######## alu_arbiter ########
==> alu_arbiter/placed.png <==
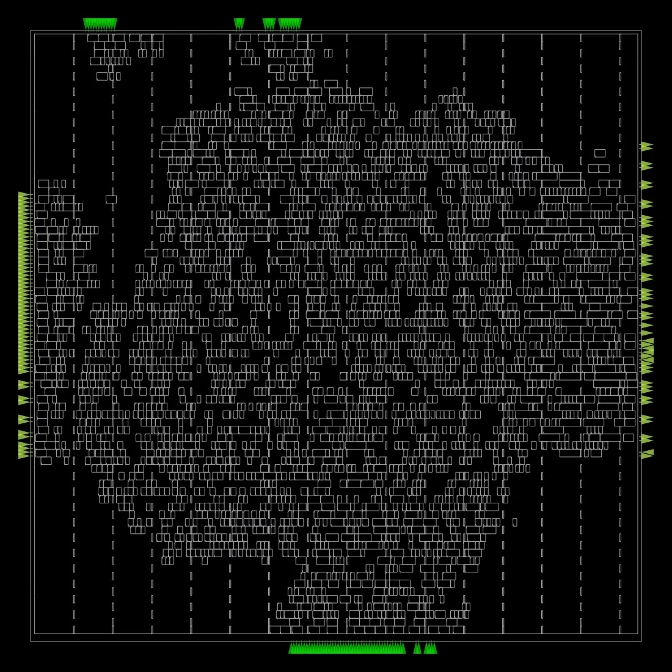
### src/rtl/alu_arbiter_pkg.sv
// Shared ALU definitions: op-code encodings, the illegal-op list and the
// response-buffer state type used by the arbiter.
package alu_arbiter_pkg;

  localparam int unsigned XLEN   = 32;
  localparam int unsigned FLAG_W = 5;

  // ALU control codes. 4'h9, 4'hC and 4'hE are unassigned and treated as illegal.
  typedef enum logic [3:0] {
    OP_ADD   = 4'h0,
    OP_SUB   = 4'h1,
    OP_AND   = 4'h2,
    OP_OR    = 4'h3,
    OP_XOR   = 4'h4,
    OP_SLL   = 4'h5,
    OP_SRL   = 4'h6,
    OP_SLT   = 4'h7,
    OP_SLTU  = 4'h8,
    OP_NOR   = 4'hA,
    OP_PASSB = 4'hB,
    OP_SRA   = 4'hD,
    OP_PASSA = 4'hF
  } alu_op_e;

  localparam logic [3:0] ILLEGAL_OPS [3] = '{4'h9, 4'hC, 4'hE};

  function automatic logic is_illegal_op(input logic [3:0] op);
    logic hit;
    hit = 1'b0;
    for (int unsigned i = 0; i < 3; i++) begin
      if (op == ILLEGAL_OPS[i]) hit = 1'b1;
    end
    return hit;
  endfunction

  typedef enum logic {
    BUF_EMPTY = 1'b0,
    BUF_FULL  = 1'b1
  } buf_state_e;

endpackage

### src/rtl/alu_arbiter_alu.sv
// alu: shared combinational datapath.
//   a, b  : 32-bit operands
//   op    : 4-bit ALU control code
//   res   : 32-bit result (0 for illegal op codes)
//   flags : {eq, gteu, ltu, gtes, lts} operand comparison (0 for illegal op codes)
//   err   : op code is illegal
module alu
  import alu_arbiter_pkg::*;
(
  input  logic [XLEN-1:0]   a,
  input  logic [XLEN-1:0]   b,
  input  logic [3:0]        op,
  output logic [XLEN-1:0]   res,
  output logic [FLAG_W-1:0] flags,
  output logic              err
);

  logic [XLEN-1:0] raw;
  logic [4:0]      shamt;

  always_comb begin
    raw   = '0;
    shamt = b[4:0];
    case (op)
      OP_ADD:   raw = a + b;
      OP_SUB:   raw = a - b;
      OP_AND:   raw = a & b;
      OP_OR:    raw = a | b;
      OP_XOR:   raw = a ^ b;
      OP_SLL:   raw = a << shamt;
      OP_SRL:   raw = a >> shamt;
      OP_SLT:   raw = {{(XLEN-1){1'b0}}, $signed(a) < $signed(b)};
      OP_SLTU:  raw = {{(XLEN-1){1'b0}}, a < b};
      OP_NOR:   raw = ~(a | b);
      OP_PASSB: raw = b;
      OP_SRA:   raw = $unsigned($signed(a) >>> shamt);
      OP_PASSA: raw = a;
      default:  raw = '0;
    endcase

    err   = is_illegal_op(op);
    flags = {a == b, a >= b, a < b, $signed(a) >= $signed(b), $signed(a) < $signed(b)};
    res   = raw;
    if (err) begin
      res   = '0;
      flags = '0;
    end
  end

endmodule

### src/rtl/alu_arbiter.sv
// alu_arbiter: two-requester round-robin front end to a shared ALU with a
// one-entry response buffer (valid/ready on both sides, 1-cycle latency).
//   clk_w_i / rst_w_i_h          : clock, synchronous active-high reset
//   reqN_valid/a/b/op            : request N operation (N = 0, 1)
//   reqN_ready_w_o_h             : request N accepted this cycle
//   rsp_valid/id/res/flags/err   : buffered result and its owner
//   rsp_ready_w_i_h              : consumer takes the response this cycle
module alu_arbiter
  import alu_arbiter_pkg::*;
#(
  parameter logic RR_INIT = 1'b0
) (
  input  logic              clk_w_i,
  input  logic              rst_w_i_h,
  input  logic              req0_valid_w_i_h,
  input  logic [XLEN-1:0]   req0_a_w_i,
  input  logic [XLEN-1:0]   req0_b_w_i,
  input  logic [3:0]        req0_op_w_i,
  output logic              req0_ready_w_o_h,
  input  logic              req1_valid_w_i_h,
  input  logic [XLEN-1:0]   req1_a_w_i,
  input  logic [XLEN-1:0]   req1_b_w_i,
  input  logic [3:0]        req1_op_w_i,
  output logic              req1_ready_w_o_h,
  output logic              rsp_valid_w_o_h,
  output logic              rsp_id_w_o,
  output logic [XLEN-1:0]   rsp_res_w_o,
  output logic [FLAG_W-1:0] rsp_flags_w_o,
  output logic              rsp_err_w_o_h,
  input  logic              rsp_ready_w_i_h
);

  buf_state_e        state_q, state_d;
  logic              prio_q;
  logic              id_q;
  logic [XLEN-1:0]   res_q;
  logic [FLAG_W-1:0] flags_q;
  logic              err_q;

  logic              can_accept, grant0, grant1, accept, sel_id;
  logic [XLEN-1:0]   alu_a, alu_b, alu_res;
  logic [3:0]        alu_op;
  logic [FLAG_W-1:0] alu_flags;
  logic              alu_err;

  always_comb begin
    can_accept = (state_q == BUF_EMPTY) || rsp_ready_w_i_h;
    grant0     = req0_valid_w_i_h && (!req1_valid_w_i_h || !prio_q);
    grant1     = req1_valid_w_i_h && (!req0_valid_w_i_h ||  prio_q);
    // Reset gates acceptance so the handshake outputs stay low in reset cycles.
    accept     = (grant0 || grant1) && can_accept && !rst_w_i_h;
    sel_id     = grant1;

    alu_a  = sel_id ? req1_a_w_i  : req0_a_w_i;
    alu_b  = sel_id ? req1_b_w_i  : req0_b_w_i;
    alu_op = sel_id ? req1_op_w_i : req0_op_w_i;

    state_d = state_q;
    if (accept) begin
      state_d = BUF_FULL;
    end else if (state_q == BUF_FULL && rsp_ready_w_i_h) begin
      state_d = BUF_EMPTY;
    end

    req0_ready_w_o_h = grant0 && can_accept && !rst_w_i_h;
    req1_ready_w_o_h = grant1 && can_accept && !rst_w_i_h;
    rsp_valid_w_o_h  = (state_q == BUF_FULL) && !rst_w_i_h;
  end

  alu u_alu (
    .a     (alu_a),
    .b     (alu_b),
    .op    (alu_op),
    .res   (alu_res),
    .flags (alu_flags),
    .err   (alu_err)
  );

  always_ff @(posedge clk_w_i) begin
    if (rst_w_i_h) begin
      state_q <= BUF_EMPTY;
      prio_q  <= RR_INIT;
      id_q    <= 1'b0;
      res_q   <= '0;
      flags_q <= '0;
      err_q   <= 1'b0;
    end else begin
      state_q <= state_d;
      if (accept) begin
        prio_q  <= ~sel_id;
        id_q    <= sel_id;
        res_q   <= alu_res;
        flags_q <= alu_flags;
        err_q   <= alu_err;
      end
    end
  end

  assign rsp_id_w_o    = id_q;
  assign rsp_res_w_o   = res_q;
  assign rsp_flags_w_o = flags_q;
  assign rsp_err_w_o_h = err_q;

endmodule

### config.mk
export PLATFORM = sky130hd
export DESIGN_NAME = alu_arbiter
export DESIGN_NICKNAME = d
export VERILOG_FILES = /design/src/rtl/alu_arbiter_pkg.sv /design/src/rtl/alu_arbiter_alu.sv /design/src/rtl/alu_arbiter.sv
export SDC_FILE = /design/constraint.sdc
export NUM_CORES = 1
export LEC_CHECK = 0
export ABC_AREA = 1
export CAP_MARGIN = 5
export CORE_UTILIZATION = 30
export CTS_CLUSTER_DIAMETER = 60
export DETAILED_ROUTE_END_ITERATION = 10
export PLACE_DENSITY = 0.59
export RECOVER_POWER = 50
export SLEW_MARGIN = 30
export SYNTH_ARGS = -nofsm -noshare
export SYNTH_HDL_FRONTEND = slang
export SYNTH_HIERARCHICAL = 1
export SYNTH_SLANG_ARGS = --single-unit
### constraint.sdc
create_clock -name clk_w_i -period 8 [get_ports clk_w_i]
set_input_delay 0.8 -clock clk_w_i [delete_from_list [all_inputs] [get_ports clk_w_i]]
set_output_delay 0.8 -clock clk_w_i [all_outputs]
set_load 0.01 [all_outputs]
==> metrics.yaml <==
outcome:
  outcome: "finished, final reports clean"
worst_setup_path:
  timing.rr.end: "rsp_res_w_o[21]$_SDFFE_PP0P_"
  endpoint_kind: "flip-flop"
  cp.arrival_ps: 5400
  endpoint: "rsp_res_w_o[21]$_SDFFE_PP0P_"
logic_synthesis:
  syn_avg_cell_area_um2: 4.84
  netlist.top_cell.by_area: "nand2_1"
  netlist_area_mm2: 0.0138
  yosys_register_bits: 41
finish:
  syn2layout_area_growth_pct: 16.5
  seq_area_um2: 821
  n_all_buffers: 204
min_path:
  min_path_type: "reg2reg"
  min_to: "rsp_id_w_o$_SDFFE_PP0P_"
power_and_ir_drop:
  p_clk_frac: 0.109
  pg_seq_mw: 0.235
  p_switching_mw: 1.27
cts:
  numClockSinks: 41
  cts.reportedPaths.clkPinSlew_ps: 60
  postCtsSetupBuffers: 0
detailed_routing:
  drc: 0
## Picture notes: alu_arbiter/placed.png
# fillers: 5,312
Post-Layout Cell Count: 3,515
Row Count: 78

-- stage by stage --
step / instances / util / total power [mW] / cell area [um2]
2_1_floorplan: 2839 / - / 1.31 / 13800
3_3_place_gp: 3507 / 0.350 / 1.87 / 15900
3_5_place_dp: 3507 / 0.350 / 1.87 / 15900
4_1_cts: 3515 / 0.354 / 2.11 / 16000
5_1_grt: 3515 / 0.354 / 2.32 / 16000
6_report: 3515 / 0.354 / 2.14 / 16000
-- logic make-up after synthesis --
logic type                 share of synthesized area
AOI/OAI and AO/OA                             0.0984
DFF                                           0.0597
buffers and inverters                          0.160
and+or+nand+nor                                0.575
xor gates and xnor gates                     0.00191
adders and majority gates                      0.105
-- worst max-delay path, cell delays in order --
cell             delay (ps)
clkdlybuf4s50_1         490
nand2_1                 140
o21ai_4                 100
buf_4                   620
nand2_1                 140
nand2_2                 630
inv_2                   470
ha_1                    490
nand2_1                  70
nand3_1                 130
nand3_1                  90
nand2_1                 170
nand2_1                 110
nand2_1                 220
nand2_1                 110
nand2_1                  70
nand2_1                  40
nand3_1                  90
nand3_1                  80
o21ai_0                 190
nor2_1                   50

######## reset_sequencer ########
==> reset_sequencer/closeup.png <==
Scale bar: 10 um. Window x 35 to 60, y 21 to 46 um. Cells in grey, sequential cells in the stronger grey; small squares are vias.
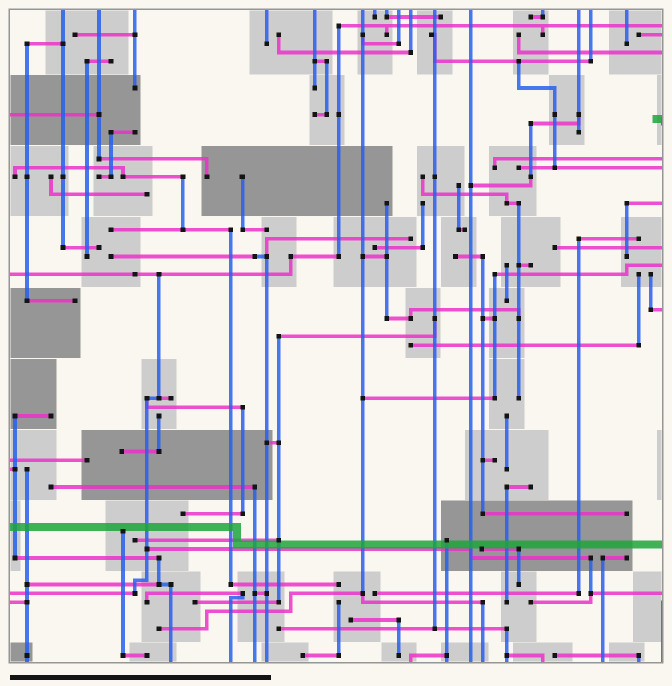
File: config.mk
export PLATFORM = sky130hd
export DESIGN_NAME = reset_sequencer
export DESIGN_NICKNAME = d
export VERILOG_FILES = /design/src/rtl/reset_sequencer_pkg.sv /design/src/rtl/reset_sequencer_debouncer.sv /design/src/rtl/reset_sequencer.sv
export SDC_FILE = /design/constraint.sdc
export NUM_CORES = 1
export LEC_CHECK = 0
export CELL_PAD_IN_SITES_DETAIL_PLACEMENT = 1
export CELL_PAD_IN_SITES_GLOBAL_PLACEMENT = 1
export CORE_ASPECT_RATIO = 1.2
export CORE_UTILIZATION = 38
export CTS_CLUSTER_SIZE = 12
export DETAILED_ROUTE_END_ITERATION = 16
export HOLD_SLACK_MARGIN = 0.15
export PLACE_DENSITY = 0.65
export SLEW_MARGIN = 0
export SYNTH_ARGS = -nofsm -noshare
export SYNTH_HDL_FRONTEND = slang
export SYNTH_SLANG_ARGS = --single-unit
File: constraint.sdc
create_clock -name clk -period 6.22 [get_ports clk]
set_input_delay 0.933 -clock clk [delete_from_list [all_inputs] [get_ports clk]]
set_output_delay 0.933 -clock clk [all_outputs]
set_load 0.005 [all_outputs]
File: src/rtl/reset_sequencer_pkg.sv
// Shared types for the board reset sequencer: FSM state encoding and retry counter width.
package reset_sequencer_pkg;

  localparam int unsigned RETRY_W = 2;

  typedef enum logic [2:0] {
    S_PLL_RST    = 3'd0,
    S_WAIT_LOCK  = 3'd1,
    S_PERIPH_REL = 3'd2,
    S_RUN        = 3'd3,
    S_FAULT      = 3'd4
  } state_t;

endpackage

File: src/rtl/reset_sequencer_debouncer.sv
// Pushbutton conditioner: 2-flop synchronizer followed by a consecutive-sample debouncer.
// pressed is the debounced, active-high view of the active-low button.
module button_debouncer #(
  parameter int unsigned DEBOUNCE_CYCLES = 500000,
  parameter int unsigned WIDTH_CNT       = 24
) (
  input  logic clk,
  input  logic reset,
  input  logic button_n,
  output logic pressed
);

  logic                 sync_1;
  logic                 sync_2;
  logic                 level;
  logic [WIDTH_CNT-1:0] cnt;

  // Two-stage synchronizer for the asynchronous button input
  always_ff @(posedge clk) begin
    sync_1 <= button_n;
    sync_2 <= sync_1;
  end

  // Accept a new level only after DEBOUNCE_CYCLES consecutive differing samples
  always_ff @(posedge clk) begin
    if (reset) begin
      level <= 1'b1;
      cnt   <= '0;
    end else if (sync_2 == level) begin
      cnt <= '0;
    end else if (cnt == WIDTH_CNT'(DEBOUNCE_CYCLES - 1)) begin
      level <= sync_2;
      cnt   <= '0;
    end else begin
      cnt <= cnt + WIDTH_CNT'(1);
    end
  end

  assign pressed = ~level;

endmodule

File: src/rtl/reset_sequencer.sv
// Board reset and clock bring-up sequencer: drives PLL areset, waits for stable lock with
// timeout and bounded retries, then releases peripheral and SoC resets in order.
module reset_sequencer
  import reset_sequencer_pkg::*;
#(
  parameter int unsigned DEBOUNCE_CYCLES     = 500000,
  parameter int unsigned PLL_RESET_CYCLES    = 64,
  parameter int unsigned LOCK_STABLE_CYCLES  = 1024,
  parameter int unsigned LOCK_TIMEOUT_CYCLES = 1000000,
  parameter int unsigned RELEASE_GAP_CYCLES  = 16,
  parameter int unsigned MAX_RETRIES         = 3,
  parameter int unsigned WIDTH_CNT           = 24
) (
  input  logic               clk,
  input  logic               reset,
  input  logic               button_n,
  input  logic               pll_locked,
  output logic               pll_areset,
  output logic               periph_reset,
  output logic               soc_reset,
  output logic               ready,
  output logic               fault,
  output logic [RETRY_W-1:0] retry_count
);

  state_t               state;
  state_t               state_next;
  logic [RETRY_W-1:0]   retry_next;
  logic [WIDTH_CNT-1:0] timer;
  logic [WIDTH_CNT-1:0] stable;
  logic                 locked_s1;
  logic                 locked_s2;
  logic                 pressed;
  logic                 restart;
  logic                 timing;

  button_debouncer #(
    .DEBOUNCE_CYCLES (DEBOUNCE_CYCLES),
    .WIDTH_CNT       (WIDTH_CNT)
  ) u_debouncer (
    .clk      (clk),
    .reset    (reset),
    .button_n (button_n),
    .pressed  (pressed)
  );

  // Two-stage synchronizer for the asynchronous PLL lock flag
  always_ff @(posedge clk) begin
    locked_s1 <= pll_locked;
    locked_s2 <= locked_s1;
  end

  // Next-state logic; button beats lock loss, lock loss beats timer expiry
  always_comb begin
    state_next = state;
    retry_next = retry_count;
    unique case (state)
      S_PLL_RST: begin
        if (timer == WIDTH_CNT'(PLL_RESET_CYCLES - 1)) state_next = S_WAIT_LOCK;
      end
      S_WAIT_LOCK: begin
        if (locked_s2 && (stable == WIDTH_CNT'(LOCK_STABLE_CYCLES - 1))) begin
          state_next = S_PERIPH_REL;
        end else if (timer == WIDTH_CNT'(LOCK_TIMEOUT_CYCLES - 1)) begin
          if (retry_count < RETRY_W'(MAX_RETRIES)) begin
            retry_next = retry_count + RETRY_W'(1);
            state_next = S_PLL_RST;
          end else begin
            state_next = S_FAULT;
          end
        end
      end
      S_PERIPH_REL: begin
        if (!locked_s2) state_next = S_PLL_RST;
        else if (timer == WIDTH_CNT'(RELEASE_GAP_CYCLES - 1)) state_next = S_RUN;
      end
      S_RUN: begin
        if (!locked_s2) state_next = S_PLL_RST;
      end
      S_FAULT: begin
        state_next = S_FAULT;
      end
      default: state_next = S_PLL_RST;
    endcase
    if (pressed) begin
      state_next = S_PLL_RST;
      retry_next = '0;
    end
  end

  assign restart = pressed || (state_next != state);
  assign timing  = (state == S_PLL_RST) || (state == S_WAIT_LOCK) || (state == S_PERIPH_REL);

  // Shared phase timer: restarts on every transition and is held at zero while the button is down
  always_ff @(posedge clk) begin
    if (reset || restart) timer <= '0;
    else if (timing)      timer <= timer + WIDTH_CNT'(1);
  end

  // Consecutive synchronized-lock counter, only live while waiting for lock
  always_ff @(posedge clk) begin
    if (reset || (state != S_WAIT_LOCK) || !locked_s2) stable <= '0;
    else                                                stable <= stable + WIDTH_CNT'(1);
  end

  // State, retry counter and outputs registered from the next state
  always_ff @(posedge clk) begin
    if (reset) begin
      state        <= S_PLL_RST;
      retry_count  <= '0;
      pll_areset   <= 1'b1;
      periph_reset <= 1'b1;
      soc_reset    <= 1'b1;
      ready        <= 1'b0;
      fault        <= 1'b0;
    end else begin
      state        <= state_next;
      retry_count  <= retry_next;
      pll_areset   <= (state_next == S_PLL_RST) || (state_next == S_FAULT);
      periph_reset <= !((state_next == S_PERIPH_REL) || (state_next == S_RUN));
      soc_reset    <= (state_next != S_RUN);
      ready        <= (state_next == S_RUN);
      fault        <= (state_next == S_FAULT);
    end
  end

endmodule

==> metrics.yaml <==
logic_synthesis:
  ys_area_mm2: 0.00388
  netlist.top_cell.by_area: "dfxtp_1"
  async_reset_ff_frac: 0
  synth_warnings: 0
cts:
  clock_latency_ps: 330
  numClockSinks: 87
  h-tree-depth: 3
  cts-root-buf: "clkbuf_16"
  clockBufferDepth: 2
outcome:
  outcome: "finished, final reports clean"
finish:
  clock_cell_area_share: 0.0630
  syn2layout_area_growth_pct: 12.2
  lay_top_count: "dfxtp_1"
  nNonClkInverters: 16
  n_clock_buffer: 14
  comb_area_mm2: 0.00201
worst_setup_path:
  path_depth: 5
  crit_path_start_kind: "primary input"
sta:
  setup-violations-final: 0
  fmax_mhz: 371
  hold_viol_final: 0
detailed_routing:
  drc: 0
  ant_nets: 0
  drt-met1-wl_um: 4100
  topRoutingLayerUsed: "met4"
  drt-total-wl_um: 8660
floorplanning:
  taps: 126
place:
  hpwl_um: 6160
  port_buffers: 10
global_route:
  gr-usage-met3: 0.0366
  grt_usage: 0.181
  antenna_found_initial: 0
  grt_max_degree: 25
  grt_use_met2: 0.315
  grt_overflow_total: 0
power_and_ir_drop:
  p_leak_nw: 1.31
  power_density_mw_per_mm2: 250
  p_switching_mw: 0.212
  cell_internal_pwr_mw: 0.877
  powerClk_mw: 0.509
  p_clk_frac: 0.468
  pg_seq_mw: 0.564
  pg_comb_mw: 0.0149
min_path:
  min_to: "locked_s2$_DFF_P_"
  hold_path_depth: 0
## Picture notes: reset_sequencer/closeup.png
- M1: magenta
- M2: blue
- M3: green
- cells with their middle in the window: 32
- sequential cells in the window: 4
- most frequent: nor2_1 (8), xnor2_1 (5), dfxtp_1 (4)
- netlist names of flops here include: `u_debouncer.cnt` (3), `u_debouncer.level` (1)

logic make-up after synthesis:
| kind of cell | Yosys count | share of synthesized area |
|---|---|---|
| and+or+nand+nor | 237 | 0.316 |
| buffers and inverters | 33 | 0.0326 |
| muxes | 1 | 0.00258 |
| AOI/OAI and AO/OA | 24 | 0.0400 |
| xor gates and xnor gates | 65 | 0.147 |
| adders and majority gates | 4 | 0.0129 |
| DFF | 87 | 0.449 |
sequential cells by signal (all words and copies together), names as in the netlist:
name	count
timer	24
u_debouncer.sync_2	1
u_debouncer.level	1
state	3
periph_reset	1
retry_count	2
locked_s1	1
fault	1
u_debouncer.sync_1	1
soc_reset	1
ready	1
stable	24
pll_areset	1
u_debouncer.cnt	24
locked_s2	1
synth_stat cells (all sizes together), types with 10 or more instances:
| cell | number |
|---|---|
| dfxtp | 87 |
| nor2 | 78 |
| xnor2 | 51 |
| nand3 | 29 |
| nor3 | 29 |
| nand2 | 26 |
| nor4 | 24 |
| inv | 16 |
| nand4 | 15 |
| clkbuf | 14 |
| xor2 | 14 |
| a21oi | 10 |

######## rr_arb_dec8 ########
--- src/rtl/rr_arb_dec8.sv ---
// rr_arb_dec8: 8-way round-robin arbiter with registered one-hot grant.
// Optional grant-hold timeout enabled by defining ARB_TIMEOUT_EN.
module rr_arb_dec8 #(
    parameter int unsigned TIMEOUT = 16
) (
    input  logic       clk,
    input  logic       rst_n,
    input  logic       en,
    input  logic [7:0] req,
    output logic [7:0] gnt,
    output logic [2:0] gnt_idx,
    output logic       gnt_vld,
    output logic       tmo
);

    typedef enum logic {
        IDLE,
        GRANT
    } state_t;

    if (TIMEOUT < 2 || TIMEOUT > 256) begin : g_bad_timeout
        $error("rr_arb_dec8: TIMEOUT must be in 2..256");
    end

    state_t     state_q, state_d;
    logic [2:0] ptr_q, ptr_d;
    logic [7:0] gnt_q, gnt_d;
    logic [2:0] idx_q, idx_d;
    logic       vld_q, vld_d;

    logic [2:0] win_idx;
    logic [2:0] scan_idx;
    logic       win_found;
    logic       hold;
    logic       tmo_hit;

    assign hold = en & req[idx_q];

    // Rotating priority scan: first set request at or after ptr.
    always_comb begin
        win_idx   = ptr_q;
        win_found = 1'b0;
        scan_idx  = ptr_q;
        for (int k = 0; k < 8; k++) begin
            scan_idx = ptr_q + 3'(k);
            if (!win_found && req[scan_idx]) begin
                win_idx   = scan_idx;
                win_found = 1'b1;
            end
        end
    end

`ifdef ARB_TIMEOUT_EN
    localparam logic [7:0] TMO_LAST = 8'(TIMEOUT - 1);

    logic [7:0] cnt_q, cnt_d;
    logic       tmo_q, tmo_d;

    // Hold counter restarts at zero on every entry into GRANT.
    always_comb begin
        cnt_d   = (state_q == GRANT) ? cnt_q + 8'd1 : 8'd0;
        tmo_hit = (cnt_q == TMO_LAST);
        tmo_d   = (state_q == GRANT) && hold && tmo_hit;
    end

    // Timeout bookkeeping registers.
    always_ff @(posedge clk or negedge rst_n) begin
        if (!rst_n) begin
            cnt_q <= 8'd0;
            tmo_q <= 1'b0;
        end else begin
            cnt_q <= cnt_d;
            tmo_q <= tmo_d;
        end
    end

    assign tmo = tmo_q;
`else
    assign tmo_hit = 1'b0;
    assign tmo     = 1'b0;
`endif

    // Next-state and registered-output logic for the IDLE/GRANT machine.
    always_comb begin
        state_d = state_q;
        ptr_d   = ptr_q;
        gnt_d   = gnt_q;
        idx_d   = idx_q;
        vld_d   = vld_q;
        case (state_q)
            IDLE: begin
                gnt_d = 8'h00;
                vld_d = 1'b0;
                if (en && win_found) begin
                    idx_d   = win_idx;
                    vld_d   = 1'b1;
                    gnt_d   = 8'h01 << win_idx;
                    state_d = GRANT;
                end
            end
            GRANT: begin
                if (!hold || tmo_hit) begin
                    state_d = IDLE;
                    vld_d   = 1'b0;
                    gnt_d   = 8'h00;
                    ptr_d   = idx_q + 3'd1;
                end
            end
            default: state_d = IDLE;
        endcase
    end

    // State and output registers; reset drops any grant immediately.
    always_ff @(posedge clk or negedge rst_n) begin
        if (!rst_n) begin
            state_q <= IDLE;
            ptr_q   <= 3'd0;
            gnt_q   <= 8'h00;
            idx_q   <= 3'd0;
            vld_q   <= 1'b0;
        end else begin
            state_q <= state_d;
            ptr_q   <= ptr_d;
            gnt_q   <= gnt_d;
            idx_q   <= idx_d;
            vld_q   <= vld_d;
        end
    end

    assign gnt     = gnt_q;
    assign gnt_idx = idx_q;
    assign gnt_vld = vld_q;

endmodule
--- config.mk ---
export PLATFORM = sky130hd
export DESIGN_NAME = rr_arb_dec8
export DESIGN_NICKNAME = d
export VERILOG_FILES = /design/src/rtl/rr_arb_dec8.sv
export SDC_FILE = /design/constraint.sdc
export NUM_CORES = 1
export LEC_CHECK = 0
export CORE_AREA = 3 3 81 83
export CTS_BUF_LIST = sky130_fd_sc_hd__clkbuf_16
export CTS_CLUSTER_DIAMETER = 80
export CTS_CLUSTER_SIZE = 40
export DETAILED_ROUTE_END_ITERATION = 16
export DIE_AREA = 0 0 84 86
export PLACE_DENSITY_LB_ADDON = 0.15
export SYNTH_ARGS = -nofsm -noshare
export SYNTH_HDL_FRONTEND = slang
export SYNTH_SLANG_ARGS = --single-unit
--- constraint.sdc ---
create_clock -name clk -period 3.25 [get_ports clk]
set_input_delay 0.325 -clock clk [delete_from_list [all_inputs] [get_ports clk]]
set_output_delay 0.325 -clock clk [all_outputs]
set_load 0.01 [all_outputs]
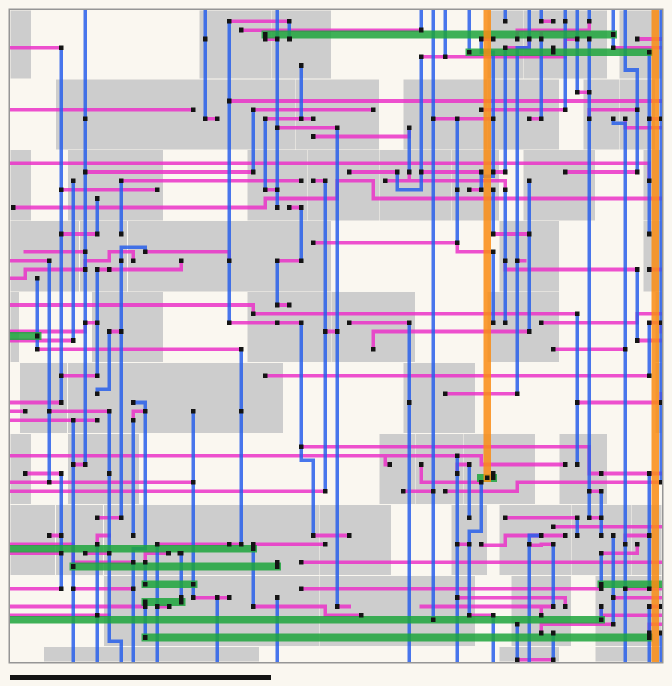
(rr_arb_dec8/closeup.png)
Scale bar: 10 um. Window x 30 to 55, y 13 to 38 um. Cells in grey, sequential cells in the stronger grey; small squares are vias.
- M4: orange
- M2: blue
- M1: magenta
- M3: green
- cells with their middle in the window: 41
- most frequent: buf_4 (10)
- sequential cells in the window: 0

==> metrics.yaml <==
run:
  maxCapViolations: 0
  tool_warnings: 27
finish:
  diodes: 0
  nNonClkInverters: 5
  fillCellCount: 561
  sh_seq_area: 0.175
  num-nets-final: 218
  buffer_area_frac: 0.176
  biggestCellCategory: "combinational gates"
detailed_routing:
  wl_met3_um: 207
  drt-total-wl_um: 4580
  drt_iter0_drc: 74
  dr.pass1.iters: 4
  drt-met1-wl_um: 2050
  topRoutingLayerUsed: "met4"
  vias_per_cell: 5.54
  routed-via-count: 1540
logic_synthesis:
  most_common_cell: "dfrtp_1"
  syn_avg_cell_area_um2: 10.9
  netlist.top_cell.by_area: "dfrtp_1"
  synth_cells: 162
  yosysCellCount: 162
  simple_gate_area_frac: 0.169
  xor_share: 0.0383
worst_setup_path:
  cpMostUsedCell: "buf_4"
  crit_path_max_incr_delay_ps: 510
  cp_max_fo: 9
  timing.critical_path.from: "ptr_q[0]$_DFFE_PN0P_"
global_route:
  grt_max_degree: 17
  grt_pass1_vias: 1597
  top_usage_layer: "met2"
  grt_usage: 0.133
  grt_overflow_total: 0
floorplanning:
  io_pins: 24
  taps: 75
  rows: 28
  core_area_mm2: 0.00592
min_path:
  hp-start: "gnt_vld$_DFFE_PN0P_"
  min_path_type: "reg2reg"
cts:
  postCtsSetupBuffers: 0
  cts-buffers-inserted: 3
sta:
  skew_ps: 2.99
  tightestPinTransition_ps: 702
  hold_viol_final: 0
outcome:
  outcome: "finished, final reports clean"
==> report_power, final <==
| group | switching, mW | internal (mW) | leakage [nW] | total [mW] |
|---|---|---|---|---|
| Sequential | 0.0639 | 0.269 | 0.210 | 0.333 |
| Clock | 0.0701 | 0.163 | 0.0385 | 0.233 |
| Combinational | 1.20 | 1.23 | 0.626 | 2.44 |
==> stage by stage <==
| step | utilization | power, mW | area, um2 |
|---|---|---|---|
| after global placement | 0.368 | 2.68 | 2180 |
| after global routing | 0.387 | 3.25 | 2290 |
| after detailed placement | 0.368 | 2.69 | 2180 |
| after CTS | 0.382 | 2.95 | 2260 |
| final | 0.387 | 3.00 | 2290 |
| after floorplan | - | 1.99 | 1760 |
==> registers in the layout, summed over array words and instances (netlist names) <==
register / count
gnt: 8
gnt_idx: 3
ptr_q: 3
gnt_vld: 1
state_q: 1
==> worst paths after layout <==
check,to,cells after the start
hold / removal,gnt_vld$_DFFE_PN0P_,2
max in group asynchronous,gnt[3]$_DFFE_PN0P_,1
min in group asynchronous,gnt[1]$_DFFE_PN0P_,1
setup reg to reg,gnt[1]$_DFFE_PN0P_,12
setup / recovery,gnt[1]$_DFFE_PN0P_,12
hold reg to reg,gnt_vld$_DFFE_PN0P_,2

######## bcd_timekeeper ########
--- src/rtl/bcd_timekeeper.sv ---
// bcd_timekeeper: BCD time-of-day core. It counts ms/s/m/H in 24-hour BCD,
// converts the hours for a 12/24-hour display, offers a debounced
// auto-repeat set mode, and emits one-cycle second and midnight strobes.

// One button path: a 2-flop synchroniser, a stability debouncer and a
// press/auto-repeat event generator. Events count only for presses that
// began while edit was high and stayed high.
module bcd_timekeeper_btn #(
  parameter int unsigned DEBOUNCE      = 20,
  parameter int unsigned HOLD_DELAY    = 500,
  parameter int unsigned REPEAT_PERIOD = 200
) (
  input  logic clk_1kHz,
  input  logic resetn,
  input  logic edit_i,
  input  logic btn_i,
  output logic event_o
);
  localparam int unsigned DB_W = $clog2(DEBOUNCE + 1);
  localparam int unsigned RP_MAX = (HOLD_DELAY > REPEAT_PERIOD) ? HOLD_DELAY : REPEAT_PERIOD;
  localparam int unsigned RP_W = $clog2(RP_MAX + 1);
  localparam logic [DB_W-1:0] DB_LAST   = DB_W'(DEBOUNCE - 1);
  localparam logic [RP_W-1:0] HOLD_LAST = RP_W'(HOLD_DELAY - 1);
  localparam logic [RP_W-1:0] REP_LAST  = RP_W'(REPEAT_PERIOD - 1);

  typedef enum logic {RPT_FIRST, RPT_NEXT} rpt_e;

  logic [1:0]      sync_q;
  logic            level_q;
  logic [DB_W-1:0] db_cnt_q;
  logic [RP_W-1:0] rpt_cnt_q;
  rpt_e            rpt_state_q;
  logic            arm_q;
  logic            event_q;

  // Debounce the synchronised level and time the press/repeat events.
  // NOTE: every register here uses <= so all of them sample pre-edge values;
  // a blocking '=' would let later statements see this edge's new values.
  always_ff @(posedge clk_1kHz or negedge resetn) begin
    if (!resetn) begin
      sync_q      <= '0;
      level_q     <= 1'b0;
      db_cnt_q    <= '0;
      rpt_cnt_q   <= '0;
      rpt_state_q <= RPT_FIRST;
      arm_q       <= 1'b0;
      event_q     <= 1'b0;
    end else begin
      sync_q  <= {sync_q[0], btn_i};
      event_q <= 1'b0;
      if (sync_q[1] != level_q) begin
        if (db_cnt_q == DB_LAST) begin
          db_cnt_q <= '0;
          level_q  <= sync_q[1];
          if (sync_q[1]) begin
            // Fresh press: arm only if edit is already on.
            arm_q       <= edit_i;
            event_q     <= edit_i;
            rpt_cnt_q   <= '0;
            rpt_state_q <= RPT_FIRST;
          end
        end else begin
          db_cnt_q <= db_cnt_q + DB_W'(1);
        end
      end else begin
        db_cnt_q <= '0;
        if (level_q) begin
          if (!edit_i) arm_q <= 1'b0;
          if ((rpt_state_q == RPT_FIRST && rpt_cnt_q == HOLD_LAST) ||
              (rpt_state_q == RPT_NEXT  && rpt_cnt_q == REP_LAST)) begin
            event_q     <= arm_q & edit_i;
            rpt_cnt_q   <= '0;
            rpt_state_q <= RPT_NEXT;
          end else begin
            rpt_cnt_q <= rpt_cnt_q + RP_W'(1);
          end
        end
      end
    end
  end

  assign event_o = event_q;
endmodule

module bcd_timekeeper #(
  parameter int unsigned TICKS_PER_MS  = 1,
  parameter int unsigned DEBOUNCE      = 20,
  parameter int unsigned HOLD_DELAY    = 500,
  parameter int unsigned REPEAT_PERIOD = 200
) (
  input  logic       clk_1kHz,
  input  logic       resetn,
  input  logic       en,
  input  logic       edit,
  input  logic       hr12,
  input  logic       btn_inc_h,
  input  logic       btn_inc_m,
  output logic [3:0] ms2,
  output logic [3:0] ms1,
  output logic [3:0] ms0,
  output logic [3:0] s1,
  output logic [3:0] s0,
  output logic [3:0] m1,
  output logic [3:0] m0,
  output logic [3:0] h1,
  output logic [3:0] h0,
  output logic       pm,
  output logic       sec_pulse,
  output logic       day_pulse
);
  localparam logic [15:0] PRE_LAST = 16'(TICKS_PER_MS - 1);

  logic [15:0] pre_q, pre_d;
  logic [3:0]  ms0_q, ms0_d;
  logic [7:0]  ms_hi_q, ms_hi_d;   // {ms2, ms1}
  logic [7:0]  sec_q, sec_d, min_q, min_d, hour_q, hour_d;
  logic        sec_pulse_q, sec_pulse_d, day_pulse_q, day_pulse_d;
  logic        evt_h, evt_m;
  logic        ms_tick, ms_carry, s_carry, m_carry, h_carry;
  logic [4:0]  hour_bin, disp_bin;
  logic [7:0]  disp_hours;
  logic        disp_pm;

  // Two-digit BCD increment that wraps from 'last' back to 00.
  function automatic logic [7:0] bcd2_inc(input logic [7:0] v, input logic [7:0] last);
    if (v == last) return 8'h00;
    if (v[3:0] == 4'd9) return {v[7:4] + 4'd1, 4'd0};
    return {v[7:4], v[3:0] + 4'd1};
  endfunction

  bcd_timekeeper_btn #(.DEBOUNCE(DEBOUNCE), .HOLD_DELAY(HOLD_DELAY), .REPEAT_PERIOD(REPEAT_PERIOD))
    u_btn_h (.clk_1kHz(clk_1kHz), .resetn(resetn), .edit_i(edit), .btn_i(btn_inc_h), .event_o(evt_h));
  bcd_timekeeper_btn #(.DEBOUNCE(DEBOUNCE), .HOLD_DELAY(HOLD_DELAY), .REPEAT_PERIOD(REPEAT_PERIOD))
    u_btn_m (.clk_1kHz(clk_1kHz), .resetn(resetn), .edit_i(edit), .btn_i(btn_inc_m), .event_o(evt_m));

  assign ms_tick  = (pre_q == PRE_LAST);
  assign ms_carry = (ms0_q == 4'd9) && (ms_hi_q == 8'h99);
  assign s_carry  = ms_carry && (sec_q == 8'h59);
  assign m_carry  = s_carry && (min_q == 8'h59);
  assign h_carry  = m_carry && (hour_q == 8'h23);

  // Next-state: set mode, or the carry chain resolved in a single edge.
  // NOTE: every variable gets its hold value first, so no path leaves one
  // unassigned and no latch is inferred.
  always_comb begin
    pre_d       = pre_q;
    ms0_d       = ms0_q;
    ms_hi_d     = ms_hi_q;
    sec_d       = sec_q;
    min_d       = min_q;
    hour_d      = hour_q;
    sec_pulse_d = 1'b0;
    day_pulse_d = 1'b0;
    if (edit) begin
      pre_d   = '0;
      ms0_d   = '0;
      ms_hi_d = '0;
      sec_d   = '0;
      if (evt_h) hour_d = bcd2_inc(hour_q, 8'h23);
      if (evt_m) min_d  = bcd2_inc(min_q, 8'h59);
    end else if (en) begin
      pre_d = ms_tick ? '0 : pre_q + 16'd1;
      if (ms_tick) begin
        ms0_d = (ms0_q == 4'd9) ? 4'd0 : ms0_q + 4'd1;
        if (ms0_q == 4'd9) ms_hi_d = bcd2_inc(ms_hi_q, 8'h99);
        if (ms_carry) begin
          sec_d       = bcd2_inc(sec_q, 8'h59);
          sec_pulse_d = 1'b1;
        end
        if (s_carry) min_d  = bcd2_inc(min_q, 8'h59);
        if (m_carry) hour_d = bcd2_inc(hour_q, 8'h23);
        if (h_carry) day_pulse_d = 1'b1;
      end
    end
  end

  // Time-of-day and strobe registers.
  always_ff @(posedge clk_1kHz or negedge resetn) begin
    if (!resetn) begin
      pre_q       <= '0;
      ms0_q       <= '0;
      ms_hi_q     <= '0;
      sec_q       <= '0;
      min_q       <= '0;
      hour_q      <= '0;
      sec_pulse_q <= 1'b0;
      day_pulse_q <= 1'b0;
    end else begin
      pre_q       <= pre_d;
      ms0_q       <= ms0_d;
      ms_hi_q     <= ms_hi_d;
      sec_q       <= sec_d;
      min_q       <= min_d;
      hour_q      <= hour_d;
      sec_pulse_q <= sec_pulse_d;
      day_pulse_q <= day_pulse_d;
    end
  end

  // Display-only hour conversion; stored time is always 24-hour.
  always_comb begin
    hour_bin   = 5'(hour_q[7:4]) * 5'd10 + 5'(hour_q[3:0]);
    disp_bin   = hour_bin;
    disp_pm    = 1'b0;
    disp_hours = hour_q;
    if (hr12) begin
      disp_pm = (hour_bin >= 5'd12);
      if (hour_bin == 5'd0)       disp_bin = 5'd12;
      else if (hour_bin > 5'd12)  disp_bin = hour_bin - 5'd12;
      disp_hours = (disp_bin >= 5'd10) ? {4'd1, 4'(disp_bin - 5'd10)} : {4'd0, disp_bin[3:0]};
    end
  end

  assign {ms2, ms1} = ms_hi_q;
  assign ms0        = ms0_q;
  assign {s1, s0}   = sec_q;
  assign {m1, m0}   = min_q;
  assign {h1, h0}   = disp_hours;
  assign pm         = disp_pm;
  assign sec_pulse  = sec_pulse_q;
  assign day_pulse  = day_pulse_q;
endmodule
--- config.mk ---
export PLATFORM = sky130hd
export DESIGN_NAME = bcd_timekeeper
export DESIGN_NICKNAME = d
export VERILOG_FILES = /design/src/rtl/bcd_timekeeper.sv
export SDC_FILE = /design/constraint.sdc
export NUM_CORES = 1
export LEC_CHECK = 0
export ABC_AREA = 0
export CORE_ASPECT_RATIO = 1.1
export CORE_MARGIN = 5
export CORE_UTILIZATION = 40
export CTS_CLUSTER_DIAMETER = 100
export CTS_CLUSTER_SIZE = 16
export DETAILED_ROUTE_END_ITERATION = 6
export SKIP_CTS_REPAIR_TIMING = 1
export SLEW_MARGIN = 20
export SYNTH_ARGS = -nofsm -noshare
export SYNTH_HDL_FRONTEND = slang
export SYNTH_SLANG_ARGS = --single-unit
--- constraint.sdc ---
create_clock -name clk_1kHz -period 4.4 [get_ports clk_1kHz]
set_input_delay 0.66 -clock clk_1kHz [delete_from_list [all_inputs] [get_ports clk_1kHz]]
set_output_delay 0.66 -clock clk_1kHz [all_outputs]
set_load 0.005 [all_outputs]
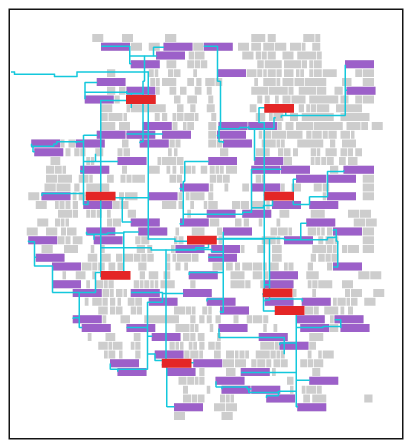
(bcd_timekeeper/clock_wires.png)
- flip-flops: purple (count 94)
- clock wires: cyan (length 1,270 um)
- clock-net drivers: red (count 9)
- routed clock nets: 10
clk latency late pin: 350 ps
Fin Clk Skew: 10.3 ps
clk pwr: 0.832 mW
clock power share: 0.410

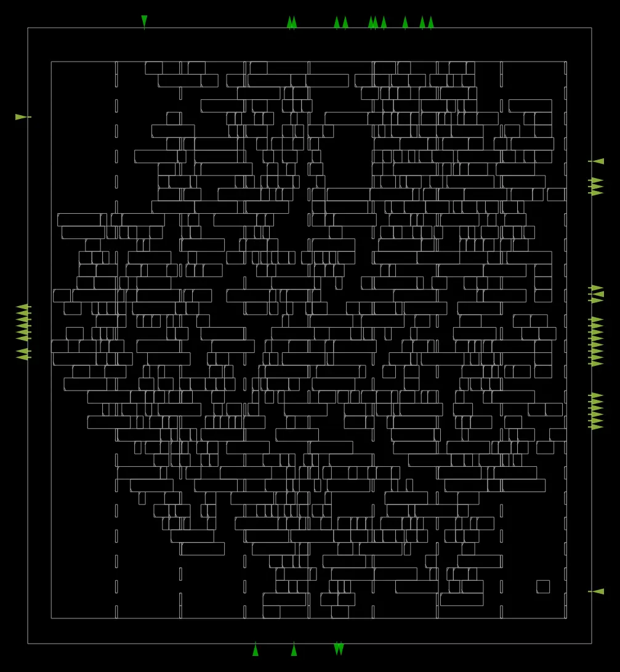
(bcd_timekeeper/placed.png)
tap cells: 184
Row Count: 44

==> critical path, cell delays in order (launching register included) <==
cell and delay (ps):
dfrtp_2 450, ha_2 210, fa_2 430, xor2_4 190, ha_4 180, nor3b_4 150
o21ai_1 180, nand2_1 100, a21oi_2 180, ha_2 230, o41a_1 180, o2111ai_1 120
o221ai_1 100, clkdlybuf4s50_1 540
==> cell type report <==
class	count	area, um2
Fill cell	1211	6710
Multi-Input combinational cell	436	2980
Sequential cell	94	2350
Timing Repair Buffer	58	548
Clock buffer	11	233
Tap cell	184	230
Inverter	36	135
Clock inverter	5	83.8
==> cells by family (layout without fill, tap and decap cells) <==
| logic type | count (synthesis) | count (layout) | share of synthesized area |
|---|---|---|---|
| XOR/XNOR | 22 | 22 | 0.0379 |
| adder cells (fa/ha/maj) | 36 | 36 | 0.0840 |
| AND-OR/OR-AND | 134 | 134 | 0.158 |
| flip-flops | 94 | 94 | 0.432 |
| AND/OR/NAND/NOR | 234 | 234 | 0.231 |
| buffers and inverters | 53 | 110 | 0.0383 |
| multiplexers | 10 | 10 | 0.0195 |
==> metrics.yaml <==
outcome:
  outcome: "finished, final reports clean"
logic_synthesis:
  most_common_cell: "dfrtp_1"
  yosys_register_bits: 94
  netlist_area_mm2: 0.00545
  ff_type: "dfrtp_1"
  yosysCellCount: 583
  yosys-top-cells-count: "94 x dfrtp_1, 53 x o21ai_0, 49 x nand2_1"
  synth.area.top_cells: "dfrtp_1 43%, ha_1 8.0%, o21ai_0 4.9%, nand2_1 3.4%, nor2_1 3.1%"
  async_reset_ff_frac: 1.00
  syn_avg_cell_area_um2: 9.35
  synth_warnings: 0
  edf_count: 0
detailed_routing:
  drt-met1-wl_um: 5700
  topRoutingLayerUsed: "met4"
  ant_nets: 0
  avgRoutedWirePerCell_um: 14.9
  dr.pass1.iters: 4
  drt-total-wl_um: 12300
  drc: 0
  routed-wl-met2_um: 5890
sta:
  hold_viol_final: 0
  min_period_over_period: 0.963
  hold_ws_ps: 349
  maxSlewHeadroom: 0.439
  setup-violations-final: 0
  slew_violations: 0
  layout_min_cycle_time_ps: 4240
  final.setup.worst_slack_ps: 164
power_and_ir_drop:
  p_switching_mw: 0.504
  power_density_mw_per_mm2: 309
  pg_comb_mw: 0.231
  total_power_mw: 2.03
  p_leak_nw: 2.82
  maxPowerGroup: "sequential cells"
  swShare: 0.248
  pg_seq_mw: 0.968
  seqPwrFrac: 0.477
floorplanning:
  initCoreUtil: 0.411
  core_area_mm2: 0.0133
  io_pins: 46
  chipArea_mm2: 0.0161
finish:
  diodes: 0
  fin_cells: 824
  num-nets-final: 678
  lay_top_count: "dfrtp_1"
  drive_gt1_frac: 0.0938
place:
  place.gp.congestion: 0.819
  pre_cts_ws_ps: 76.8
  port_buffers: 45
cts:
  cts_tree: "built"
  numClockSinks: 94
global_route:
  top_usage_layer: "met2"
  grt_usage: 0.154
  gr-usage-met3: 0.0273
  grt_overflow_total: 0
  antenna_found_initial: 0
  grt_max_degree: 62
min_path:
  hold_path_depth: 0
  hp-start: "u_btn_m.sync_q[0]$_DFF_PN0_"
  min_path_type: "reg2reg"
worst_setup_path:
  timing.rr.end: "hour_q[6]$_DFFE_PN0P_"
  endpoint: "h0[1]"
  worstSetupPathType: "reg2out"
  cp_max_fo: 4
  crit_path_start_kind: "flip-flop"

######## serial_addsub ########
==> serial_addsub/clock_wires.png <==
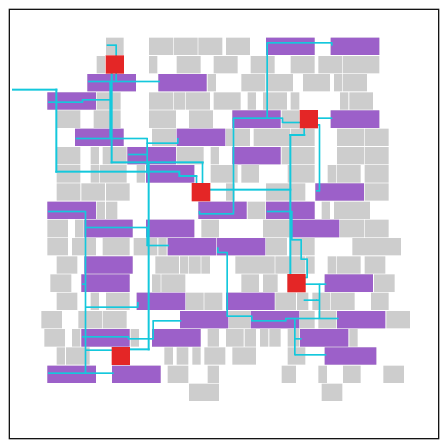
===== src/rtl/serial_addsub_pkg.sv =====
// Shared types and constants for the bit-serial adder/subtractor family.
package serial_addsub_pkg;
  typedef enum logic {
    ST_IDLE = 1'b0,
    ST_RUN  = 1'b1
  } state_t;

  localparam logic MODE_SUB = 1'b0;
  localparam logic MODE_ADD = 1'b1;
endpackage


===== src/rtl/addsub_bit_cell.sv =====
// Combinational 1-bit full adder / full subtractor selected by mode.
module addsub_bit_cell
  import serial_addsub_pkg::*;
(
  input  logic a,
  input  logic b,
  input  logic c,
  input  logic mode,
  output logic s,
  output logic co
);
  logic a_eff;

  // Borrow is the carry equation with the minuend inverted.
  assign a_eff = (mode == MODE_ADD) ? a : ~a;
  assign s     = a ^ b ^ c;
  assign co    = (a_eff & b) | (a_eff & c) | (b & c);
endmodule


===== src/rtl/serial_addsub.sv =====
// Bit-serial add/subtract, LSB first, one bit per clock through a single cell.
// Handshake: start is taken only while busy=0 (including the done cycle); done pulses one cycle with result valid.
module serial_addsub
  import serial_addsub_pkg::*;
#(
  parameter int WIDTH = 8
) (
  input  logic             clk,
  input  logic             rst,
  input  logic             start,
  input  logic             mode,
  input  logic [WIDTH-1:0] a,
  input  logic [WIDTH-1:0] b,
  input  logic             cin,
  output logic             busy,
  output logic             done,
  output logic [WIDTH-1:0] result,
  output logic             cout,
  output logic             ovf
);
  localparam int CW = $clog2(WIDTH + 1);

  state_t           state;
  logic [WIDTH-1:0] a_sh;
  logic [WIDTH-1:0] b_sh;
  logic             mode_q;
  logic             carry;
  logic [CW-1:0]    cnt;
  logic             cell_s;
  logic             cell_co;
  logic [WIDTH:0]   res_ext;
  logic             last;

  addsub_bit_cell u_cell (
    .a    (a_sh[0]),
    .b    (b_sh[0]),
    .c    (carry),
    .mode (mode_q),
    .s    (cell_s),
    .co   (cell_co)
  );

  assign res_ext = {cell_s, result};
  assign last    = (cnt == CW'(WIDTH - 1));

  always_ff @(posedge clk) begin
    if (rst) begin
      state  <= ST_IDLE;
      a_sh   <= '0;
      b_sh   <= '0;
      mode_q <= 1'b0;
      carry  <= 1'b0;
      cnt    <= '0;
      busy   <= 1'b0;
      done   <= 1'b0;
      result <= '0;
      cout   <= 1'b0;
      ovf    <= 1'b0;
    end else begin
      done <= 1'b0;
      case (state)
        ST_IDLE: begin
          if (start) begin
            a_sh   <= a;
            b_sh   <= b;
            mode_q <= mode;
            carry  <= cin;
            cnt    <= '0;
            busy   <= 1'b1;
            state  <= ST_RUN;
          end
        end
        ST_RUN: begin
          a_sh   <= a_sh >> 1;
          b_sh   <= b_sh >> 1;
          result <= res_ext[WIDTH:1];
          carry  <= cell_co;
          cnt    <= cnt + 1'b1;
          if (last) begin
            // On the last bit the shift registers hold the operand MSBs and cell_s is the result MSB.
            cout <= cell_co;
            if (mode_q == MODE_ADD)
              ovf <= (a_sh[0] == b_sh[0]) & (cell_s != a_sh[0]);
            else
              ovf <= (a_sh[0] != b_sh[0]) & (cell_s != a_sh[0]);
            done  <= 1'b1;
            busy  <= 1'b0;
            state <= ST_IDLE;
          end
        end
        default: state <= ST_IDLE;
      endcase
    end
  end
endmodule


===== config.mk =====
export PLATFORM = sky130hd
export DESIGN_NAME = serial_addsub
export DESIGN_NICKNAME = d
export VERILOG_FILES = /design/src/rtl/serial_addsub_pkg.sv /design/src/rtl/addsub_bit_cell.sv /design/src/rtl/serial_addsub.sv
export SDC_FILE = /design/constraint.sdc
export NUM_CORES = 1
export LEC_CHECK = 0
export CAP_MARGIN = 30
export CORE_MARGIN = 4
export CORE_UTILIZATION = 50
export CTS_BUF_LIST = sky130_fd_sc_hd__clkbuf_4
export DETAILED_ROUTE_END_ITERATION = 12
export PLACE_DENSITY_LB_ADDON = 0.15
export SKIP_LAST_GASP = 1
export SLEW_MARGIN = 20
export SYNTH_ARGS = -nofsm -noshare
export SYNTH_HDL_FRONTEND = slang
export SYNTH_HIERARCHICAL = 1
export SYNTH_SLANG_ARGS = --single-unit

===== constraint.sdc =====
create_clock -name clk -period 1.5 [get_ports clk]
set_input_delay 0.15 -clock clk [delete_from_list [all_inputs] [get_ports clk]]
set_output_delay 0.15 -clock clk [all_outputs]
set_load 0.03 [all_outputs]

==> metrics.yaml <==
detailed_routing:
  drt_iter0_drc: 51
  wl_met3_um: 130
  drt-total-wl_um: 3010
  avgRoutedWirePerCell_um: 13.2
  drt-met1-wl_um: 1320
  topRoutingLayerUsed: "met4"
logic_synthesis:
  ff_type: "dfxtp_1"
  ys_sh_adder: 0.0152
  syn_avg_cell_area_um2: 10.5
  synth_cell_types: 26
  synth_seq_share: 0.448
  synth.area.top_cells: "dfxtp_1 45%, mux2i_1 17%, mux2_2 8.6%, nor2_1 7.0%, mux2_4 2.9%"
  ys_sh_aoi: 0.0416
  yosysCellCount: 149
sta:
  skew_ps: 12.1
  final.setup.worst_slack_ps: 163
  fin_setup_tns_ps: 0
  min_period_over_period: 0.891
  layout_min_cycle_time_ps: 1340
  hold_viol_final: 0
worst_setup_path:
  r2r_start: "a_sh[0]$_SDFFE_PP0P_"
  cp_max_fo: 5
  cp.arrival_ps: 1620
global_route:
  grt_max_degree: 21
  grt_overflow_total: 0
  grt_pass1_wl_um: 5290
  grt_pass1_vias: 1246
power_and_ir_drop:
  power_density_mw_per_mm2: 922
  total_power_mw: 1.82
min_path:
  min_to: "mode_q$_SDFFE_PP0P_"
  hp-start: "mode"
  min_path_type: "in2reg"
finish:
  fillCellCount: 270
  drive_gt1_frac: 0.185
  diodes: 0
cts:
  postCtsSetupBuffers: 0
  cts-buffers-inserted: 5
outcome:
  outcome: "finished, final reports clean"
Notes on serial_addsub/clock_wires.png above:
- flip-flops: purple (count 35)
- clock wires: cyan (length 430 um)
- clock-net drivers: red (count 5)
- routed clock nets: 6

flip-flops by register name, summed over array words and instances, names as in the netlist, 4 cells and up:
name	count
a_sh	8
b_sh	8
cnt	4
result	8
cell type report:
| class | count | area, um2 | share of cell area |
|---|---|---|---|
| Multi-Input combinational cell | 101 | 793 | 0.401 |
| Clock inverter | 3 | 20.0 | 0.0101 |
| Inverter | 2 | 7.51 | 0.00380 |
| Tap cell | 44 | 55.1 | 0.0278 |
| Sequential cell | 35 | 702 | 0.355 |
| Timing Repair Buffer | 38 | 363 | 0.183 |
| Clock buffer | 5 | 37.5 | 0.0190 |
timing repair:
item | in CTS | in global routing
gates resized | 12 | 2
cloned | 0 | 0
endpoints found under the setup margin | 12 | 1
where the power goes:
group / internal (mW) / switching, mW
Sequential: 0.972 / 0.0379
Combinational: 0.174 / 0.122
Clock: 0.179 / 0.339
synthesized netlist by cell type (all sizes together), types with 2 or more instances:
master / number
nor3: 2
nor2: 29
nor3b: 3
buf: 7
a211oi: 2
mux2i: 27
xnor2: 4
mux2: 15
o21a: 2
clkbuf: 4
nor2b: 3
a21oi: 5
inv: 2
dfxtp: 35
xor2: 2

######## efuse_ctrl_pv ########
[src/rtl/efuse_ctrl_pkg.sv]
// Shared types and helpers for the parametrised eFuse controller.
package efuse_ctrl_pkg;

  // Widths of the macro timing fields (read and program strobe lengths).
  localparam int TRD_W  = 6;
  localparam int TPGM_W = 10;

  typedef enum logic [3:0] {
    IDLE,
    RD_SETUP,
    RD_STROBE,
    RD_CAPT,
    PG_SCAN,
    PG_SETUP,
    PG_STROBE,
    PG_HOLD,
    DONE
  } state_t;

  // What the current busy period is doing; decides what happens after the last byte.
  typedef enum logic [1:0] {
    MODE_AUTO,
    MODE_READ,
    MODE_WRITE
  } mode_t;

  // Number of macro bytes covered by a window of win_bits bits.
  function automatic int win_bytes(input int win_bits);
    return win_bits / 8;
  endfunction

endpackage

[src/rtl/efuse_strobe_timer.sv]
// Loadable down-counter timing the macro strobe; a length of 0 behaves as 1.
module efuse_strobe_timer
  import efuse_ctrl_pkg::*;
#(
  parameter int W = TPGM_W
) (
  input  logic         clk,
  input  logic         rst,
  input  logic         load,
  input  logic [W-1:0] len,
  output logic         expire
);

  logic [W-1:0] cnt;

  // Load in the setup cycle, then count down once per strobe cycle.
  always_ff @(posedge clk) begin
    if (rst) begin
      cnt <= '0;
    end else if (load) begin
      cnt <= (len == '0) ? W'(1) : len;
    end else if (cnt != '0) begin
      cnt <= cnt - W'(1);
    end
  end

  // Expiry marks the final strobe cycle.
  assign expire = (cnt == W'(1));

endmodule

[src/rtl/efuse_ctrl_pv.sv]
// eFuse controller: autoload into a shadow register, windowed read refresh,
// and windowed program with verify and bounded per-bit retry.
module efuse_ctrl_pv
  import efuse_ctrl_pkg::*;
#(
  parameter int          NBITS     = 256,
  parameter int          NW        = 64,
  parameter int          NR        = 64,
  parameter int          MAX_RETRY = 2,
  parameter logic [15:0] KEY       = 16'h55AA,
  parameter int          AW        = $clog2(NBITS)
) (
  input  logic                          clk,
  input  logic                          rst,
  input  logic                          autoload_start,
  input  logic                          cmd_start,
  input  logic                          cmd_write,
  input  logic [15:0]                   password,
  input  logic [NW-1:0]                 wdata,
  input  logic [$clog2(NBITS/NR)-1:0]   read_sel,
  input  logic [$clog2(NBITS/NW)-1:0]   write_sel,
  input  logic [TRD_W-1:0]              trd,
  input  logic [TPGM_W-1:0]             tpgm,
  output logic [NR-1:0]                 rdata,
  output logic                          efuse_pgmen_o,
  output logic                          efuse_rden_o,
  output logic                          efuse_aen_o,
  output logic [AW-1:0]                 efuse_addr_o,
  input  logic [7:0]                    efuse_rdata_i,
  output logic                          autoload_done,
  output logic                          busy,
  output logic                          cmd_done,
  output logic                          verify_err,
  output logic                          pwd_err
);

  localparam int NBYTES   = NBITS / 8;
  localparam int BW       = AW - 3;
  localparam int NWB      = $clog2(NW);
  localparam int WSW      = $clog2(NBITS / NW);
  localparam int NW_BYTES = win_bytes(NW);
  localparam int NR_BYTES = win_bytes(NR);

  state_t            state, state_nxt;
  mode_t             mode;
  logic [BW-1:0]     byte_idx, byte_last;
  logic [NWB-1:0]    bit_idx;
  logic [NW-1:0]     wdata_q, pg_mask;
  logic [WSW-1:0]    wsel_q;
  logic [7:0]        attempt;
  logic [NBITS-1:0]  shadow, shadow_nxt;

  logic              idle, start_al, start_cmd, start_rd, start_wr, pwd_bad;
  logic              last_byte, bit_last, bit_step;
  logic [AW-1:0]     rd_bit_base, wr_bit_base;
  logic [NW-1:0]     win_now, fail_vec;
  logic              fail_any, retry_ok;
  logic              tmr_load, tmr_exp;
  logic [TPGM_W-1:0] tmr_len;

  // Start decode: autoload has priority, and nothing starts while busy.
  assign idle      = (state == IDLE);
  assign start_al  = idle && autoload_start;
  assign start_cmd = idle && cmd_start && !autoload_start;
  assign start_rd  = start_cmd && !cmd_write;
  assign start_wr  = start_cmd && cmd_write && (password == KEY);
  assign pwd_bad   = start_cmd && cmd_write && (password != KEY);

  assign rd_bit_base = AW'(int'(read_sel) * NR);
  assign wr_bit_base = AW'(int'(wsel_q) * NW);
  assign rdata       = shadow[rd_bit_base +: NR];

  assign last_byte = (byte_idx == byte_last);
  assign bit_last  = (bit_idx == NWB'(NW - 1));
  assign bit_step  = ((state == PG_SCAN) && !pg_mask[bit_idx]) || (state == PG_HOLD);

  // Shadow including the byte being captured this cycle, so verify sees the final byte.
  always_comb begin
    shadow_nxt = shadow;
    if (state == RD_CAPT) shadow_nxt[{byte_idx, 3'b000} +: 8] = efuse_rdata_i;
  end

  assign win_now  = shadow_nxt[wr_bit_base +: NW];
  assign fail_vec = wdata_q & ~win_now;
  assign fail_any = |fail_vec;
  assign retry_ok = (attempt <= 8'(MAX_RETRY));

  assign tmr_load = (state == RD_SETUP) || (state == PG_SETUP);
  assign tmr_len  = (state == PG_SETUP) ? tpgm : TPGM_W'(trd);

  efuse_strobe_timer #(.W(TPGM_W)) u_timer (
    .clk    (clk),
    .rst    (rst),
    .load   (tmr_load),
    .len    (tmr_len),
    .expire (tmr_exp)
  );

  // State register.
  always_ff @(posedge clk) begin
    if (rst) state <= IDLE;
    else     state <= state_nxt;
  end

  // Next-state logic.
  always_comb begin
    state_nxt = state;
    case (state)
      IDLE: begin
        if (start_al || start_rd) state_nxt = RD_SETUP;
        else if (start_wr)        state_nxt = PG_SCAN;
      end
      RD_SETUP:  state_nxt = RD_STROBE;
      RD_STROBE: if (tmr_exp) state_nxt = RD_CAPT;
      RD_CAPT: begin
        if (!last_byte)                                      state_nxt = RD_SETUP;
        else if ((mode == MODE_WRITE) && fail_any && retry_ok) state_nxt = PG_SCAN;
        else                                                 state_nxt = DONE;
      end
      PG_SCAN: begin
        if (pg_mask[bit_idx]) state_nxt = PG_SETUP;
        else if (bit_last)    state_nxt = RD_SETUP;
      end
      PG_SETUP:  state_nxt = PG_STROBE;
      PG_STROBE: if (tmr_exp) state_nxt = PG_HOLD;
      PG_HOLD:   state_nxt = bit_last ? RD_SETUP : PG_SCAN;
      DONE:      state_nxt = IDLE;
      default:   state_nxt = IDLE;
    endcase
  end

  // Macro strobes and status decoded from the current state.
  always_comb begin
    efuse_pgmen_o = 1'b0;
    efuse_rden_o  = 1'b0;
    efuse_aen_o   = 1'b0;
    efuse_addr_o  = '0;
    case (state)
      RD_SETUP, RD_CAPT: begin
        efuse_rden_o = 1'b1;
        efuse_addr_o = {byte_idx, 3'b000};
      end
      RD_STROBE: begin
        efuse_rden_o = 1'b1;
        efuse_aen_o  = 1'b1;
        efuse_addr_o = {byte_idx, 3'b000};
      end
      PG_SETUP, PG_HOLD: begin
        efuse_pgmen_o = 1'b1;
        efuse_addr_o  = wr_bit_base + AW'(bit_idx);
      end
      PG_STROBE: begin
        efuse_pgmen_o = 1'b1;
        efuse_aen_o   = 1'b1;
        efuse_addr_o  = wr_bit_base + AW'(bit_idx);
      end
      default: ;
    endcase
    busy     = (state != IDLE);
    cmd_done = (state == DONE) && (mode != MODE_AUTO);
  end

  // Sequencing counters, latched command fields, shadow and sticky flags.
  always_ff @(posedge clk) begin
    if (rst) begin
      mode          <= MODE_AUTO;
      byte_idx      <= '0;
      byte_last     <= '0;
      bit_idx       <= '0;
      wdata_q       <= '0;
      pg_mask       <= '0;
      wsel_q        <= '0;
      attempt       <= '0;
      shadow        <= '0;
      autoload_done <= 1'b0;
      verify_err    <= 1'b0;
      pwd_err       <= 1'b0;
    end else begin
      pwd_err <= pwd_bad;
      shadow  <= shadow_nxt;
      if (start_cmd) verify_err <= 1'b0;

      if (start_al) begin
        mode          <= MODE_AUTO;
        byte_idx      <= '0;
        byte_last     <= BW'(NBYTES - 1);
        autoload_done <= 1'b0;
      end else if (start_rd) begin
        mode      <= MODE_READ;
        byte_idx  <= rd_bit_base[AW-1:3];
        byte_last <= rd_bit_base[AW-1:3] + BW'(NR_BYTES - 1);
      end else if (start_wr) begin
        mode    <= MODE_WRITE;
        wdata_q <= wdata;
        pg_mask <= wdata;
        wsel_q  <= write_sel;
        bit_idx <= '0;
        attempt <= 8'd1;
      end

      if (state == RD_CAPT) begin
        if (!last_byte) begin
          byte_idx <= byte_idx + BW'(1);
        end else begin
          if (mode == MODE_AUTO) autoload_done <= 1'b1;
          if ((mode == MODE_WRITE) && fail_any) begin
            if (retry_ok) begin
              attempt <= attempt + 8'd1;
              pg_mask <= fail_vec;
              bit_idx <= '0;
            end else begin
              verify_err <= 1'b1;
            end
          end
        end
      end

      // Advance to the next bit, or set up the verify readback after the last one.
      if (bit_step) begin
        if (bit_last) begin
          byte_idx  <= wr_bit_base[AW-1:3];
          byte_last <= wr_bit_base[AW-1:3] + BW'(NW_BYTES - 1);
        end else begin
          bit_idx <= bit_idx + NWB'(1);
        end
      end
    end
  end

endmodule

[config.mk]
export PLATFORM = sky130hd
export DESIGN_NAME = efuse_ctrl_pv
export DESIGN_NICKNAME = d
export VERILOG_FILES = /design/src/rtl/efuse_ctrl_pkg.sv /design/src/rtl/efuse_strobe_timer.sv /design/src/rtl/efuse_ctrl_pv.sv
export SDC_FILE = /design/constraint.sdc
export NUM_CORES = 1
export LEC_CHECK = 0
export ABC_AREA = 1
export CAP_MARGIN = 40
export CORE_MARGIN = 2
export CORE_UTILIZATION = 51
export CTS_CLUSTER_SIZE = 12
export DETAILED_ROUTE_END_ITERATION = 8
export PLACE_DENSITY = 0.72
export SYNTH_ARGS = -nofsm -noshare
export SYNTH_HDL_FRONTEND = slang
export SYNTH_SLANG_ARGS = --single-unit
[constraint.sdc]
create_clock -name clk -period 4.2 [get_ports clk]
set_clock_uncertainty 0.15 [all_clocks]
set_input_delay 0.84 -clock clk [delete_from_list [all_inputs] [get_ports clk]]
set_output_delay 0.84 -clock clk [all_outputs]
set_load 0.005 [all_outputs]
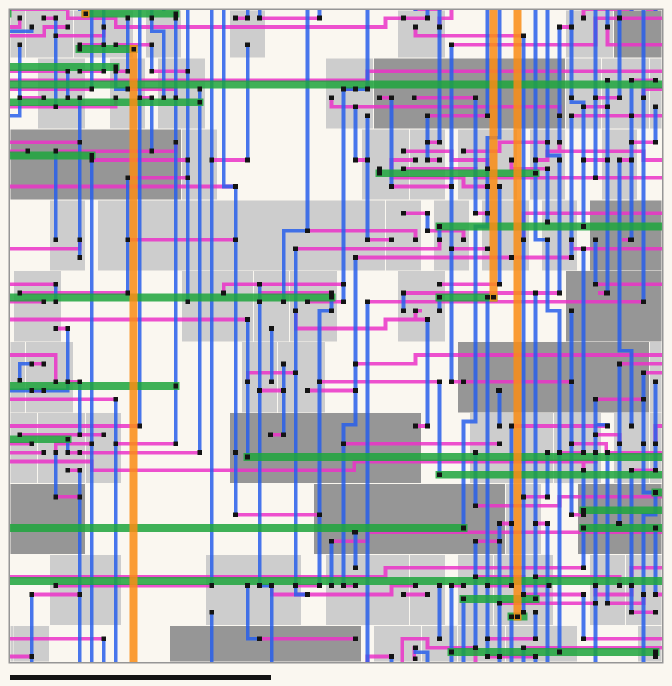
(efuse_ctrl_pv/closeup.png)
Scale bar: 10 um. Window x 96 to 121, y 53 to 78 um. Cells in grey, sequential cells in the stronger grey; small squares are vias.
- M2: blue
- M1: magenta
- M3: green
- M4: orange
- cells with their middle in the window: 60
- netlist names of flops here include: `pg_mask` (5)
- sequential cells in the window: 7
- most frequent: nand2_1 (15), o21ai_0 (14)

cell type report:
class,count,area share
tap,600,0.0263
inverter,169,0.0226
sequential,429,0.301
clock inverter,14,0.00596
multi-input combinational,2620,0.452
clock buffer,73,0.0521
timing repair buffer,415,0.139
antenna,1,0.0000877
timing repair:
item	4_1_cts	5_1_grt
setup endpoints to repair	76	76
endpoints found under the hold margin	0	0
gates cloned	0	0
setup buffers	0	8
pin swaps	0	2
gates resized	5	33
placed cells by master, fill, tap and decap left out, drive strengths merged, types with 23 or more instances in the layout:
master,count
nand3,671
nand2,658
dfxtp,429
a21oi,371
nor2,366
o21ai,244
buf,225
clkdlybuf4s50,189
inv,164
o22ai,76
clkbuf,74
or2,70
o211a,64
nand4,23
sequential cells by signal, indices dropped and copies added (netlist names):
register       count
shadow           256
pg_mask           64
wdata_q           64
u_timer.cnt       10
attempt            8
bit_idx            6
byte_idx           5
byte_last          5
state              4
mode               2
wsel_q             2
autoload_done      1
pwd_err            1
verify_err         1
stage by stage:
stage	power [mW]	std cells	setup TNS (ps)
final	10.3	4321	0
after floorplan	5.23	3465	0
after detailed placement	5.88	4225	-18980
after global routing	10.6	4320	-14.5
after CTS	10.3	4312	0
after global placement	5.86	4225	-19800
==> metrics.yaml <==
worst_setup_path:
  timing.rr.end: "pg_mask[12]$_SDFF_PP0_"
  timing.critical_path.from: "byte_idx[1]$_SDFF_PP0_"
  regToRegSetupSlack_ps: 160
  endpoint_kind: "flip-flop"
  cp.arrival_ps: 4400
  endpoint: "pg_mask[12]$_SDFF_PP0_"
  crit_path_max_incr_delay_ps: 330
  critPathTopFamily: "simple AND/OR/NAND/NOR gates"
  crit_slowest_cell: "dfxtp_1"
sta:
  hold_ws_ps: 290
  tightestPinTransition_ps: 1100
  min_period_over_period: 0.961
  setup-violations-final: 0
  hold_viol_final: 0
global_route:
  grt_usage: 0.384
  top_usage_layer: "met2"
  use_met1: 0.524
  grt_use_met2: 0.582
  grt_overflow_total: 0
power_and_ir_drop:
  pg_comb_mw: 1.65
  seqPwrFrac: 0.407
  swShare: 0.281
logic_synthesis:
  syn_nets: 3588
  ys_sh_adder: 0.00541
  netlist_area_mm2: 0.0231
  logic_family: "simple AND/OR/NAND/NOR gates"
  synth_warnings: 0
  ys_area_mm2: 0.0231
  synth_cell_types: 44
  netlist.top_cell.by_area: "dfxtp_1"
  ys_sh_aoi: 0.192
floorplanning:
  rows: 78
  chipArea_mm2: 0.0471
  die-width_um: 217
  fp.dieH_um: 217
cts:
  cts-root-buf: "clkbuf_16"
finish:
  seq_area_mm2: 0.00859
  drive_gt1_frac: 0.123
  stdcell_area_mm2: 0.0285
detailed_routing:
  vias_per_cell: 6.17
min_path:
  min_to: "attempt[6]$_SDFF_PP0_"
outcome:
  outcome: "finished, final reports clean"
place:
  hpwl_um: 64100

######## fetch_unit ########
$ cat src/rtl/fetch_unit.sv
// Instruction-fetch stage: one outstanding imem request at a time, returned words buffered in a
// small in-order queue that feeds IF/ID. Redirects flush the queue and drop in-flight data.
module fetch_unit #(
  parameter logic [31:0] RESET_PC        = 32'h0000_0000,
  parameter logic [31:0] NOP_INSTRUCTION = 32'h0000_0013,
  parameter int unsigned QUEUE_DEPTH     = 2
) (
  input  logic        clk,
  input  logic        rst,
  input  logic        redirect,
  input  logic [31:0] redirect_pc,
  input  logic        stall,
  output logic        imem_req,
  output logic [31:0] imem_addr,
  input  logic        imem_ready,
  input  logic        imem_rvalid,
  input  logic [31:0] imem_rdata,
  output logic        if_valid,
  output logic [31:0] if_pc,
  output logic [31:0] if_pc_plus_4,
  output logic [31:0] if_instruction
);

  localparam int unsigned PtrW = $clog2(QUEUE_DEPTH);
  localparam int unsigned CntW = $clog2(QUEUE_DEPTH + 1);
  localparam logic [CntW:0] DepthExt = (CntW + 1)'(QUEUE_DEPTH);

  typedef enum logic [1:0] {StIdle, StWait, StDiscard} state_e;

  state_e          state_q, state_d;
  logic [31:0]     fetch_pc_q, fetch_pc_d;
  logic [31:0]     pending_pc_q, pending_pc_d;
  logic [PtrW-1:0] head_q, head_d, tail_q, tail_d;
  logic [CntW-1:0] count_q, count_d;
  logic [31:0]     qpc_q [QUEUE_DEPTH];
  logic [31:0]     qpc_d [QUEUE_DEPTH];
  logic [31:0]     qins_q [QUEUE_DEPTH];
  logic [31:0]     qins_d [QUEUE_DEPTH];

  logic            push, pop, accept;
  logic [CntW:0]   count_after;

  // Handshake: a new request is only allowed when its response is guaranteed a queue slot.
  always_comb begin
    if_valid    = (count_q != '0);
    pop         = if_valid && !stall && !redirect;
    push        = (state_q == StWait) && imem_rvalid && !redirect;
    count_after = {1'b0, count_q} + {{CntW{1'b0}}, push} - {{CntW{1'b0}}, pop};
    imem_req    = !rst && !redirect
                  && ((state_q == StIdle) || ((state_q == StWait) && imem_rvalid))
                  && (count_after < DepthExt);
    accept      = imem_req && imem_ready;
  end

  always_ff @(posedge clk) begin
    if (rst) begin
      state_q <= StIdle;
    end else begin
      state_q <= state_d;
    end
  end

  always_comb begin
    state_d = state_q;
    unique case (state_q)
      StIdle:    if (accept) state_d = StWait;
      StWait:    if (imem_rvalid) state_d = accept ? StWait : StIdle;
      StDiscard: if (imem_rvalid) state_d = StIdle;
      default:   state_d = StIdle;
    endcase
    // A response still owed by memory must be swallowed before fetching the new target.
    if (redirect) begin
      state_d = ((state_q != StIdle) && !imem_rvalid) ? StDiscard : StIdle;
    end
  end

  always_comb begin
    fetch_pc_d   = fetch_pc_q;
    pending_pc_d = pending_pc_q;
    head_d       = head_q;
    tail_d       = tail_q;
    count_d      = count_after[CntW-1:0];
    qpc_d        = qpc_q;
    qins_d       = qins_q;
    if (accept) begin
      fetch_pc_d   = fetch_pc_q + 32'd4;
      pending_pc_d = fetch_pc_q;
    end
    if (push) begin
      qpc_d[tail_q]  = pending_pc_q;
      qins_d[tail_q] = imem_rdata;
      tail_d         = tail_q + PtrW'(1);
    end
    if (pop) begin
      head_d = head_q + PtrW'(1);
    end
    if (redirect) begin
      fetch_pc_d = redirect_pc & ~32'h3;
      head_d     = '0;
      tail_d     = '0;
      count_d    = '0;
    end
  end

  always_ff @(posedge clk) begin
    if (rst) begin
      fetch_pc_q   <= RESET_PC;
      pending_pc_q <= RESET_PC;
      head_q       <= '0;
      tail_q       <= '0;
      count_q      <= '0;
    end else begin
      fetch_pc_q   <= fetch_pc_d;
      pending_pc_q <= pending_pc_d;
      head_q       <= head_d;
      tail_q       <= tail_d;
      count_q      <= count_d;
    end
  end

  always_ff @(posedge clk) begin
    qpc_q  <= qpc_d;
    qins_q <= qins_d;
  end

  always_comb begin
    imem_addr      = fetch_pc_q;
    if_pc          = '0;
    if_pc_plus_4   = '0;
    if_instruction = NOP_INSTRUCTION;
    if (if_valid) begin
      if_pc          = qpc_q[head_q];
      if_pc_plus_4   = qpc_q[head_q] + 32'd4;
      if_instruction = qins_q[head_q];
    end
  end

  push_into_full_a : assert property (@(posedge clk) disable iff (rst)
    !(push && !pop && (count_q == CntW'(QUEUE_DEPTH))));

endmodule

$ cat config.mk
export PLATFORM = sky130hd
export DESIGN_NAME = fetch_unit
export DESIGN_NICKNAME = d
export VERILOG_FILES = /design/src/rtl/fetch_unit.sv
export SDC_FILE = /design/constraint.sdc
export NUM_CORES = 1
export LEC_CHECK = 0
export CAP_MARGIN = 20
export CORE_MARGIN = 1.5
export CORE_UTILIZATION = 56
export CTS_BUF_LIST = sky130_fd_sc_hd__clkbuf_8
export CTS_CLUSTER_DIAMETER = 150
export DETAILED_ROUTE_END_ITERATION = 12
export GPL_TIMING_DRIVEN = 0
export PLACE_DENSITY = 0.88
export SYNTH_ARGS = -nofsm -noshare
export SYNTH_HDL_FRONTEND = slang
export SYNTH_SLANG_ARGS = --single-unit
$ cat constraint.sdc
create_clock -name clk -period 7.3 [get_ports clk]
set_input_delay 1.46 -clock clk [delete_from_list [all_inputs] [get_ports clk]]
set_output_delay 1.46 -clock clk [all_outputs]
set_load 0.05 [all_outputs]
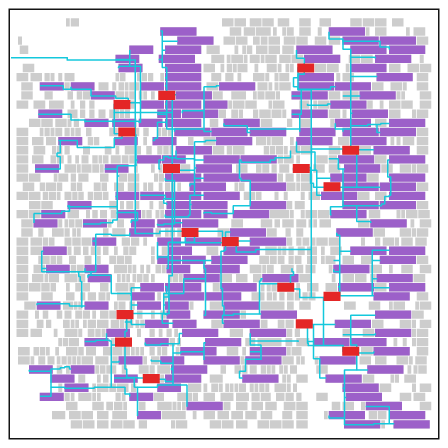
(fetch_unit/clock_wires.png)
- clock wires: cyan (length 1,980 um)
- flip-flops: purple (count 190)
- clock-net drivers: red (count 17)
- flops lie: widely spread
- routed clock nets: 18

==> metrics.yaml <==
finish:
  clock_cell_area_share: 0.0318
  stdcell_area_mm2: 0.0112
  lay_top_count: "clkdlybuf4s50_1"
  num-nets-final: 1101
  biggestCellCategory: "sequential cells"
  syn2layout_area_growth_pct: 29.7
  diodes: 0
  nNonClkInverters: 12
  n_clock_buffer: 18
  n_all_buffers: 250
detailed_routing:
  drt-total-wl_um: 22500
  dr.pass1.iters: 6
  routed-via-count: 7142
  avgRoutedWirePerCell_um: 18.4
sta:
  maxSlewHeadroom: 0.384
  hold_ws_ps: 461
  min_period_over_period: 0.899
  final.setup.worst_slack_ps: 737
cts:
  clockBufferDepth: 2
  cts_resized: 0
  h-tree-depth: 4
  postCtsSetupBuffers: 0
  clock_latency_ps: 470
  numClockSinks: 190
  cts_tree: "built"
global_route:
  grt_overflow_total: 0
  grt_pass1_vias: 6893
  grt_max_degree: 33
power_and_ir_drop:
  total_power_mw: 1.97
  vdd_drop_max_v: 0.000131
  power_density_mw_per_mm2: 176
  maxPowerGroup: "sequential cells"
  powerClk_mw: 0.635
logic_synthesis:
  edf_count: 124
  yosysCellCount: 809
  mux_share: 0.0838
  netlist.top_cell.by_area: "edfxtp_1"
  logic_family: "simple AND/OR/NAND/NOR gates"
  ys_sh_aoi: 0.0893
  most_common_cell: "edfxtp_1"
worst_setup_path:
  crit_path_cell_trace: "buf_4, buf_2, buf_2, buf_2, mux2_2, ha_1, inv_1, a211oi_2, nand3_1, nor4b_1, mux2_2, clkdlybuf4s50_1"
  critPathTopFamily: "buffers and inverters"
  crit_slowest_cell: "clkdlybuf4s50_1"
  cp_max_fo: 10
  crit_path_max_incr_delay_ps: 700
  cp.arrival_ps: 5100
floorplanning:
  io_pins: 200
  fp.dieH_um: 127
  chipArea_mm2: 0.0162
outcome:
  outcome: "finished, final reports clean"
place:
  place.gp.congestion: 0.934
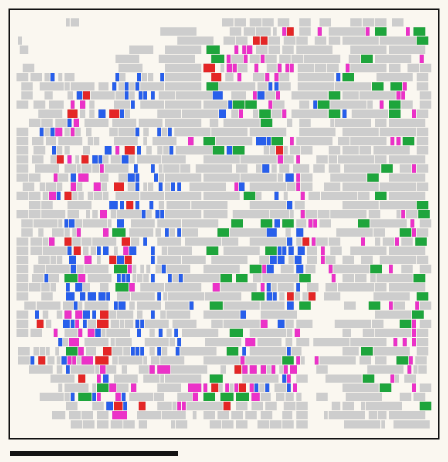
(fetch_unit/gates.png)
Scale bar: 50 um.
- mux cells: green (cells 71; most used mux2i_1)
- and/or cells: red (cells 36; most used and2_1)
- nor cells: magenta (cells 135; most used nor2_1; where widely spread)
- nand cells: blue (cells 153; most used nand2_1)

-- final timing paths --
| check | from | endpoint | depth (start not counted) |
|---|---|---|---|
| max | head_q$_SDFFE_PP0P_ | if_pc_plus_4[28] | 12 |
| min | pending_pc_q[4]$_SDFFE_PP0P_ | qpc_q[36]$_DFFE_PP_ | 0 |
| max reg2reg | count_q[1]$_SDFF_PP0_ | pending_pc_q[7]$_SDFFE_PP0P_ | 16 |
| min reg2reg | pending_pc_q[4]$_SDFFE_PP0P_ | qpc_q[36]$_DFFE_PP_ | 0 |
-- registers in the layout (all words and copies together), names as in the netlist --
name and flops:
qins_q 64, qpc_q 60, imem_addr 30, pending_pc_q 30
count_q 2, state_q 2, head_q 1, tail_q 1
-- worst reg2reg max path, cell delays in order, from the launching register on --
cell      delay, ps
dfxtp_1         350
nor2_1          310
clkbuf_1        560
nor3_1          100
ha_1            320
inv_1            60
ha_1            130
inv_1            40
fa_1            370
xor2_1          180
or4_1           530
buf_2           180
buf_6           150
buf_2           210
clkbuf_1        250
nand2_1         150
a21oi_1          70
-- metal layers --
metal	global-route usage	routed length, um	vias up
met3	0.0544	2050	52
met5	0	0	-
li1	-	-	3372
met4	0.128	660	0
met1	0.345	8870	3300
met2	0.461	10900	418

######## pong_msg_receiver ########
==> pong_msg_receiver/route_heat.png <==
21 x 21 tiles, from black (low) to pale yellow (high), scaled to the fullest tile. Values are wire area over tile area, all layers added.
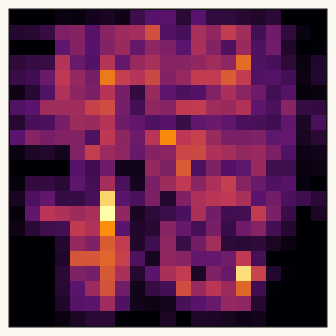
==> pong_msg_receiver/clock_wires.png <==
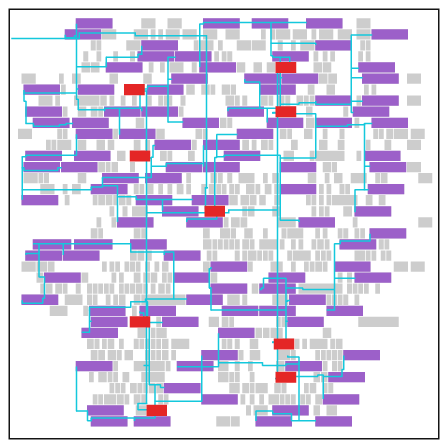
## config.mk

```make
export PLATFORM = sky130hd
export DESIGN_NAME = pong_msg_receiver
export DESIGN_NICKNAME = d
export VERILOG_FILES = /design/src/rtl/pong_msg_pkg.sv /design/src/rtl/uart_rx_byte.sv /design/src/rtl/pong_msg_receiver.sv
export SDC_FILE = /design/constraint.sdc
export NUM_CORES = 1
export LEC_CHECK = 0
export ABC_AREA = 1
export CORE_UTILIZATION = 46
export DETAILED_ROUTE_END_ITERATION = 7
export PLACE_DENSITY = 0.66
export SKIP_CTS_REPAIR_TIMING = 1
export SLEW_MARGIN = 30
export SYNTH_ARGS = -nofsm -noshare
export SYNTH_HDL_FRONTEND = slang
export SYNTH_SLANG_ARGS = --single-unit
```

## constraint.sdc

```tcl
create_clock -name CLOCK_50 -period 8.5 [get_ports CLOCK_50]
set_clock_uncertainty 0.2 [all_clocks]
set_input_delay 0.85 -clock CLOCK_50 [delete_from_list [all_inputs] [get_ports CLOCK_50]]
set_output_delay 0.85 -clock CLOCK_50 [all_outputs]
set_load 0.05 [all_outputs]
```

## src/rtl/pong_msg_pkg.sv

```systemverilog
// Shared definitions for the Pong board-to-board message link.
// Used by both the sender and the receiver so type codes and frame
// layout stay in lock-step. PONG_RX_CHECKSUM_EN selects whether frames
// carry a trailing XOR checksum byte (and hence a CSUM frame state).
package pong_msg_pkg;

  localparam logic [7:0] MSG_BALL    = 8'hA1;
  localparam logic [7:0] MSG_MISS    = 8'hA2;
  localparam logic [7:0] MSG_NEWGAME = 8'hA3;
  localparam logic [7:0] MSG_ACK     = 8'hA4;

`ifdef PONG_RX_CHECKSUM_EN
  typedef enum logic [1:0] {HDR, PAYLOAD, CSUM, HOLD} frame_state_t;
`else
  typedef enum logic [1:0] {HDR, PAYLOAD, HOLD} frame_state_t;
`endif

  // True for the four type codes the link understands.
  function automatic logic type_known(input logic [7:0] t);
    return (t == MSG_BALL) || (t == MSG_MISS) || (t == MSG_NEWGAME) || (t == MSG_ACK);
  endfunction

  // Number of payload bytes following the type byte.
  function automatic logic [1:0] payload_len(input logic [7:0] t);
    logic [1:0] n;
    case (t)
      MSG_BALL:    n = 2'd3;
      MSG_MISS:    n = 2'd2;
      MSG_NEWGAME: n = 2'd1;
      default:     n = 2'd0;
    endcase
    return n;
  endfunction

  // One-hot type flags ordered {ack, new_game, miss, ball}.
  function automatic logic [3:0] type_flags(input logic [7:0] t);
    logic [3:0] f;
    case (t)
      MSG_BALL:    f = 4'b0001;
      MSG_MISS:    f = 4'b0010;
      MSG_NEWGAME: f = 4'b0100;
      MSG_ACK:     f = 4'b1000;
      default:     f = 4'b0000;
    endcase
    return f;
  endfunction

endpackage

```

## src/rtl/uart_rx_byte.sv

```systemverilog
// 8N1 UART byte receiver: 2-FF input synchroniser, start-bit
// qualification at half a bit, mid-bit sampling, stop-bit check.
// After a framing error it waits for the line to go idle (high) before
// hunting for the next start bit, so a long low line is one error only.
module uart_rx_byte #(
  parameter int CLKS_PER_BIT = 434
) (
  input  logic       CLOCK_50,
  input  logic       reset,
  input  logic       UART_RXD,
  output logic       byte_valid,
  output logic [7:0] byte_data,
  output logic       framing_err,
  output logic       rx_busy
);

  localparam int CW = $clog2(CLKS_PER_BIT + 1);
  localparam logic [CW-1:0] HALF_LAST = CW'(CLKS_PER_BIT / 2 - 1);
  localparam logic [CW-1:0] BIT_LAST  = CW'(CLKS_PER_BIT - 1);

  typedef enum logic [2:0] {IDLE, START, DATA, STOP, WAIT_IDLE} rx_state_t;

  logic            rxd_meta_reg, rxd_sync_reg;
  rx_state_t       state_reg, state_next;
  logic [CW-1:0]   cnt_reg, cnt_next;
  logic [2:0]      bit_reg, bit_next;
  logic [7:0]      shift_reg, shift_next;
  logic            valid_reg, valid_next;
  logic            ferr_reg, ferr_next;

  // Bring the asynchronous serial line into the clock domain.
  always_ff @(posedge CLOCK_50 or posedge reset) begin
    if (reset) begin
      rxd_meta_reg <= 1'b1;
      rxd_sync_reg <= 1'b1;
    end else begin
      rxd_meta_reg <= UART_RXD;
      rxd_sync_reg <= rxd_meta_reg;
    end
  end

  // Byte engine state and datapath registers.
  always_ff @(posedge CLOCK_50 or posedge reset) begin
    if (reset) begin
      state_reg <= IDLE;
      cnt_reg   <= '0;
      bit_reg   <= '0;
      shift_reg <= '0;
      valid_reg <= 1'b0;
      ferr_reg  <= 1'b0;
    end else begin
      state_reg <= state_next;
      cnt_reg   <= cnt_next;
      bit_reg   <= bit_next;
      shift_reg <= shift_next;
      valid_reg <= valid_next;
      ferr_reg  <= ferr_next;
    end
  end

  // Bit timing: qualify start at half a bit, then sample every bit centre.
  always_comb begin
    state_next = state_reg;
    cnt_next   = cnt_reg;
    bit_next   = bit_reg;
    shift_next = shift_reg;
    valid_next = 1'b0;
    ferr_next  = 1'b0;
    case (state_reg)
      IDLE: begin
        if (!rxd_sync_reg) begin
          state_next = START;
          cnt_next   = '0;
        end
      end
      START: begin
        if (cnt_reg == HALF_LAST) begin
          cnt_next = '0;
          bit_next = '0;
          state_next = rxd_sync_reg ? IDLE : DATA;
        end else begin
          cnt_next = cnt_reg + CW'(1);
        end
      end
      DATA: begin
        if (cnt_reg == BIT_LAST) begin
          cnt_next   = '0;
          shift_next = {rxd_sync_reg, shift_reg[7:1]};
          if (bit_reg == 3'd7) state_next = STOP;
          else                 bit_next   = bit_reg + 3'd1;
        end else begin
          cnt_next = cnt_reg + CW'(1);
        end
      end
      STOP: begin
        if (cnt_reg == BIT_LAST) begin
          cnt_next = '0;
          if (rxd_sync_reg) begin
            valid_next = 1'b1;
            state_next = IDLE;
          end else begin
            ferr_next  = 1'b1;
            state_next = WAIT_IDLE;
          end
        end else begin
          cnt_next = cnt_reg + CW'(1);
        end
      end
      WAIT_IDLE: begin
        if (rxd_sync_reg) state_next = IDLE;
      end
      default: state_next = IDLE;
    endcase
  end

  assign byte_valid  = valid_reg;
  assign byte_data   = shift_reg;
  assign framing_err = ferr_reg;
  assign rx_busy     = (state_reg != IDLE);

endmodule

```

## src/rtl/pong_msg_receiver.sv

```systemverilog
// Receive side of the Pong board-to-board link. Assembles UART bytes
// into ball / miss / new-game / ack frames and holds each message until
// the game logic acknowledges it. Build option PONG_RX_CHECKSUM_EN adds
// a trailing XOR checksum byte to every frame.
module pong_msg_receiver
  import pong_msg_pkg::*;
#(
  parameter int CLK_HZ       = 50000000,
  parameter int BAUD         = 115200,
  parameter int TIMEOUT_BITS = 20
) (
  input  logic       CLOCK_50,
  input  logic       reset,
  input  logic       UART_RXD,
  output logic       UART_CTS,
  output logic       new_message_received,
  input  logic       message_acked,
  output logic       ball_message_rx,
  output logic       miss_message_rx,
  output logic       new_game_message_rx,
  output logic       new_game_ack_message_rx,
  output logic [8:0] ball_y_rx,
  output logic [3:0] velocity_x_rx,
  output logic [3:0] velocity_y_rx,
  output logic [4:0] my_score_rx,
  output logic [4:0] your_score_rx,
  output logic       you_should_serve_rx,
  output logic       you_serve_first_rx,
  output logic       rx_error
);

  localparam int CLKS_PER_BIT = CLK_HZ / BAUD;
  localparam int TO_LIMIT     = TIMEOUT_BITS * CLKS_PER_BIT;
  localparam int TW           = $clog2(TO_LIMIT + 1);
  localparam logic [TW-1:0] TO_LAST = TW'(TO_LIMIT - 1);

  logic       byte_valid, framing_err, rx_busy;
  logic [7:0] byte_data;

  uart_rx_byte #(.CLKS_PER_BIT(CLKS_PER_BIT)) u_rx (
    .CLOCK_50    (CLOCK_50),
    .reset       (reset),
    .UART_RXD    (UART_RXD),
    .byte_valid  (byte_valid),
    .byte_data   (byte_data),
    .framing_err (framing_err),
    .rx_busy     (rx_busy)
  );

  frame_state_t  state_reg, state_next;
  logic [1:0]    pay_cnt_reg, pay_cnt_next;
  logic [7:0]    type_reg, type_next;
  logic [7:0]    sh_reg [3];
  logic [7:0]    sh_next [3];
  logic [TW-1:0] to_cnt_reg, to_cnt_next;
  logic          msg_valid_reg, msg_valid_next;
  logic [3:0]    flags_reg, flags_next;
  logic [8:0]    ball_y_reg, ball_y_next;
  logic [3:0]    vx_reg, vx_next, vy_reg, vy_next;
  logic [4:0]    my_score_reg, my_score_next, your_score_reg, your_score_next;
  logic          serve_reg, serve_next, first_reg, first_next;
  logic          err_reg, err_next;
  logic          deliver, timeout, in_frame;
`ifdef PONG_RX_CHECKSUM_EN
  logic [7:0]    csum_reg, csum_next;

  // Running XOR of type and payload bytes.
  always_ff @(posedge CLOCK_50 or posedge reset) begin
    if (reset) csum_reg <= '0;
    else       csum_reg <= csum_next;
  end
`endif

  // Frame FSM, shadow payload and message output registers.
  always_ff @(posedge CLOCK_50 or posedge reset) begin
    if (reset) begin
      state_reg      <= HDR;
      pay_cnt_reg    <= '0;
      type_reg       <= '0;
      sh_reg         <= '{default: '0};
      to_cnt_reg     <= '0;
      msg_valid_reg  <= 1'b0;
      flags_reg      <= '0;
      ball_y_reg     <= '0;
      vx_reg         <= '0;
      vy_reg         <= '0;
      my_score_reg   <= '0;
      your_score_reg <= '0;
      serve_reg      <= 1'b0;
      first_reg      <= 1'b0;
      err_reg        <= 1'b0;
    end else begin
      state_reg      <= state_next;
      pay_cnt_reg    <= pay_cnt_next;
      type_reg       <= type_next;
      sh_reg         <= sh_next;
      to_cnt_reg     <= to_cnt_next;
      msg_valid_reg  <= msg_valid_next;
      flags_reg      <= flags_next;
      ball_y_reg     <= ball_y_next;
      vx_reg         <= vx_next;
      vy_reg         <= vy_next;
      my_score_reg   <= my_score_next;
      your_score_reg <= your_score_next;
      serve_reg      <= serve_next;
      first_reg      <= first_next;
      err_reg        <= err_next;
    end
  end

  // Next-state logic: frame assembly, checks, delivery and ack handling.
  always_comb begin
    state_next      = state_reg;
    pay_cnt_next    = pay_cnt_reg;
    type_next       = type_reg;
    sh_next         = sh_reg;
    msg_valid_next  = msg_valid_reg;
    flags_next      = flags_reg;
    ball_y_next     = ball_y_reg;
    vx_next         = vx_reg;
    vy_next         = vy_reg;
    my_score_next   = my_score_reg;
    your_score_next = your_score_reg;
    serve_next      = serve_reg;
    first_next      = first_reg;
    err_next        = 1'b0;
    deliver         = 1'b0;
`ifdef PONG_RX_CHECKSUM_EN
    csum_next       = csum_reg;
    in_frame        = (state_reg == PAYLOAD) || (state_reg == CSUM);
`else
    in_frame        = (state_reg == PAYLOAD);
`endif
    // Idle-gap timer only runs while a frame is partly received and the
    // line shows no start bit.
    timeout     = (to_cnt_reg == TO_LAST);
    to_cnt_next = (in_frame && !rx_busy && !byte_valid && !timeout) ? to_cnt_reg + TW'(1) : '0;

    case (state_reg)
      HDR: begin
        if (byte_valid) begin
          if (type_known(byte_data)) begin
            type_next    = byte_data;
            pay_cnt_next = '0;
`ifdef PONG_RX_CHECKSUM_EN
            csum_next  = byte_data;
            state_next = (payload_len(byte_data) == 2'd0) ? CSUM : PAYLOAD;
`else
            if (payload_len(byte_data) == 2'd0) deliver    = 1'b1;
            else                                state_next = PAYLOAD;
`endif
          end else begin
            err_next = 1'b1;
          end
        end else if (framing_err) begin
          err_next = 1'b1;
        end
      end
      PAYLOAD: begin
        if (byte_valid) begin
          sh_next[pay_cnt_reg] = byte_data;
          pay_cnt_next         = pay_cnt_reg + 2'd1;
`ifdef PONG_RX_CHECKSUM_EN
          csum_next = csum_reg ^ byte_data;
          if (pay_cnt_reg == payload_len(type_reg) - 2'd1) state_next = CSUM;
`else
          if (pay_cnt_reg == payload_len(type_reg) - 2'd1) deliver = 1'b1;
`endif
        end else if (framing_err || timeout) begin
          err_next   = 1'b1;
          state_next = HDR;
        end
      end
`ifdef PONG_RX_CHECKSUM_EN
      CSUM: begin
        if (byte_valid) begin
          if (byte_data == csum_reg) begin
            deliver = 1'b1;
          end else begin
            err_next   = 1'b1;
            state_next = HDR;
          end
        end else if (framing_err || timeout) begin
          err_next   = 1'b1;
          state_next = HDR;
        end
      end
`endif
      HOLD: begin
        // Anything arriving while a message is held is dropped.
        if (byte_valid || framing_err) err_next = 1'b1;
        if (message_acked) begin
          msg_valid_next = 1'b0;
          flags_next     = '0;
          state_next     = HDR;
        end
      end
      default: state_next = HDR;
    endcase

    // Publish the completed frame; only the fields of its type change.
    if (deliver) begin
      msg_valid_next = 1'b1;
      flags_next     = type_flags(type_next);
      state_next     = HOLD;
      case (type_next)
        MSG_BALL: begin
          ball_y_next = {sh_next[0], sh_next[1][7]};
          vx_next     = sh_next[1][3:0];
          vy_next     = sh_next[2][3:0];
        end
        MSG_MISS: begin
          my_score_next   = sh_next[0][4:0];
          your_score_next = sh_next[1][4:0];
          serve_next      = sh_next[1][5];
        end
        MSG_NEWGAME: first_next = sh_next[0][0];
        default: ;
      endcase
    end
  end

  assign UART_CTS                = (state_reg == HOLD);
  assign new_message_received    = msg_valid_reg;
  assign ball_message_rx         = flags_reg[0];
  assign miss_message_rx         = flags_reg[1];
  assign new_game_message_rx     = flags_reg[2];
  assign new_game_ack_message_rx = flags_reg[3];
  assign ball_y_rx               = ball_y_reg;
  assign velocity_x_rx           = vx_reg;
  assign velocity_y_rx           = vy_reg;
  assign my_score_rx             = my_score_reg;
  assign your_score_rx           = your_score_reg;
  assign you_should_serve_rx     = serve_reg;
  assign you_serve_first_rx      = first_reg;
  assign rx_error                = err_reg;

endmodule
```

==> metrics.yaml <==
logic_synthesis:
  async_reset_ff_frac: 1.00
  edf_count: 0
  netlist.top_cell.by_area: "dfrtp_1"
  synth_seq_share: 0.546
  ys_sh_adder: 0.0230
  top_area_frac: 0.536
  yosys_register_bits: 107
  syn_avg_cell_area_um2: 8.59
  mux_share: 0
  ff_type: "dfrtp_1"
finish:
  stdcell_area_mm2: 0.00562
  num-nets-final: 620
  fillCellCount: 952
  seq_area_mm2: 0.00268
  layout_top_cells: "175 x nand2_1, 105 x dfrtp_1, 48 x nor2_1"
worst_setup_path:
  regToRegSetupSlack_ps: 5500
  timing.rr.end: "your_score_rx[1]$_DFFE_PP0P_"
  crit_path_max_incr_delay_ps: 530
  critPathTopFamily: "simple AND/OR/NAND/NOR gates"
  r2r_start: "u_rx.byte_data[2]$_DFFE_PP0P_"
run:
  tool_warnings: 30
  maxCapViolations: 0
sta:
  fin_setup_tns_ps: 0
  slew_violations: 0
detailed_routing:
  dr.pass1.iters: 4
  drt_iter0_drc: 170
global_route:
  grt_max_degree: 80
floorplanning:
  chipArea_mm2: 0.0111
power_and_ir_drop:
  total_power_mw: 0.878
  power_density_mw_per_mm2: 156
  cell_internal_pwr_mw: 0.682
  seqPwrFrac: 0.584
  p_comb_frac: 0.029
place:
  place_area_mm2: 0.00541
outcome:
  outcome: "finished, final reports clean"
Notes on pong_msg_receiver/route_heat.png above:
- fullest tile: 0.55
- mean over tiles: 0.14
- tiles over half the peak: 10%
WL/cell: 12.9 um
DRT Wirelength: 9630 um
vias post-DR: 3,770
gr usage total: 0.189

Notes on pong_msg_receiver/clock_wires.png above:
- clock-net drivers: red (count 9)
- flip-flops: purple (count 107)
- clock wires: cyan (length 1,300 um)
- routed clock nets: 10
- flops lie: widely spread
clock power share: 0.388
clk pwr: 0.340 mW
clk latency late pin: 380 ps

[metal layers]
layer  up-vias  GRT usage  part of all wire  wire (um)
li1       1930          -                 -          -
met1      1779      0.269              0.51       4890
met2        47      0.290              0.45       4310
met3        14     0.0216             0.023        221
met4         0     0.0875             0.022        207
met5         -          0                 0          0
[power by group through the flow]
| stage | Sequential (mW) | Clock (mW) | Combinational, mW |
|---|---|---|---|
| final | 0.513 | 0.340 | 0.0251 |
| after global routing | 0.513 | 0.365 | 0.0283 |
| after CTS | 0.513 | 0.351 | 0.0261 |
| after detailed placement | 0.523 | 0 | 0.0260 |
| after global placement | 0.523 | 0 | 0.0258 |
| after floorplan | 0.530 | 0 | 0.00963 |
[cell type report]
class / instances / share of cell area
sequential: 107 / 0.477
tap: 136 / 0.0303
inverter: 58 / 0.0392
clock inverter: 5 / 0.0151
timing repair buffer: 41 / 0.0728
clock buffer: 9 / 0.0220
multi-input combinational: 390 / 0.344
[metrics by stage]
stage	utilization	instances	setup slack [ps]
6_report	0.544	746	5500
3_3_place_gp	0.524	732	5620
3_5_place_dp	0.524	732	5530
2_1_floorplan	-	571	4640
4_1_cts	0.544	746	5500
5_1_grt	0.544	746	5180

######## canvas_brush_engine ########
`config.mk`:
```
export PLATFORM = sky130hd
export DESIGN_NAME = canvas_brush_engine
export DESIGN_NICKNAME = d
export VERILOG_FILES = /design/src/rtl/canvas_brush_engine.sv
export SDC_FILE = /design/constraint.sdc
export NUM_CORES = 1
export LEC_CHECK = 0
export CORE_UTILIZATION = 56
export DETAILED_ROUTE_END_ITERATION = 8
export PLACE_DENSITY = 0.94
export SETUP_SLACK_MARGIN = 0.5
export SYNTH_ARGS = -nofsm -noshare
export SYNTH_HDL_FRONTEND = slang
export SYNTH_SLANG_ARGS = --single-unit
```
`constraint.sdc`:
```
create_clock -name CLOCK_50 -period 5.3 [get_ports CLOCK_50]
set_clock_uncertainty 0.2 [all_clocks]
set_input_delay 1.06 -clock CLOCK_50 [delete_from_list [all_inputs] [get_ports CLOCK_50]]
set_output_delay 1.06 -clock CLOCK_50 [all_outputs]
set_load 0.05 [all_outputs]
```
`src/rtl/canvas_brush_engine.sv`:
```
// canvas_brush_engine: clamped mouse cursor, full-screen clear sweep and
// clipped NxN brush stamping, one registered vga_adapter pixel per cycle.
// Ports: CLOCK_50, reset (sync, active-high); mouse_delta_x/y,
//   mouse_data_valid, left/right_button, draw_enable, brush_size,
//   pen/erase/clear_color, clear_request in; vga_x/y/color/write,
//   cursor_x/y, clearing_active, busy, clear_done out.
module canvas_brush_engine #(
   parameter int SCREEN_WIDTH  = 320,
   parameter int SCREEN_HEIGHT = 240,
   parameter int X_BITS        = 9,
   parameter int Y_BITS        = 8,
   parameter int COLOR_DEPTH   = 9,
   parameter int INVERT_Y      = 1
) (
   input  logic                   CLOCK_50,
   input  logic                   reset,
   input  logic [8:0]             mouse_delta_x,
   input  logic [8:0]             mouse_delta_y,
   input  logic                   mouse_data_valid,
   input  logic                   left_button,
   input  logic                   right_button,
   input  logic                   draw_enable,
   input  logic [1:0]             brush_size,
   input  logic [COLOR_DEPTH-1:0] pen_color,
   input  logic [COLOR_DEPTH-1:0] erase_color,
   input  logic [COLOR_DEPTH-1:0] clear_color,
   input  logic                   clear_request,
   output logic [X_BITS-1:0]      vga_x,
   output logic [Y_BITS-1:0]      vga_y,
   output logic [COLOR_DEPTH-1:0] vga_color,
   output logic                   vga_write,
   output logic [X_BITS-1:0]      cursor_x,
   output logic [Y_BITS-1:0]      cursor_y,
   output logic                   clearing_active,
   output logic                   busy,
   output logic                   clear_done
);
   localparam int XS = X_BITS + 2;
   localparam int YS = Y_BITS + 2;
   localparam logic [X_BITS-1:0] X_LAST = X_BITS'(SCREEN_WIDTH - 1);
   localparam logic [Y_BITS-1:0] Y_LAST = Y_BITS'(SCREEN_HEIGHT - 1);
   localparam logic signed [XS-1:0] X_MAX_S = XS'(SCREEN_WIDTH - 1);
   localparam logic signed [YS-1:0] Y_MAX_S = YS'(SCREEN_HEIGHT - 1);
   localparam logic [X_BITS:0] X_LIM = (X_BITS+1)'(SCREEN_WIDTH);
   localparam logic [Y_BITS:0] Y_LIM = (Y_BITS+1)'(SCREEN_HEIGHT);

   typedef enum logic [1:0] {
      S_IDLE,
      S_CLEAR,
      S_STAMP
   } state_t;

   state_t state_q, state_d;

   logic [X_BITS-1:0]      clr_x_q, clr_x_d;
   logic [Y_BITS-1:0]      clr_y_q, clr_y_d;
   logic                   clr_end_q, clr_end_d;
   logic [X_BITS-1:0]      org_x_q, org_x_d;
   logic [Y_BITS-1:0]      org_y_q, org_y_d;
   logic [1:0]             sz_q, sz_d;
   logic [1:0]             off_i_q, off_i_d;
   logic [1:0]             off_j_q, off_j_d;
   logic [COLOR_DEPTH-1:0] col_q, col_d;
   logic                   hist_q, hist_d;
   logic [X_BITS-1:0]      last_x_q, last_x_d;
   logic [Y_BITS-1:0]      last_y_q, last_y_d;
   logic [X_BITS-1:0]      cur_x_q, cur_x_d;
   logic [Y_BITS-1:0]      cur_y_q, cur_y_d;
   logic [X_BITS-1:0]      vga_x_q, vga_x_d;
   logic [Y_BITS-1:0]      vga_y_q, vga_y_d;
   logic [COLOR_DEPTH-1:0] vga_color_q, vga_color_d;
   logic                   vga_write_q, vga_write_d;
   logic                   clear_done_q, clear_done_d;

   logic                   pen_down;
   logic                   trig;
   logic                   stamp_last;
   logic [X_BITS:0]        px;
   logic [Y_BITS:0]        py;
   logic                   px_in;
   logic signed [XS-1:0]   dx_s, sum_x;
   logic signed [YS-1:0]   dy_s, sum_y;

   assign pen_down   = draw_enable && (left_button || right_button);
   assign trig       = pen_down && (!hist_q ||
                       cur_x_q != last_x_q || cur_y_q != last_y_q);
   assign stamp_last = (off_i_q == sz_q) && (off_j_q == sz_q);
   assign px    = {1'b0, org_x_q} + (X_BITS+1)'(off_i_q);
   assign py    = {1'b0, org_y_q} + (Y_BITS+1)'(off_j_q);
   assign px_in = (px < X_LIM) && (py < Y_LIM);

   // State register and all datapath flops
   always_ff @(posedge CLOCK_50) begin
      if (reset) begin
         state_q      <= S_CLEAR;
         clr_x_q      <= '0;
         clr_y_q      <= '0;
         clr_end_q    <= 1'b0;
         org_x_q      <= '0;
         org_y_q      <= '0;
         sz_q         <= '0;
         off_i_q      <= '0;
         off_j_q      <= '0;
         col_q        <= '0;
         hist_q       <= 1'b0;
         last_x_q     <= '0;
         last_y_q     <= '0;
         cur_x_q      <= X_BITS'(SCREEN_WIDTH / 2);
         cur_y_q      <= Y_BITS'(SCREEN_HEIGHT / 2);
         vga_x_q      <= '0;
         vga_y_q      <= '0;
         vga_color_q  <= '0;
         vga_write_q  <= 1'b0;
         clear_done_q <= 1'b0;
      end else begin
         state_q      <= state_d;
         clr_x_q      <= clr_x_d;
         clr_y_q      <= clr_y_d;
         clr_end_q    <= clr_end_d;
         org_x_q      <= org_x_d;
         org_y_q      <= org_y_d;
         sz_q         <= sz_d;
         off_i_q      <= off_i_d;
         off_j_q      <= off_j_d;
         col_q        <= col_d;
         hist_q       <= hist_d;
         last_x_q     <= last_x_d;
         last_y_q     <= last_y_d;
         cur_x_q      <= cur_x_d;
         cur_y_q      <= cur_y_d;
         vga_x_q      <= vga_x_d;
         vga_y_q      <= vga_y_d;
         vga_color_q  <= vga_color_d;
         vga_write_q  <= vga_write_d;
         clear_done_q <= clear_done_d;
      end
   end

   // Next-state logic
   always_comb begin
      state_d = state_q;
      case (state_q)
         S_IDLE: begin
            if (clear_request)  state_d = S_CLEAR;
            else if (trig)      state_d = S_STAMP;
         end
         S_CLEAR: begin
            if (clr_end_q)      state_d = S_IDLE;
         end
         S_STAMP: begin
            if (clear_request)  state_d = S_CLEAR;
            else if (stamp_last) state_d = S_IDLE;
         end
         default:               state_d = S_CLEAR;
      endcase
   end

   // Pixel output and sweep/stamp bookkeeping
   always_comb begin
      clr_x_d      = clr_x_q;
      clr_y_d      = clr_y_q;
      clr_end_d    = clr_end_q;
      org_x_d      = org_x_q;
      org_y_d      = org_y_q;
      sz_d         = sz_q;
      off_i_d      = off_i_q;
      off_j_d      = off_j_q;
      col_d        = col_q;
      hist_d       = hist_q;
      last_x_d     = last_x_q;
      last_y_d     = last_y_q;
      vga_x_d      = vga_x_q;
      vga_y_d      = vga_y_q;
      vga_color_d  = vga_color_q;
      vga_write_d  = 1'b0;
      clear_done_d = 1'b0;
      case (state_q)
         S_IDLE: begin
            if (clear_request) begin
               clr_x_d   = '0;
               clr_y_d   = '0;
               clr_end_d = 1'b0;
            end else if (trig) begin
               org_x_d  = cur_x_q;
               org_y_d  = cur_y_q;
               sz_d     = brush_size;
               off_i_d  = '0;
               off_j_d  = '0;
               col_d    = right_button ? erase_color : pen_color;
               hist_d   = 1'b1;
               last_x_d = cur_x_q;
               last_y_d = cur_y_q;
            end else if (!pen_down) begin
               hist_d = 1'b0;
            end
         end
         S_CLEAR: begin
            if (clr_end_q) begin
               clear_done_d = 1'b1;
               hist_d       = 1'b0;
            end else begin
               vga_x_d     = clr_x_q;
               vga_y_d     = clr_y_q;
               vga_color_d = clear_color;
               vga_write_d = 1'b1;
               if (clr_x_q == X_LAST) begin
                  clr_x_d = '0;
                  if (clr_y_q == Y_LAST) clr_end_d = 1'b1;
                  else clr_y_d = clr_y_q + Y_BITS'(1);
               end else begin
                  clr_x_d = clr_x_q + X_BITS'(1);
               end
            end
         end
         S_STAMP: begin
            if (clear_request) begin
               // Abort presents (0,0) at once; sweep resumes at (1,0)
               vga_x_d     = '0;
               vga_y_d     = '0;
               vga_color_d = clear_color;
               vga_write_d = 1'b1;
               clr_x_d     = X_BITS'(1);
               clr_y_d     = '0;
               clr_end_d   = 1'b0;
            end else begin
               vga_x_d     = X_BITS'(px);
               vga_y_d     = Y_BITS'(py);
               vga_color_d = col_q;
               vga_write_d = px_in;
               if (off_i_q == sz_q) begin
                  off_i_d = '0;
                  off_j_d = off_j_q + 2'd1;
               end else begin
                  off_i_d = off_i_q + 2'd1;
               end
            end
         end
         default: ;
      endcase
   end

   // Cursor: widened signed add, then per-axis clamp
   always_comb begin
      dx_s = XS'($signed(mouse_delta_x));
      dy_s = YS'($signed(mouse_delta_y));
      if (INVERT_Y != 0) dy_s = -dy_s;
      sum_x   = $signed({2'b00, cur_x_q}) + dx_s;
      sum_y   = $signed({2'b00, cur_y_q}) + dy_s;
      cur_x_d = cur_x_q;
      cur_y_d = cur_y_q;
      if (mouse_data_valid) begin
         if (sum_x[XS-1])         cur_x_d = '0;
         else if (sum_x > X_MAX_S) cur_x_d = X_LAST;
         else                      cur_x_d = X_BITS'(sum_x);
         if (sum_y[YS-1])         cur_y_d = '0;
         else if (sum_y > Y_MAX_S) cur_y_d = Y_LAST;
         else                      cur_y_d = Y_BITS'(sum_y);
      end
   end

   assign vga_x           = vga_x_q;
   assign vga_y           = vga_y_q;
   assign vga_color       = vga_color_q;
   assign vga_write       = vga_write_q;
   assign cursor_x        = cur_x_q;
   assign cursor_y        = cur_y_q;
   assign clear_done      = clear_done_q;
   assign clearing_active = (state_q == S_CLEAR);
   assign busy            = (state_q != S_IDLE);

endmodule

```
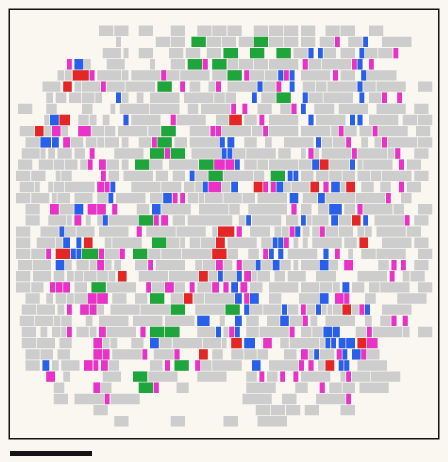
(canvas_brush_engine/gates.png)
Scale bar: 20 um.
- mux cells: green (cells 31; most used mux2i_1)
- nor cells: magenta (cells 139; most used nor2_1; where widely spread)
- and/or cells: red (cells 24; most used and3_1)
- nand cells: blue (cells 98; most used nand2_1)
most used logic cell in the final layout: nor2_1
Post-Layout Cell Count: 930
combinational share of cell area: 0.509

[final timing paths]
check,slack [ps],start,end
max,1670,mouse_delta_y[0],cursor_y[4]$_SDFFE_PP1P_
min,290,hist_q$_SDFFE_PP0P_,hist_q$_SDFFE_PP0P_
max reg2reg,2160,state_q[1]$_SDFFE_PP0P_,vga_y[2]$_SDFFE_PP0P_
min reg2reg,290,hist_q$_SDFFE_PP0P_,hist_q$_SDFFE_PP0P_
[power breakdown]
part | total [mW] | internal, mW | switching [mW]
Sequential | 0.899 | 0.819 | 0.0802
Clock | 0.511 | 0.226 | 0.285
Combinational | 1.01 | 0.370 | 0.638
Total | 2.42 | 1.41 | 1.00
[per-layer routing]
| metal | vias to the layer above | track usage | wire, um |
|---|---|---|---|
| met3 | 62 | 0.0489 | 1140 |
| li1 | 2696 | - | - |
| met1 | 2590 | 0.355 | 6500 |
| met5 | - | 0 | 0 |
| met4 | 0 | 0.120 | 479 |
| met2 | 255 | 0.484 | 7500 |
[logic make-up after synthesis]
group | after synthesis | share of synthesized area
buf+inv | 71 | 0.0499
xor+xnor | 52 | 0.0789
fa+ha+maj | 32 | 0.0734
mux | 31 | 0.0531
compound gates | 168 | 0.202
flops | 98 | 0.334
simple gates | 261 | 0.209
==> metrics.yaml <==
detailed_routing:
  drc: 0
  dr.pass1.iters: 8
  vias_per_cell: 6.02
cts:
  numClockSinks: 98
  postCtsSetupBuffers: 0
worst_setup_path:
  critPathTopFamily: "AND-OR/OR-AND gates"
sta:
  layout_min_cycle_time_ps: 3630
  rsz0062_at_grt: "false"
  tightestPinTransition_ps: 759
logic_synthesis:
  top_area_frac: 0.334
  syn_nets: 799
  async_reset_ff_frac: 0
  synth.area.top_cells: "dfxtp_1 33%, nor2_1 6.5%, ha_1 6.0%, mux2i_1 5.1%, xnor2_1 4.5%"
  yosysCellCount: 713
floorplanning:
  rows: 36
min_path:
  hold_path_depth: 2
power_and_ir_drop:
  vdd_drop_max_v: 0.000201
finish:
  drive_gt1_frac: 0.0376
  n_all_buffers: 104
  fillCellCount: 745
place:
  place_area_mm2: 0.00691
outcome:
  outcome: "finished, final reports clean"

######## sha1_block_loader ########
### config.mk
export PLATFORM = sky130hd
export DESIGN_NAME = sha1_block_loader
export DESIGN_NICKNAME = d
export VERILOG_FILES = /design/src/rtl/sha1_block_loader.sv
export SDC_FILE = /design/constraint.sdc
export NUM_CORES = 2
export LEC_CHECK = 0
export ABC_AREA = 1
export CAP_MARGIN = 40
export CORE_MARGIN = 10
export CORE_UTILIZATION = 40
export DETAILED_ROUTE_END_ITERATION = 6
export PLACE_DENSITY_LB_ADDON = 0.25
export SYNTH_ARGS = -nofsm -noshare
export SYNTH_HDL_FRONTEND = slang
export SYNTH_SLANG_ARGS = --single-unit
### constraint.sdc
create_clock -name clk -period 8.1 [get_ports clk]
set_input_delay 1.62 -clock clk [delete_from_list [all_inputs] [get_ports clk]]
set_output_delay 1.62 -clock clk [all_outputs]
set_load 0.05 [all_outputs]
### src/rtl/sha1_block_loader.sv
// SHA-1 block loader: collects up to MAXW big-endian message words, appends
// the SHA-1 padding and length, and emits one 512-bit block with the chaining
// state that came in alongside the message's first word.
module sha1_block_loader #(
  parameter int MAXW = 13
) (
  input  logic         clk,
  input  logic         rst,
  input  logic         in_valid,
  output logic         in_ready,
  input  logic [31:0]  in_data,
  input  logic         in_last,
  input  logic [159:0] in_ihv,
  output logic [511:0] msg_out,
  output logic [31:0]  d_out,
  output logic [159:0] ihv_out,
  output logic         out_valid,
  output logic         err
);

  localparam logic [1:0] COLLECT = 2'd0;
  localparam logic [1:0] EMIT    = 2'd1;
  localparam logic [1:0] DROP    = 2'd2;

  logic [1:0]   r_state;
  logic [3:0]   r_cnt;
  logic [31:0]  r_buf [0:15];
  logic [159:0] r_ihv;
  logic [511:0] r_msg;
  logic [159:0] r_ihv_out;
  logic [31:0]  r_d;
  logic         r_vld;
  logic         r_err;

  logic         w_acc;
  logic [3:0]   w_n;
  logic [511:0] w_blk;
  logic [159:0] w_ihv;

  assign in_ready  = ~rst & (r_state != EMIT);
  assign w_acc     = in_valid & in_ready;
  assign w_n       = r_cnt + 4'd1;
  // A 1-word message never touched r_ihv, so take the IHV straight off the bus.
  assign w_ihv     = (r_cnt == 4'd0) ? in_ihv : r_ihv;

  assign msg_out   = r_msg;
  assign d_out     = r_d;
  assign ihv_out   = r_ihv_out;
  assign out_valid = r_vld;
  assign err       = r_err;

  // Padded block assembled from the buffer plus the word being accepted now.
  // Slots at or above cnt never read the buffer, so stale words cannot leak.
  always_comb begin
    w_blk = '0;
    for (int i = 0; i < 16; i++) begin
      if (i == 15)
        w_blk[i*32 +: 32] = {23'd0, w_n, 5'd0};
      else if (4'(i) < r_cnt)
        w_blk[i*32 +: 32] = r_buf[i];
      else if (4'(i) == r_cnt)
        w_blk[i*32 +: 32] = in_data;
      else if (4'(i) == w_n)
        w_blk[i*32 +: 32] = 32'h8000_0000;
      else
        w_blk[i*32 +: 32] = 32'd0;
    end
  end

  // Message buffer and IHV latch; no reset needed since the pad logic masks them.
  always_ff @(posedge clk) begin
    if (!rst && w_acc && r_state == COLLECT) begin
      r_buf[r_cnt] <= in_data;
      if (r_cnt == 4'd0) r_ihv <= in_ihv;
    end
  end

  // Control FSM and registered outputs.
  always_ff @(posedge clk) begin
    if (rst) begin
      r_state   <= COLLECT;
      r_cnt     <= 4'd0;
      r_vld     <= 1'b0;
      r_err     <= 1'b0;
      r_msg     <= '0;
      r_ihv_out <= '0;
      r_d       <= '0;
    end else begin
      r_vld <= 1'b0;
      r_err <= 1'b0;
      case (r_state)
        COLLECT: begin
          if (w_acc) begin
            // With MAXW <= 13 a last word always fits (cnt+1 <= MAXW), so
            // the only overflow path is a non-last word in the final slot.
            if (in_last) begin
              r_state   <= EMIT;
              r_cnt     <= 4'd0;
              r_msg     <= w_blk;
              r_ihv_out <= w_ihv;
              r_d       <= w_ihv[31:0];
              r_vld     <= 1'b1;
            end else if (r_cnt == 4'(MAXW - 1)) begin
              r_state <= DROP;
              r_cnt   <= 4'd0;
              r_err   <= 1'b1;
            end else begin
              r_cnt <= r_cnt + 4'd1;
            end
          end
        end
        EMIT:    r_state <= COLLECT;
        DROP:    if (w_acc && in_last) r_state <= COLLECT;
        default: r_state <= COLLECT;
      endcase
    end
  end

endmodule

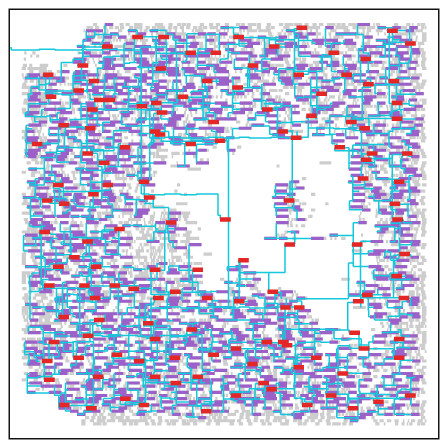
(sha1_block_loader/clock_wires.png)
- clock wires: cyan (length 15,800 um)
- clock-net drivers: red (count 141)
- flip-flops: purple (count 1,292)
- flops lie: widely spread

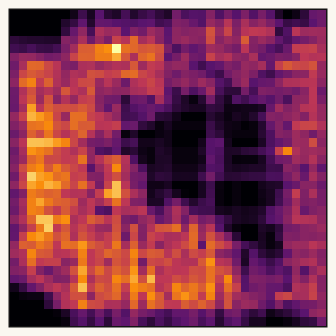
(sha1_block_loader/route_heat.png)
37 x 37 tiles, from black (low) to pale yellow (high), scaled to the fullest tile. Values are wire area over tile area, all layers added.
- fullest tile: 0.65
- nearly empty tiles: 5.4%
- densest ninth of the die: west
- tiles over half the peak: 25%
- emptiest ninth of the die: centre
- mean over tiles: 0.23

==> metrics.yaml <==
outcome:
  outcome: "finished, final reports clean"
logic_synthesis:
  synth_warnings: 0
  ys_sh_adder: 0.00204
  syn_avg_cell_area_um2: 10.3
  simple_gate_area_frac: 0.103
  mux_share: 0
  yosysCellCount: 4745
  yosys_register_bits: 1292
  synth.area.top_cells: "edfxtp_1 39%, dfxtp_1 27%, o21ai_0 7.4%, a21oi_1 5.3%, nand3_1 4.7%"
  logic_family: "AND-OR/OR-AND gates"
worst_setup_path:
  reg2reg_depth: 5
  timing.rr.end: "r_ihv[123]$_DFFE_PP_"
  path_depth: 7
  cp.required_ps: 8450
  cpMostUsedCell: "buf_4"
  crit_slowest_cell: "buf_4"
run:
  maxCapViolations: 0
min_path:
  min_to: "msg_out[383]$_SDFFE_PP0P_"
  hold_path_depth: 2
finish:
  buffer_area_frac: 0.156
  biggestCellCategory: "sequential cells"
  drive_gt1_frac: 0.0679
  comb_area_mm2: 0.0144
sta:
  final.setup.worst_slack_ps: 2830
  fin_setup_tns_ps: 0
  rsz0062_at_grt: "false"
  hold_viol_final: 0
cts:
  cts-buffers-inserted: 141
  h-tree-depth: 4
  cts.reportedPaths.clkPinSlew_ps: 60
  clockBufferDepth: 3
global_route:
  grt_max_degree: 232
  grt_overflow_total: 0
  grt_pass1_vias: 38400
  use_met1: 0.326
  gr-usage-met3: 0.0824
detailed_routing:
  dr.pass1.iters: 6
  drt-met1-wl_um: 73100
  routed-via-count: 40500
power_and_ir_drop:
  total_power_mw: 15.2
  p_leak_nw: 22.1
  power_density_mw_per_mm2: 240
  vdd_drop_max_v: 0.000186
floorplanning:
  core_area_mm2: 0.122
-- per-stage QoR --
stage / cells / hold slack (ps) / utilization
after detailed placement: 6863 / 458 / 0.483
after global placement: 6831 / 450 / 0.478
after floorplan: 4772 / 447 / -
final: 7126 / 470 / 0.521
after global routing: 7123 / 494 / 0.520
after CTS: 7121 / 470 / 0.520
-- registers in the layout, summed over array words and instances (netlist names) --
register,count
msg_out,484
r_state,2
out_valid,1
r_buf,480
ihv_out,160
err,1
r_ihv,160
r_cnt,4
-- cell usage in the layout, fill, tap and decap left out, drive strengths merged --
cell type,instances
clkdlybuf4s50,846
o21ai,797
dfxtp,652
edfxtp,640
a21oi,519
nand2,509
nand3,460
a31oi,347
clkbuf,215
nor2,153
buf,131
inv,71
nor3,39
clkinv,33
o22ai,32
conb,28
ha,8
diode,5
nand4,3
nand3b,2
o21a,2
bufinv,2
clkinvlp,2
xnor2,1
or2,1
o211ai,1
a21boi,1
a22oi,1
-- report_power, final --
part / internal [mW] / switching, mW / total [mW]
registers: 7.08 / 0.130 / 7.21
clock network: 3.59 / 2.68 / 6.26
logic: 0.511 / 1.25 / 1.77
total: 11.2 / 4.06 / 15.2


==> gallery <==
Close-up of the layout.
picture 1
Scale bar: 10 um. Window x 173 to 198, y 99 to 124 um. Cells in grey, sequential cells in the stronger grey; small squares are vias.
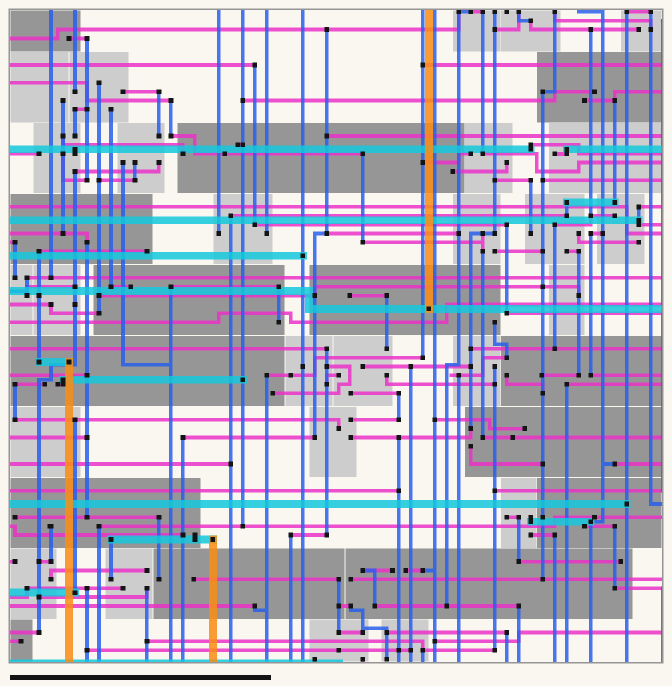
picture 2
Scale bar: 10 um. Window x 40 to 65, y 19 to 44 um. Cells in grey, sequential cells in the stronger grey; small squares are vias.
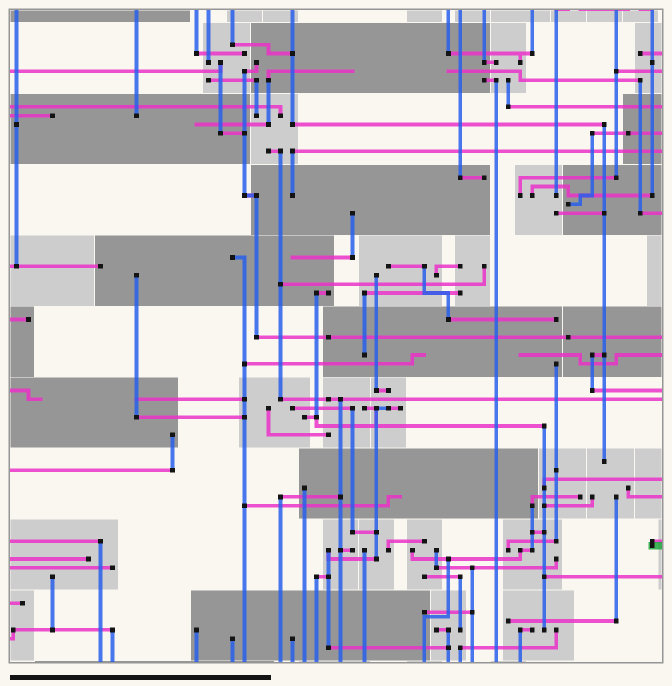
picture 3
Scale bar: 10 um. Window x 51 to 76, y 26 to 51 um. Cells in grey, sequential cells in the stronger grey; small squares are vias.
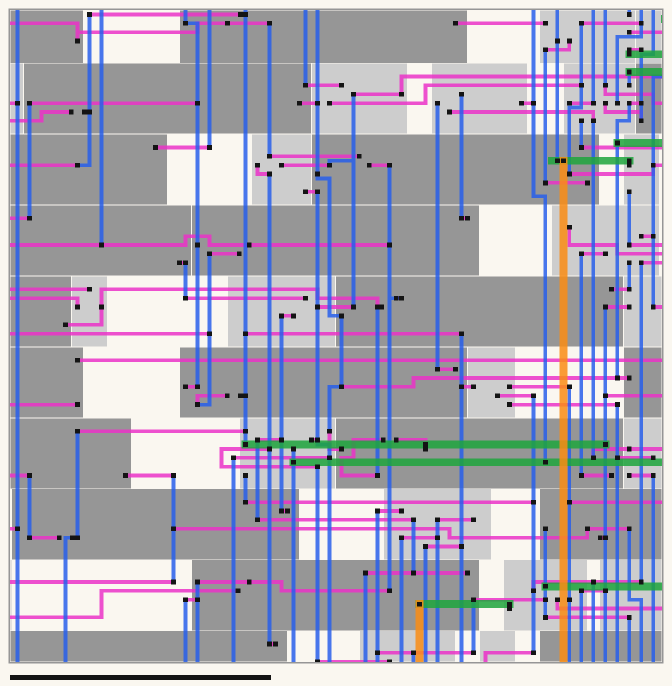
picture 4
Scale bar: 10 um. Window x 48 to 73, y 27 to 52 um. Cells in grey, sequential cells in the stronger grey; small squares are vias.
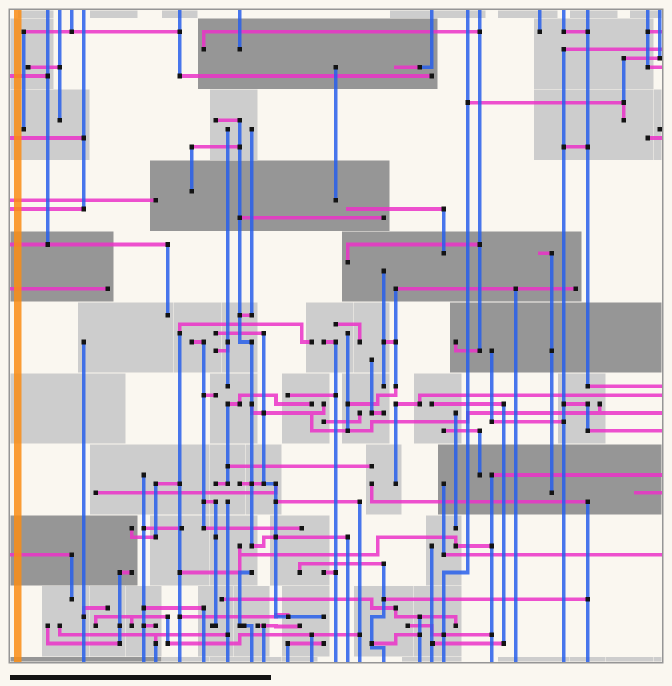
picture 5
Scale bar: 10 um. Window x 40 to 65, y 19 to 44 um. Cells in grey, sequential cells in the stronger grey; small squares are vias.
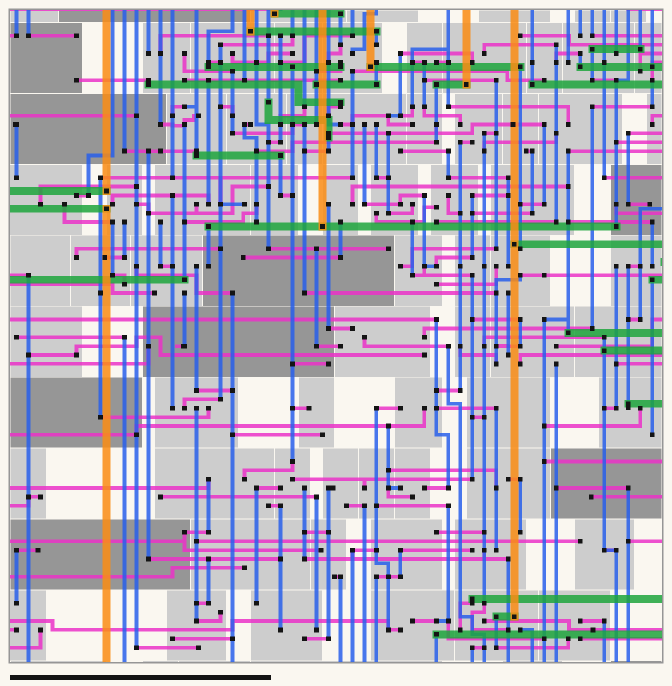
picture 6
Scale bar: 10 um. Window x 96 to 121, y 52 to 77 um. Cells in grey, sequential cells in the stronger grey; small squares are vias.
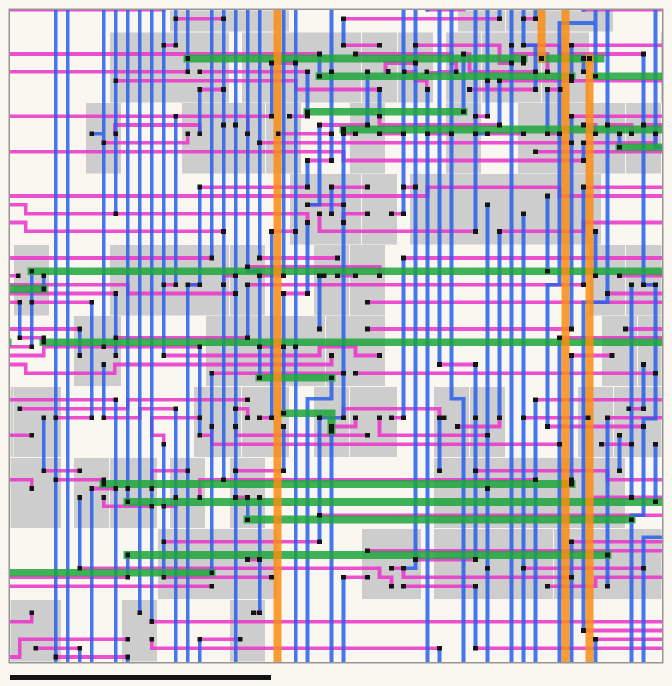
Picture 3 comes from fetch_unit.
Picture 1 comes from sha1_block_loader.
Picture 6 comes from alu_arbiter.
Picture 5 comes from canvas_brush_engine.
Picture 2 comes from pong_msg_receiver.
Picture 4 comes from bcd_timekeeper.
Of these, largest die: picture 1

Key to picture 3:
- M3: green
- M2: blue
- M1: magenta
- M4: orange
- most frequent: edfxtp_1 (11), mux2_2 (3), mux2i_1 (3)
- netlist names of flops here include: `qpc_q` (11), `pending_pc_q` (1)
- cells with their middle in the window: 27
- sequential cells in the window: 12


==> gallery <==
Clock wires, drivers and flops.
(a)
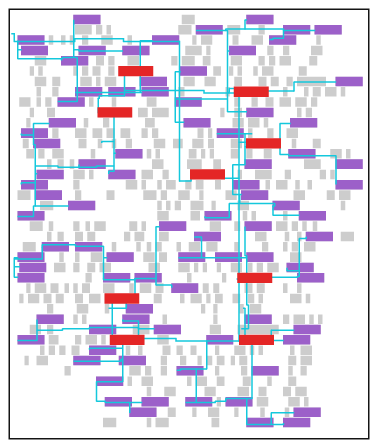
(b)
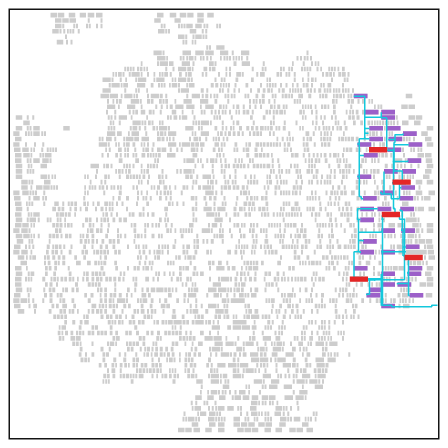
(c)
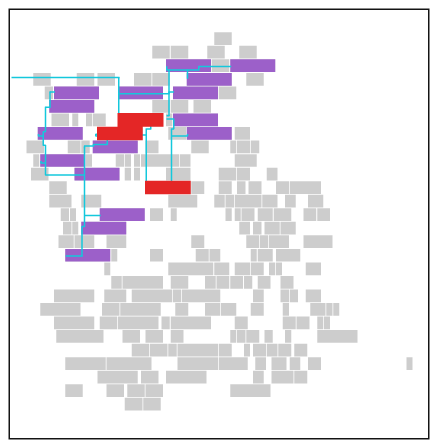
(d)
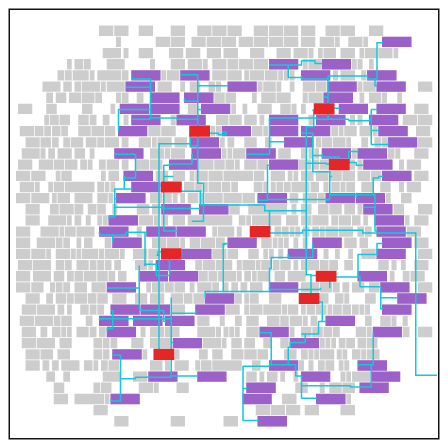
(e)
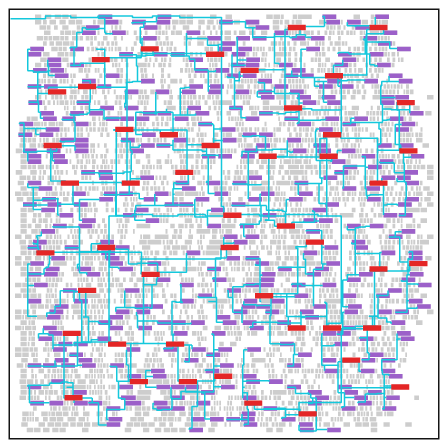
- efuse_ctrl_pv = (e)
- reset_sequencer = (a)
- canvas_brush_engine = (d)
- rr_arb_dec8 = (c)
- alu_arbiter = (b)
The one with the fewest sequential cells is (c).
The one with the most sequential cells is (e).

No activity file was given, so power comes from the tool's default toggle rates.
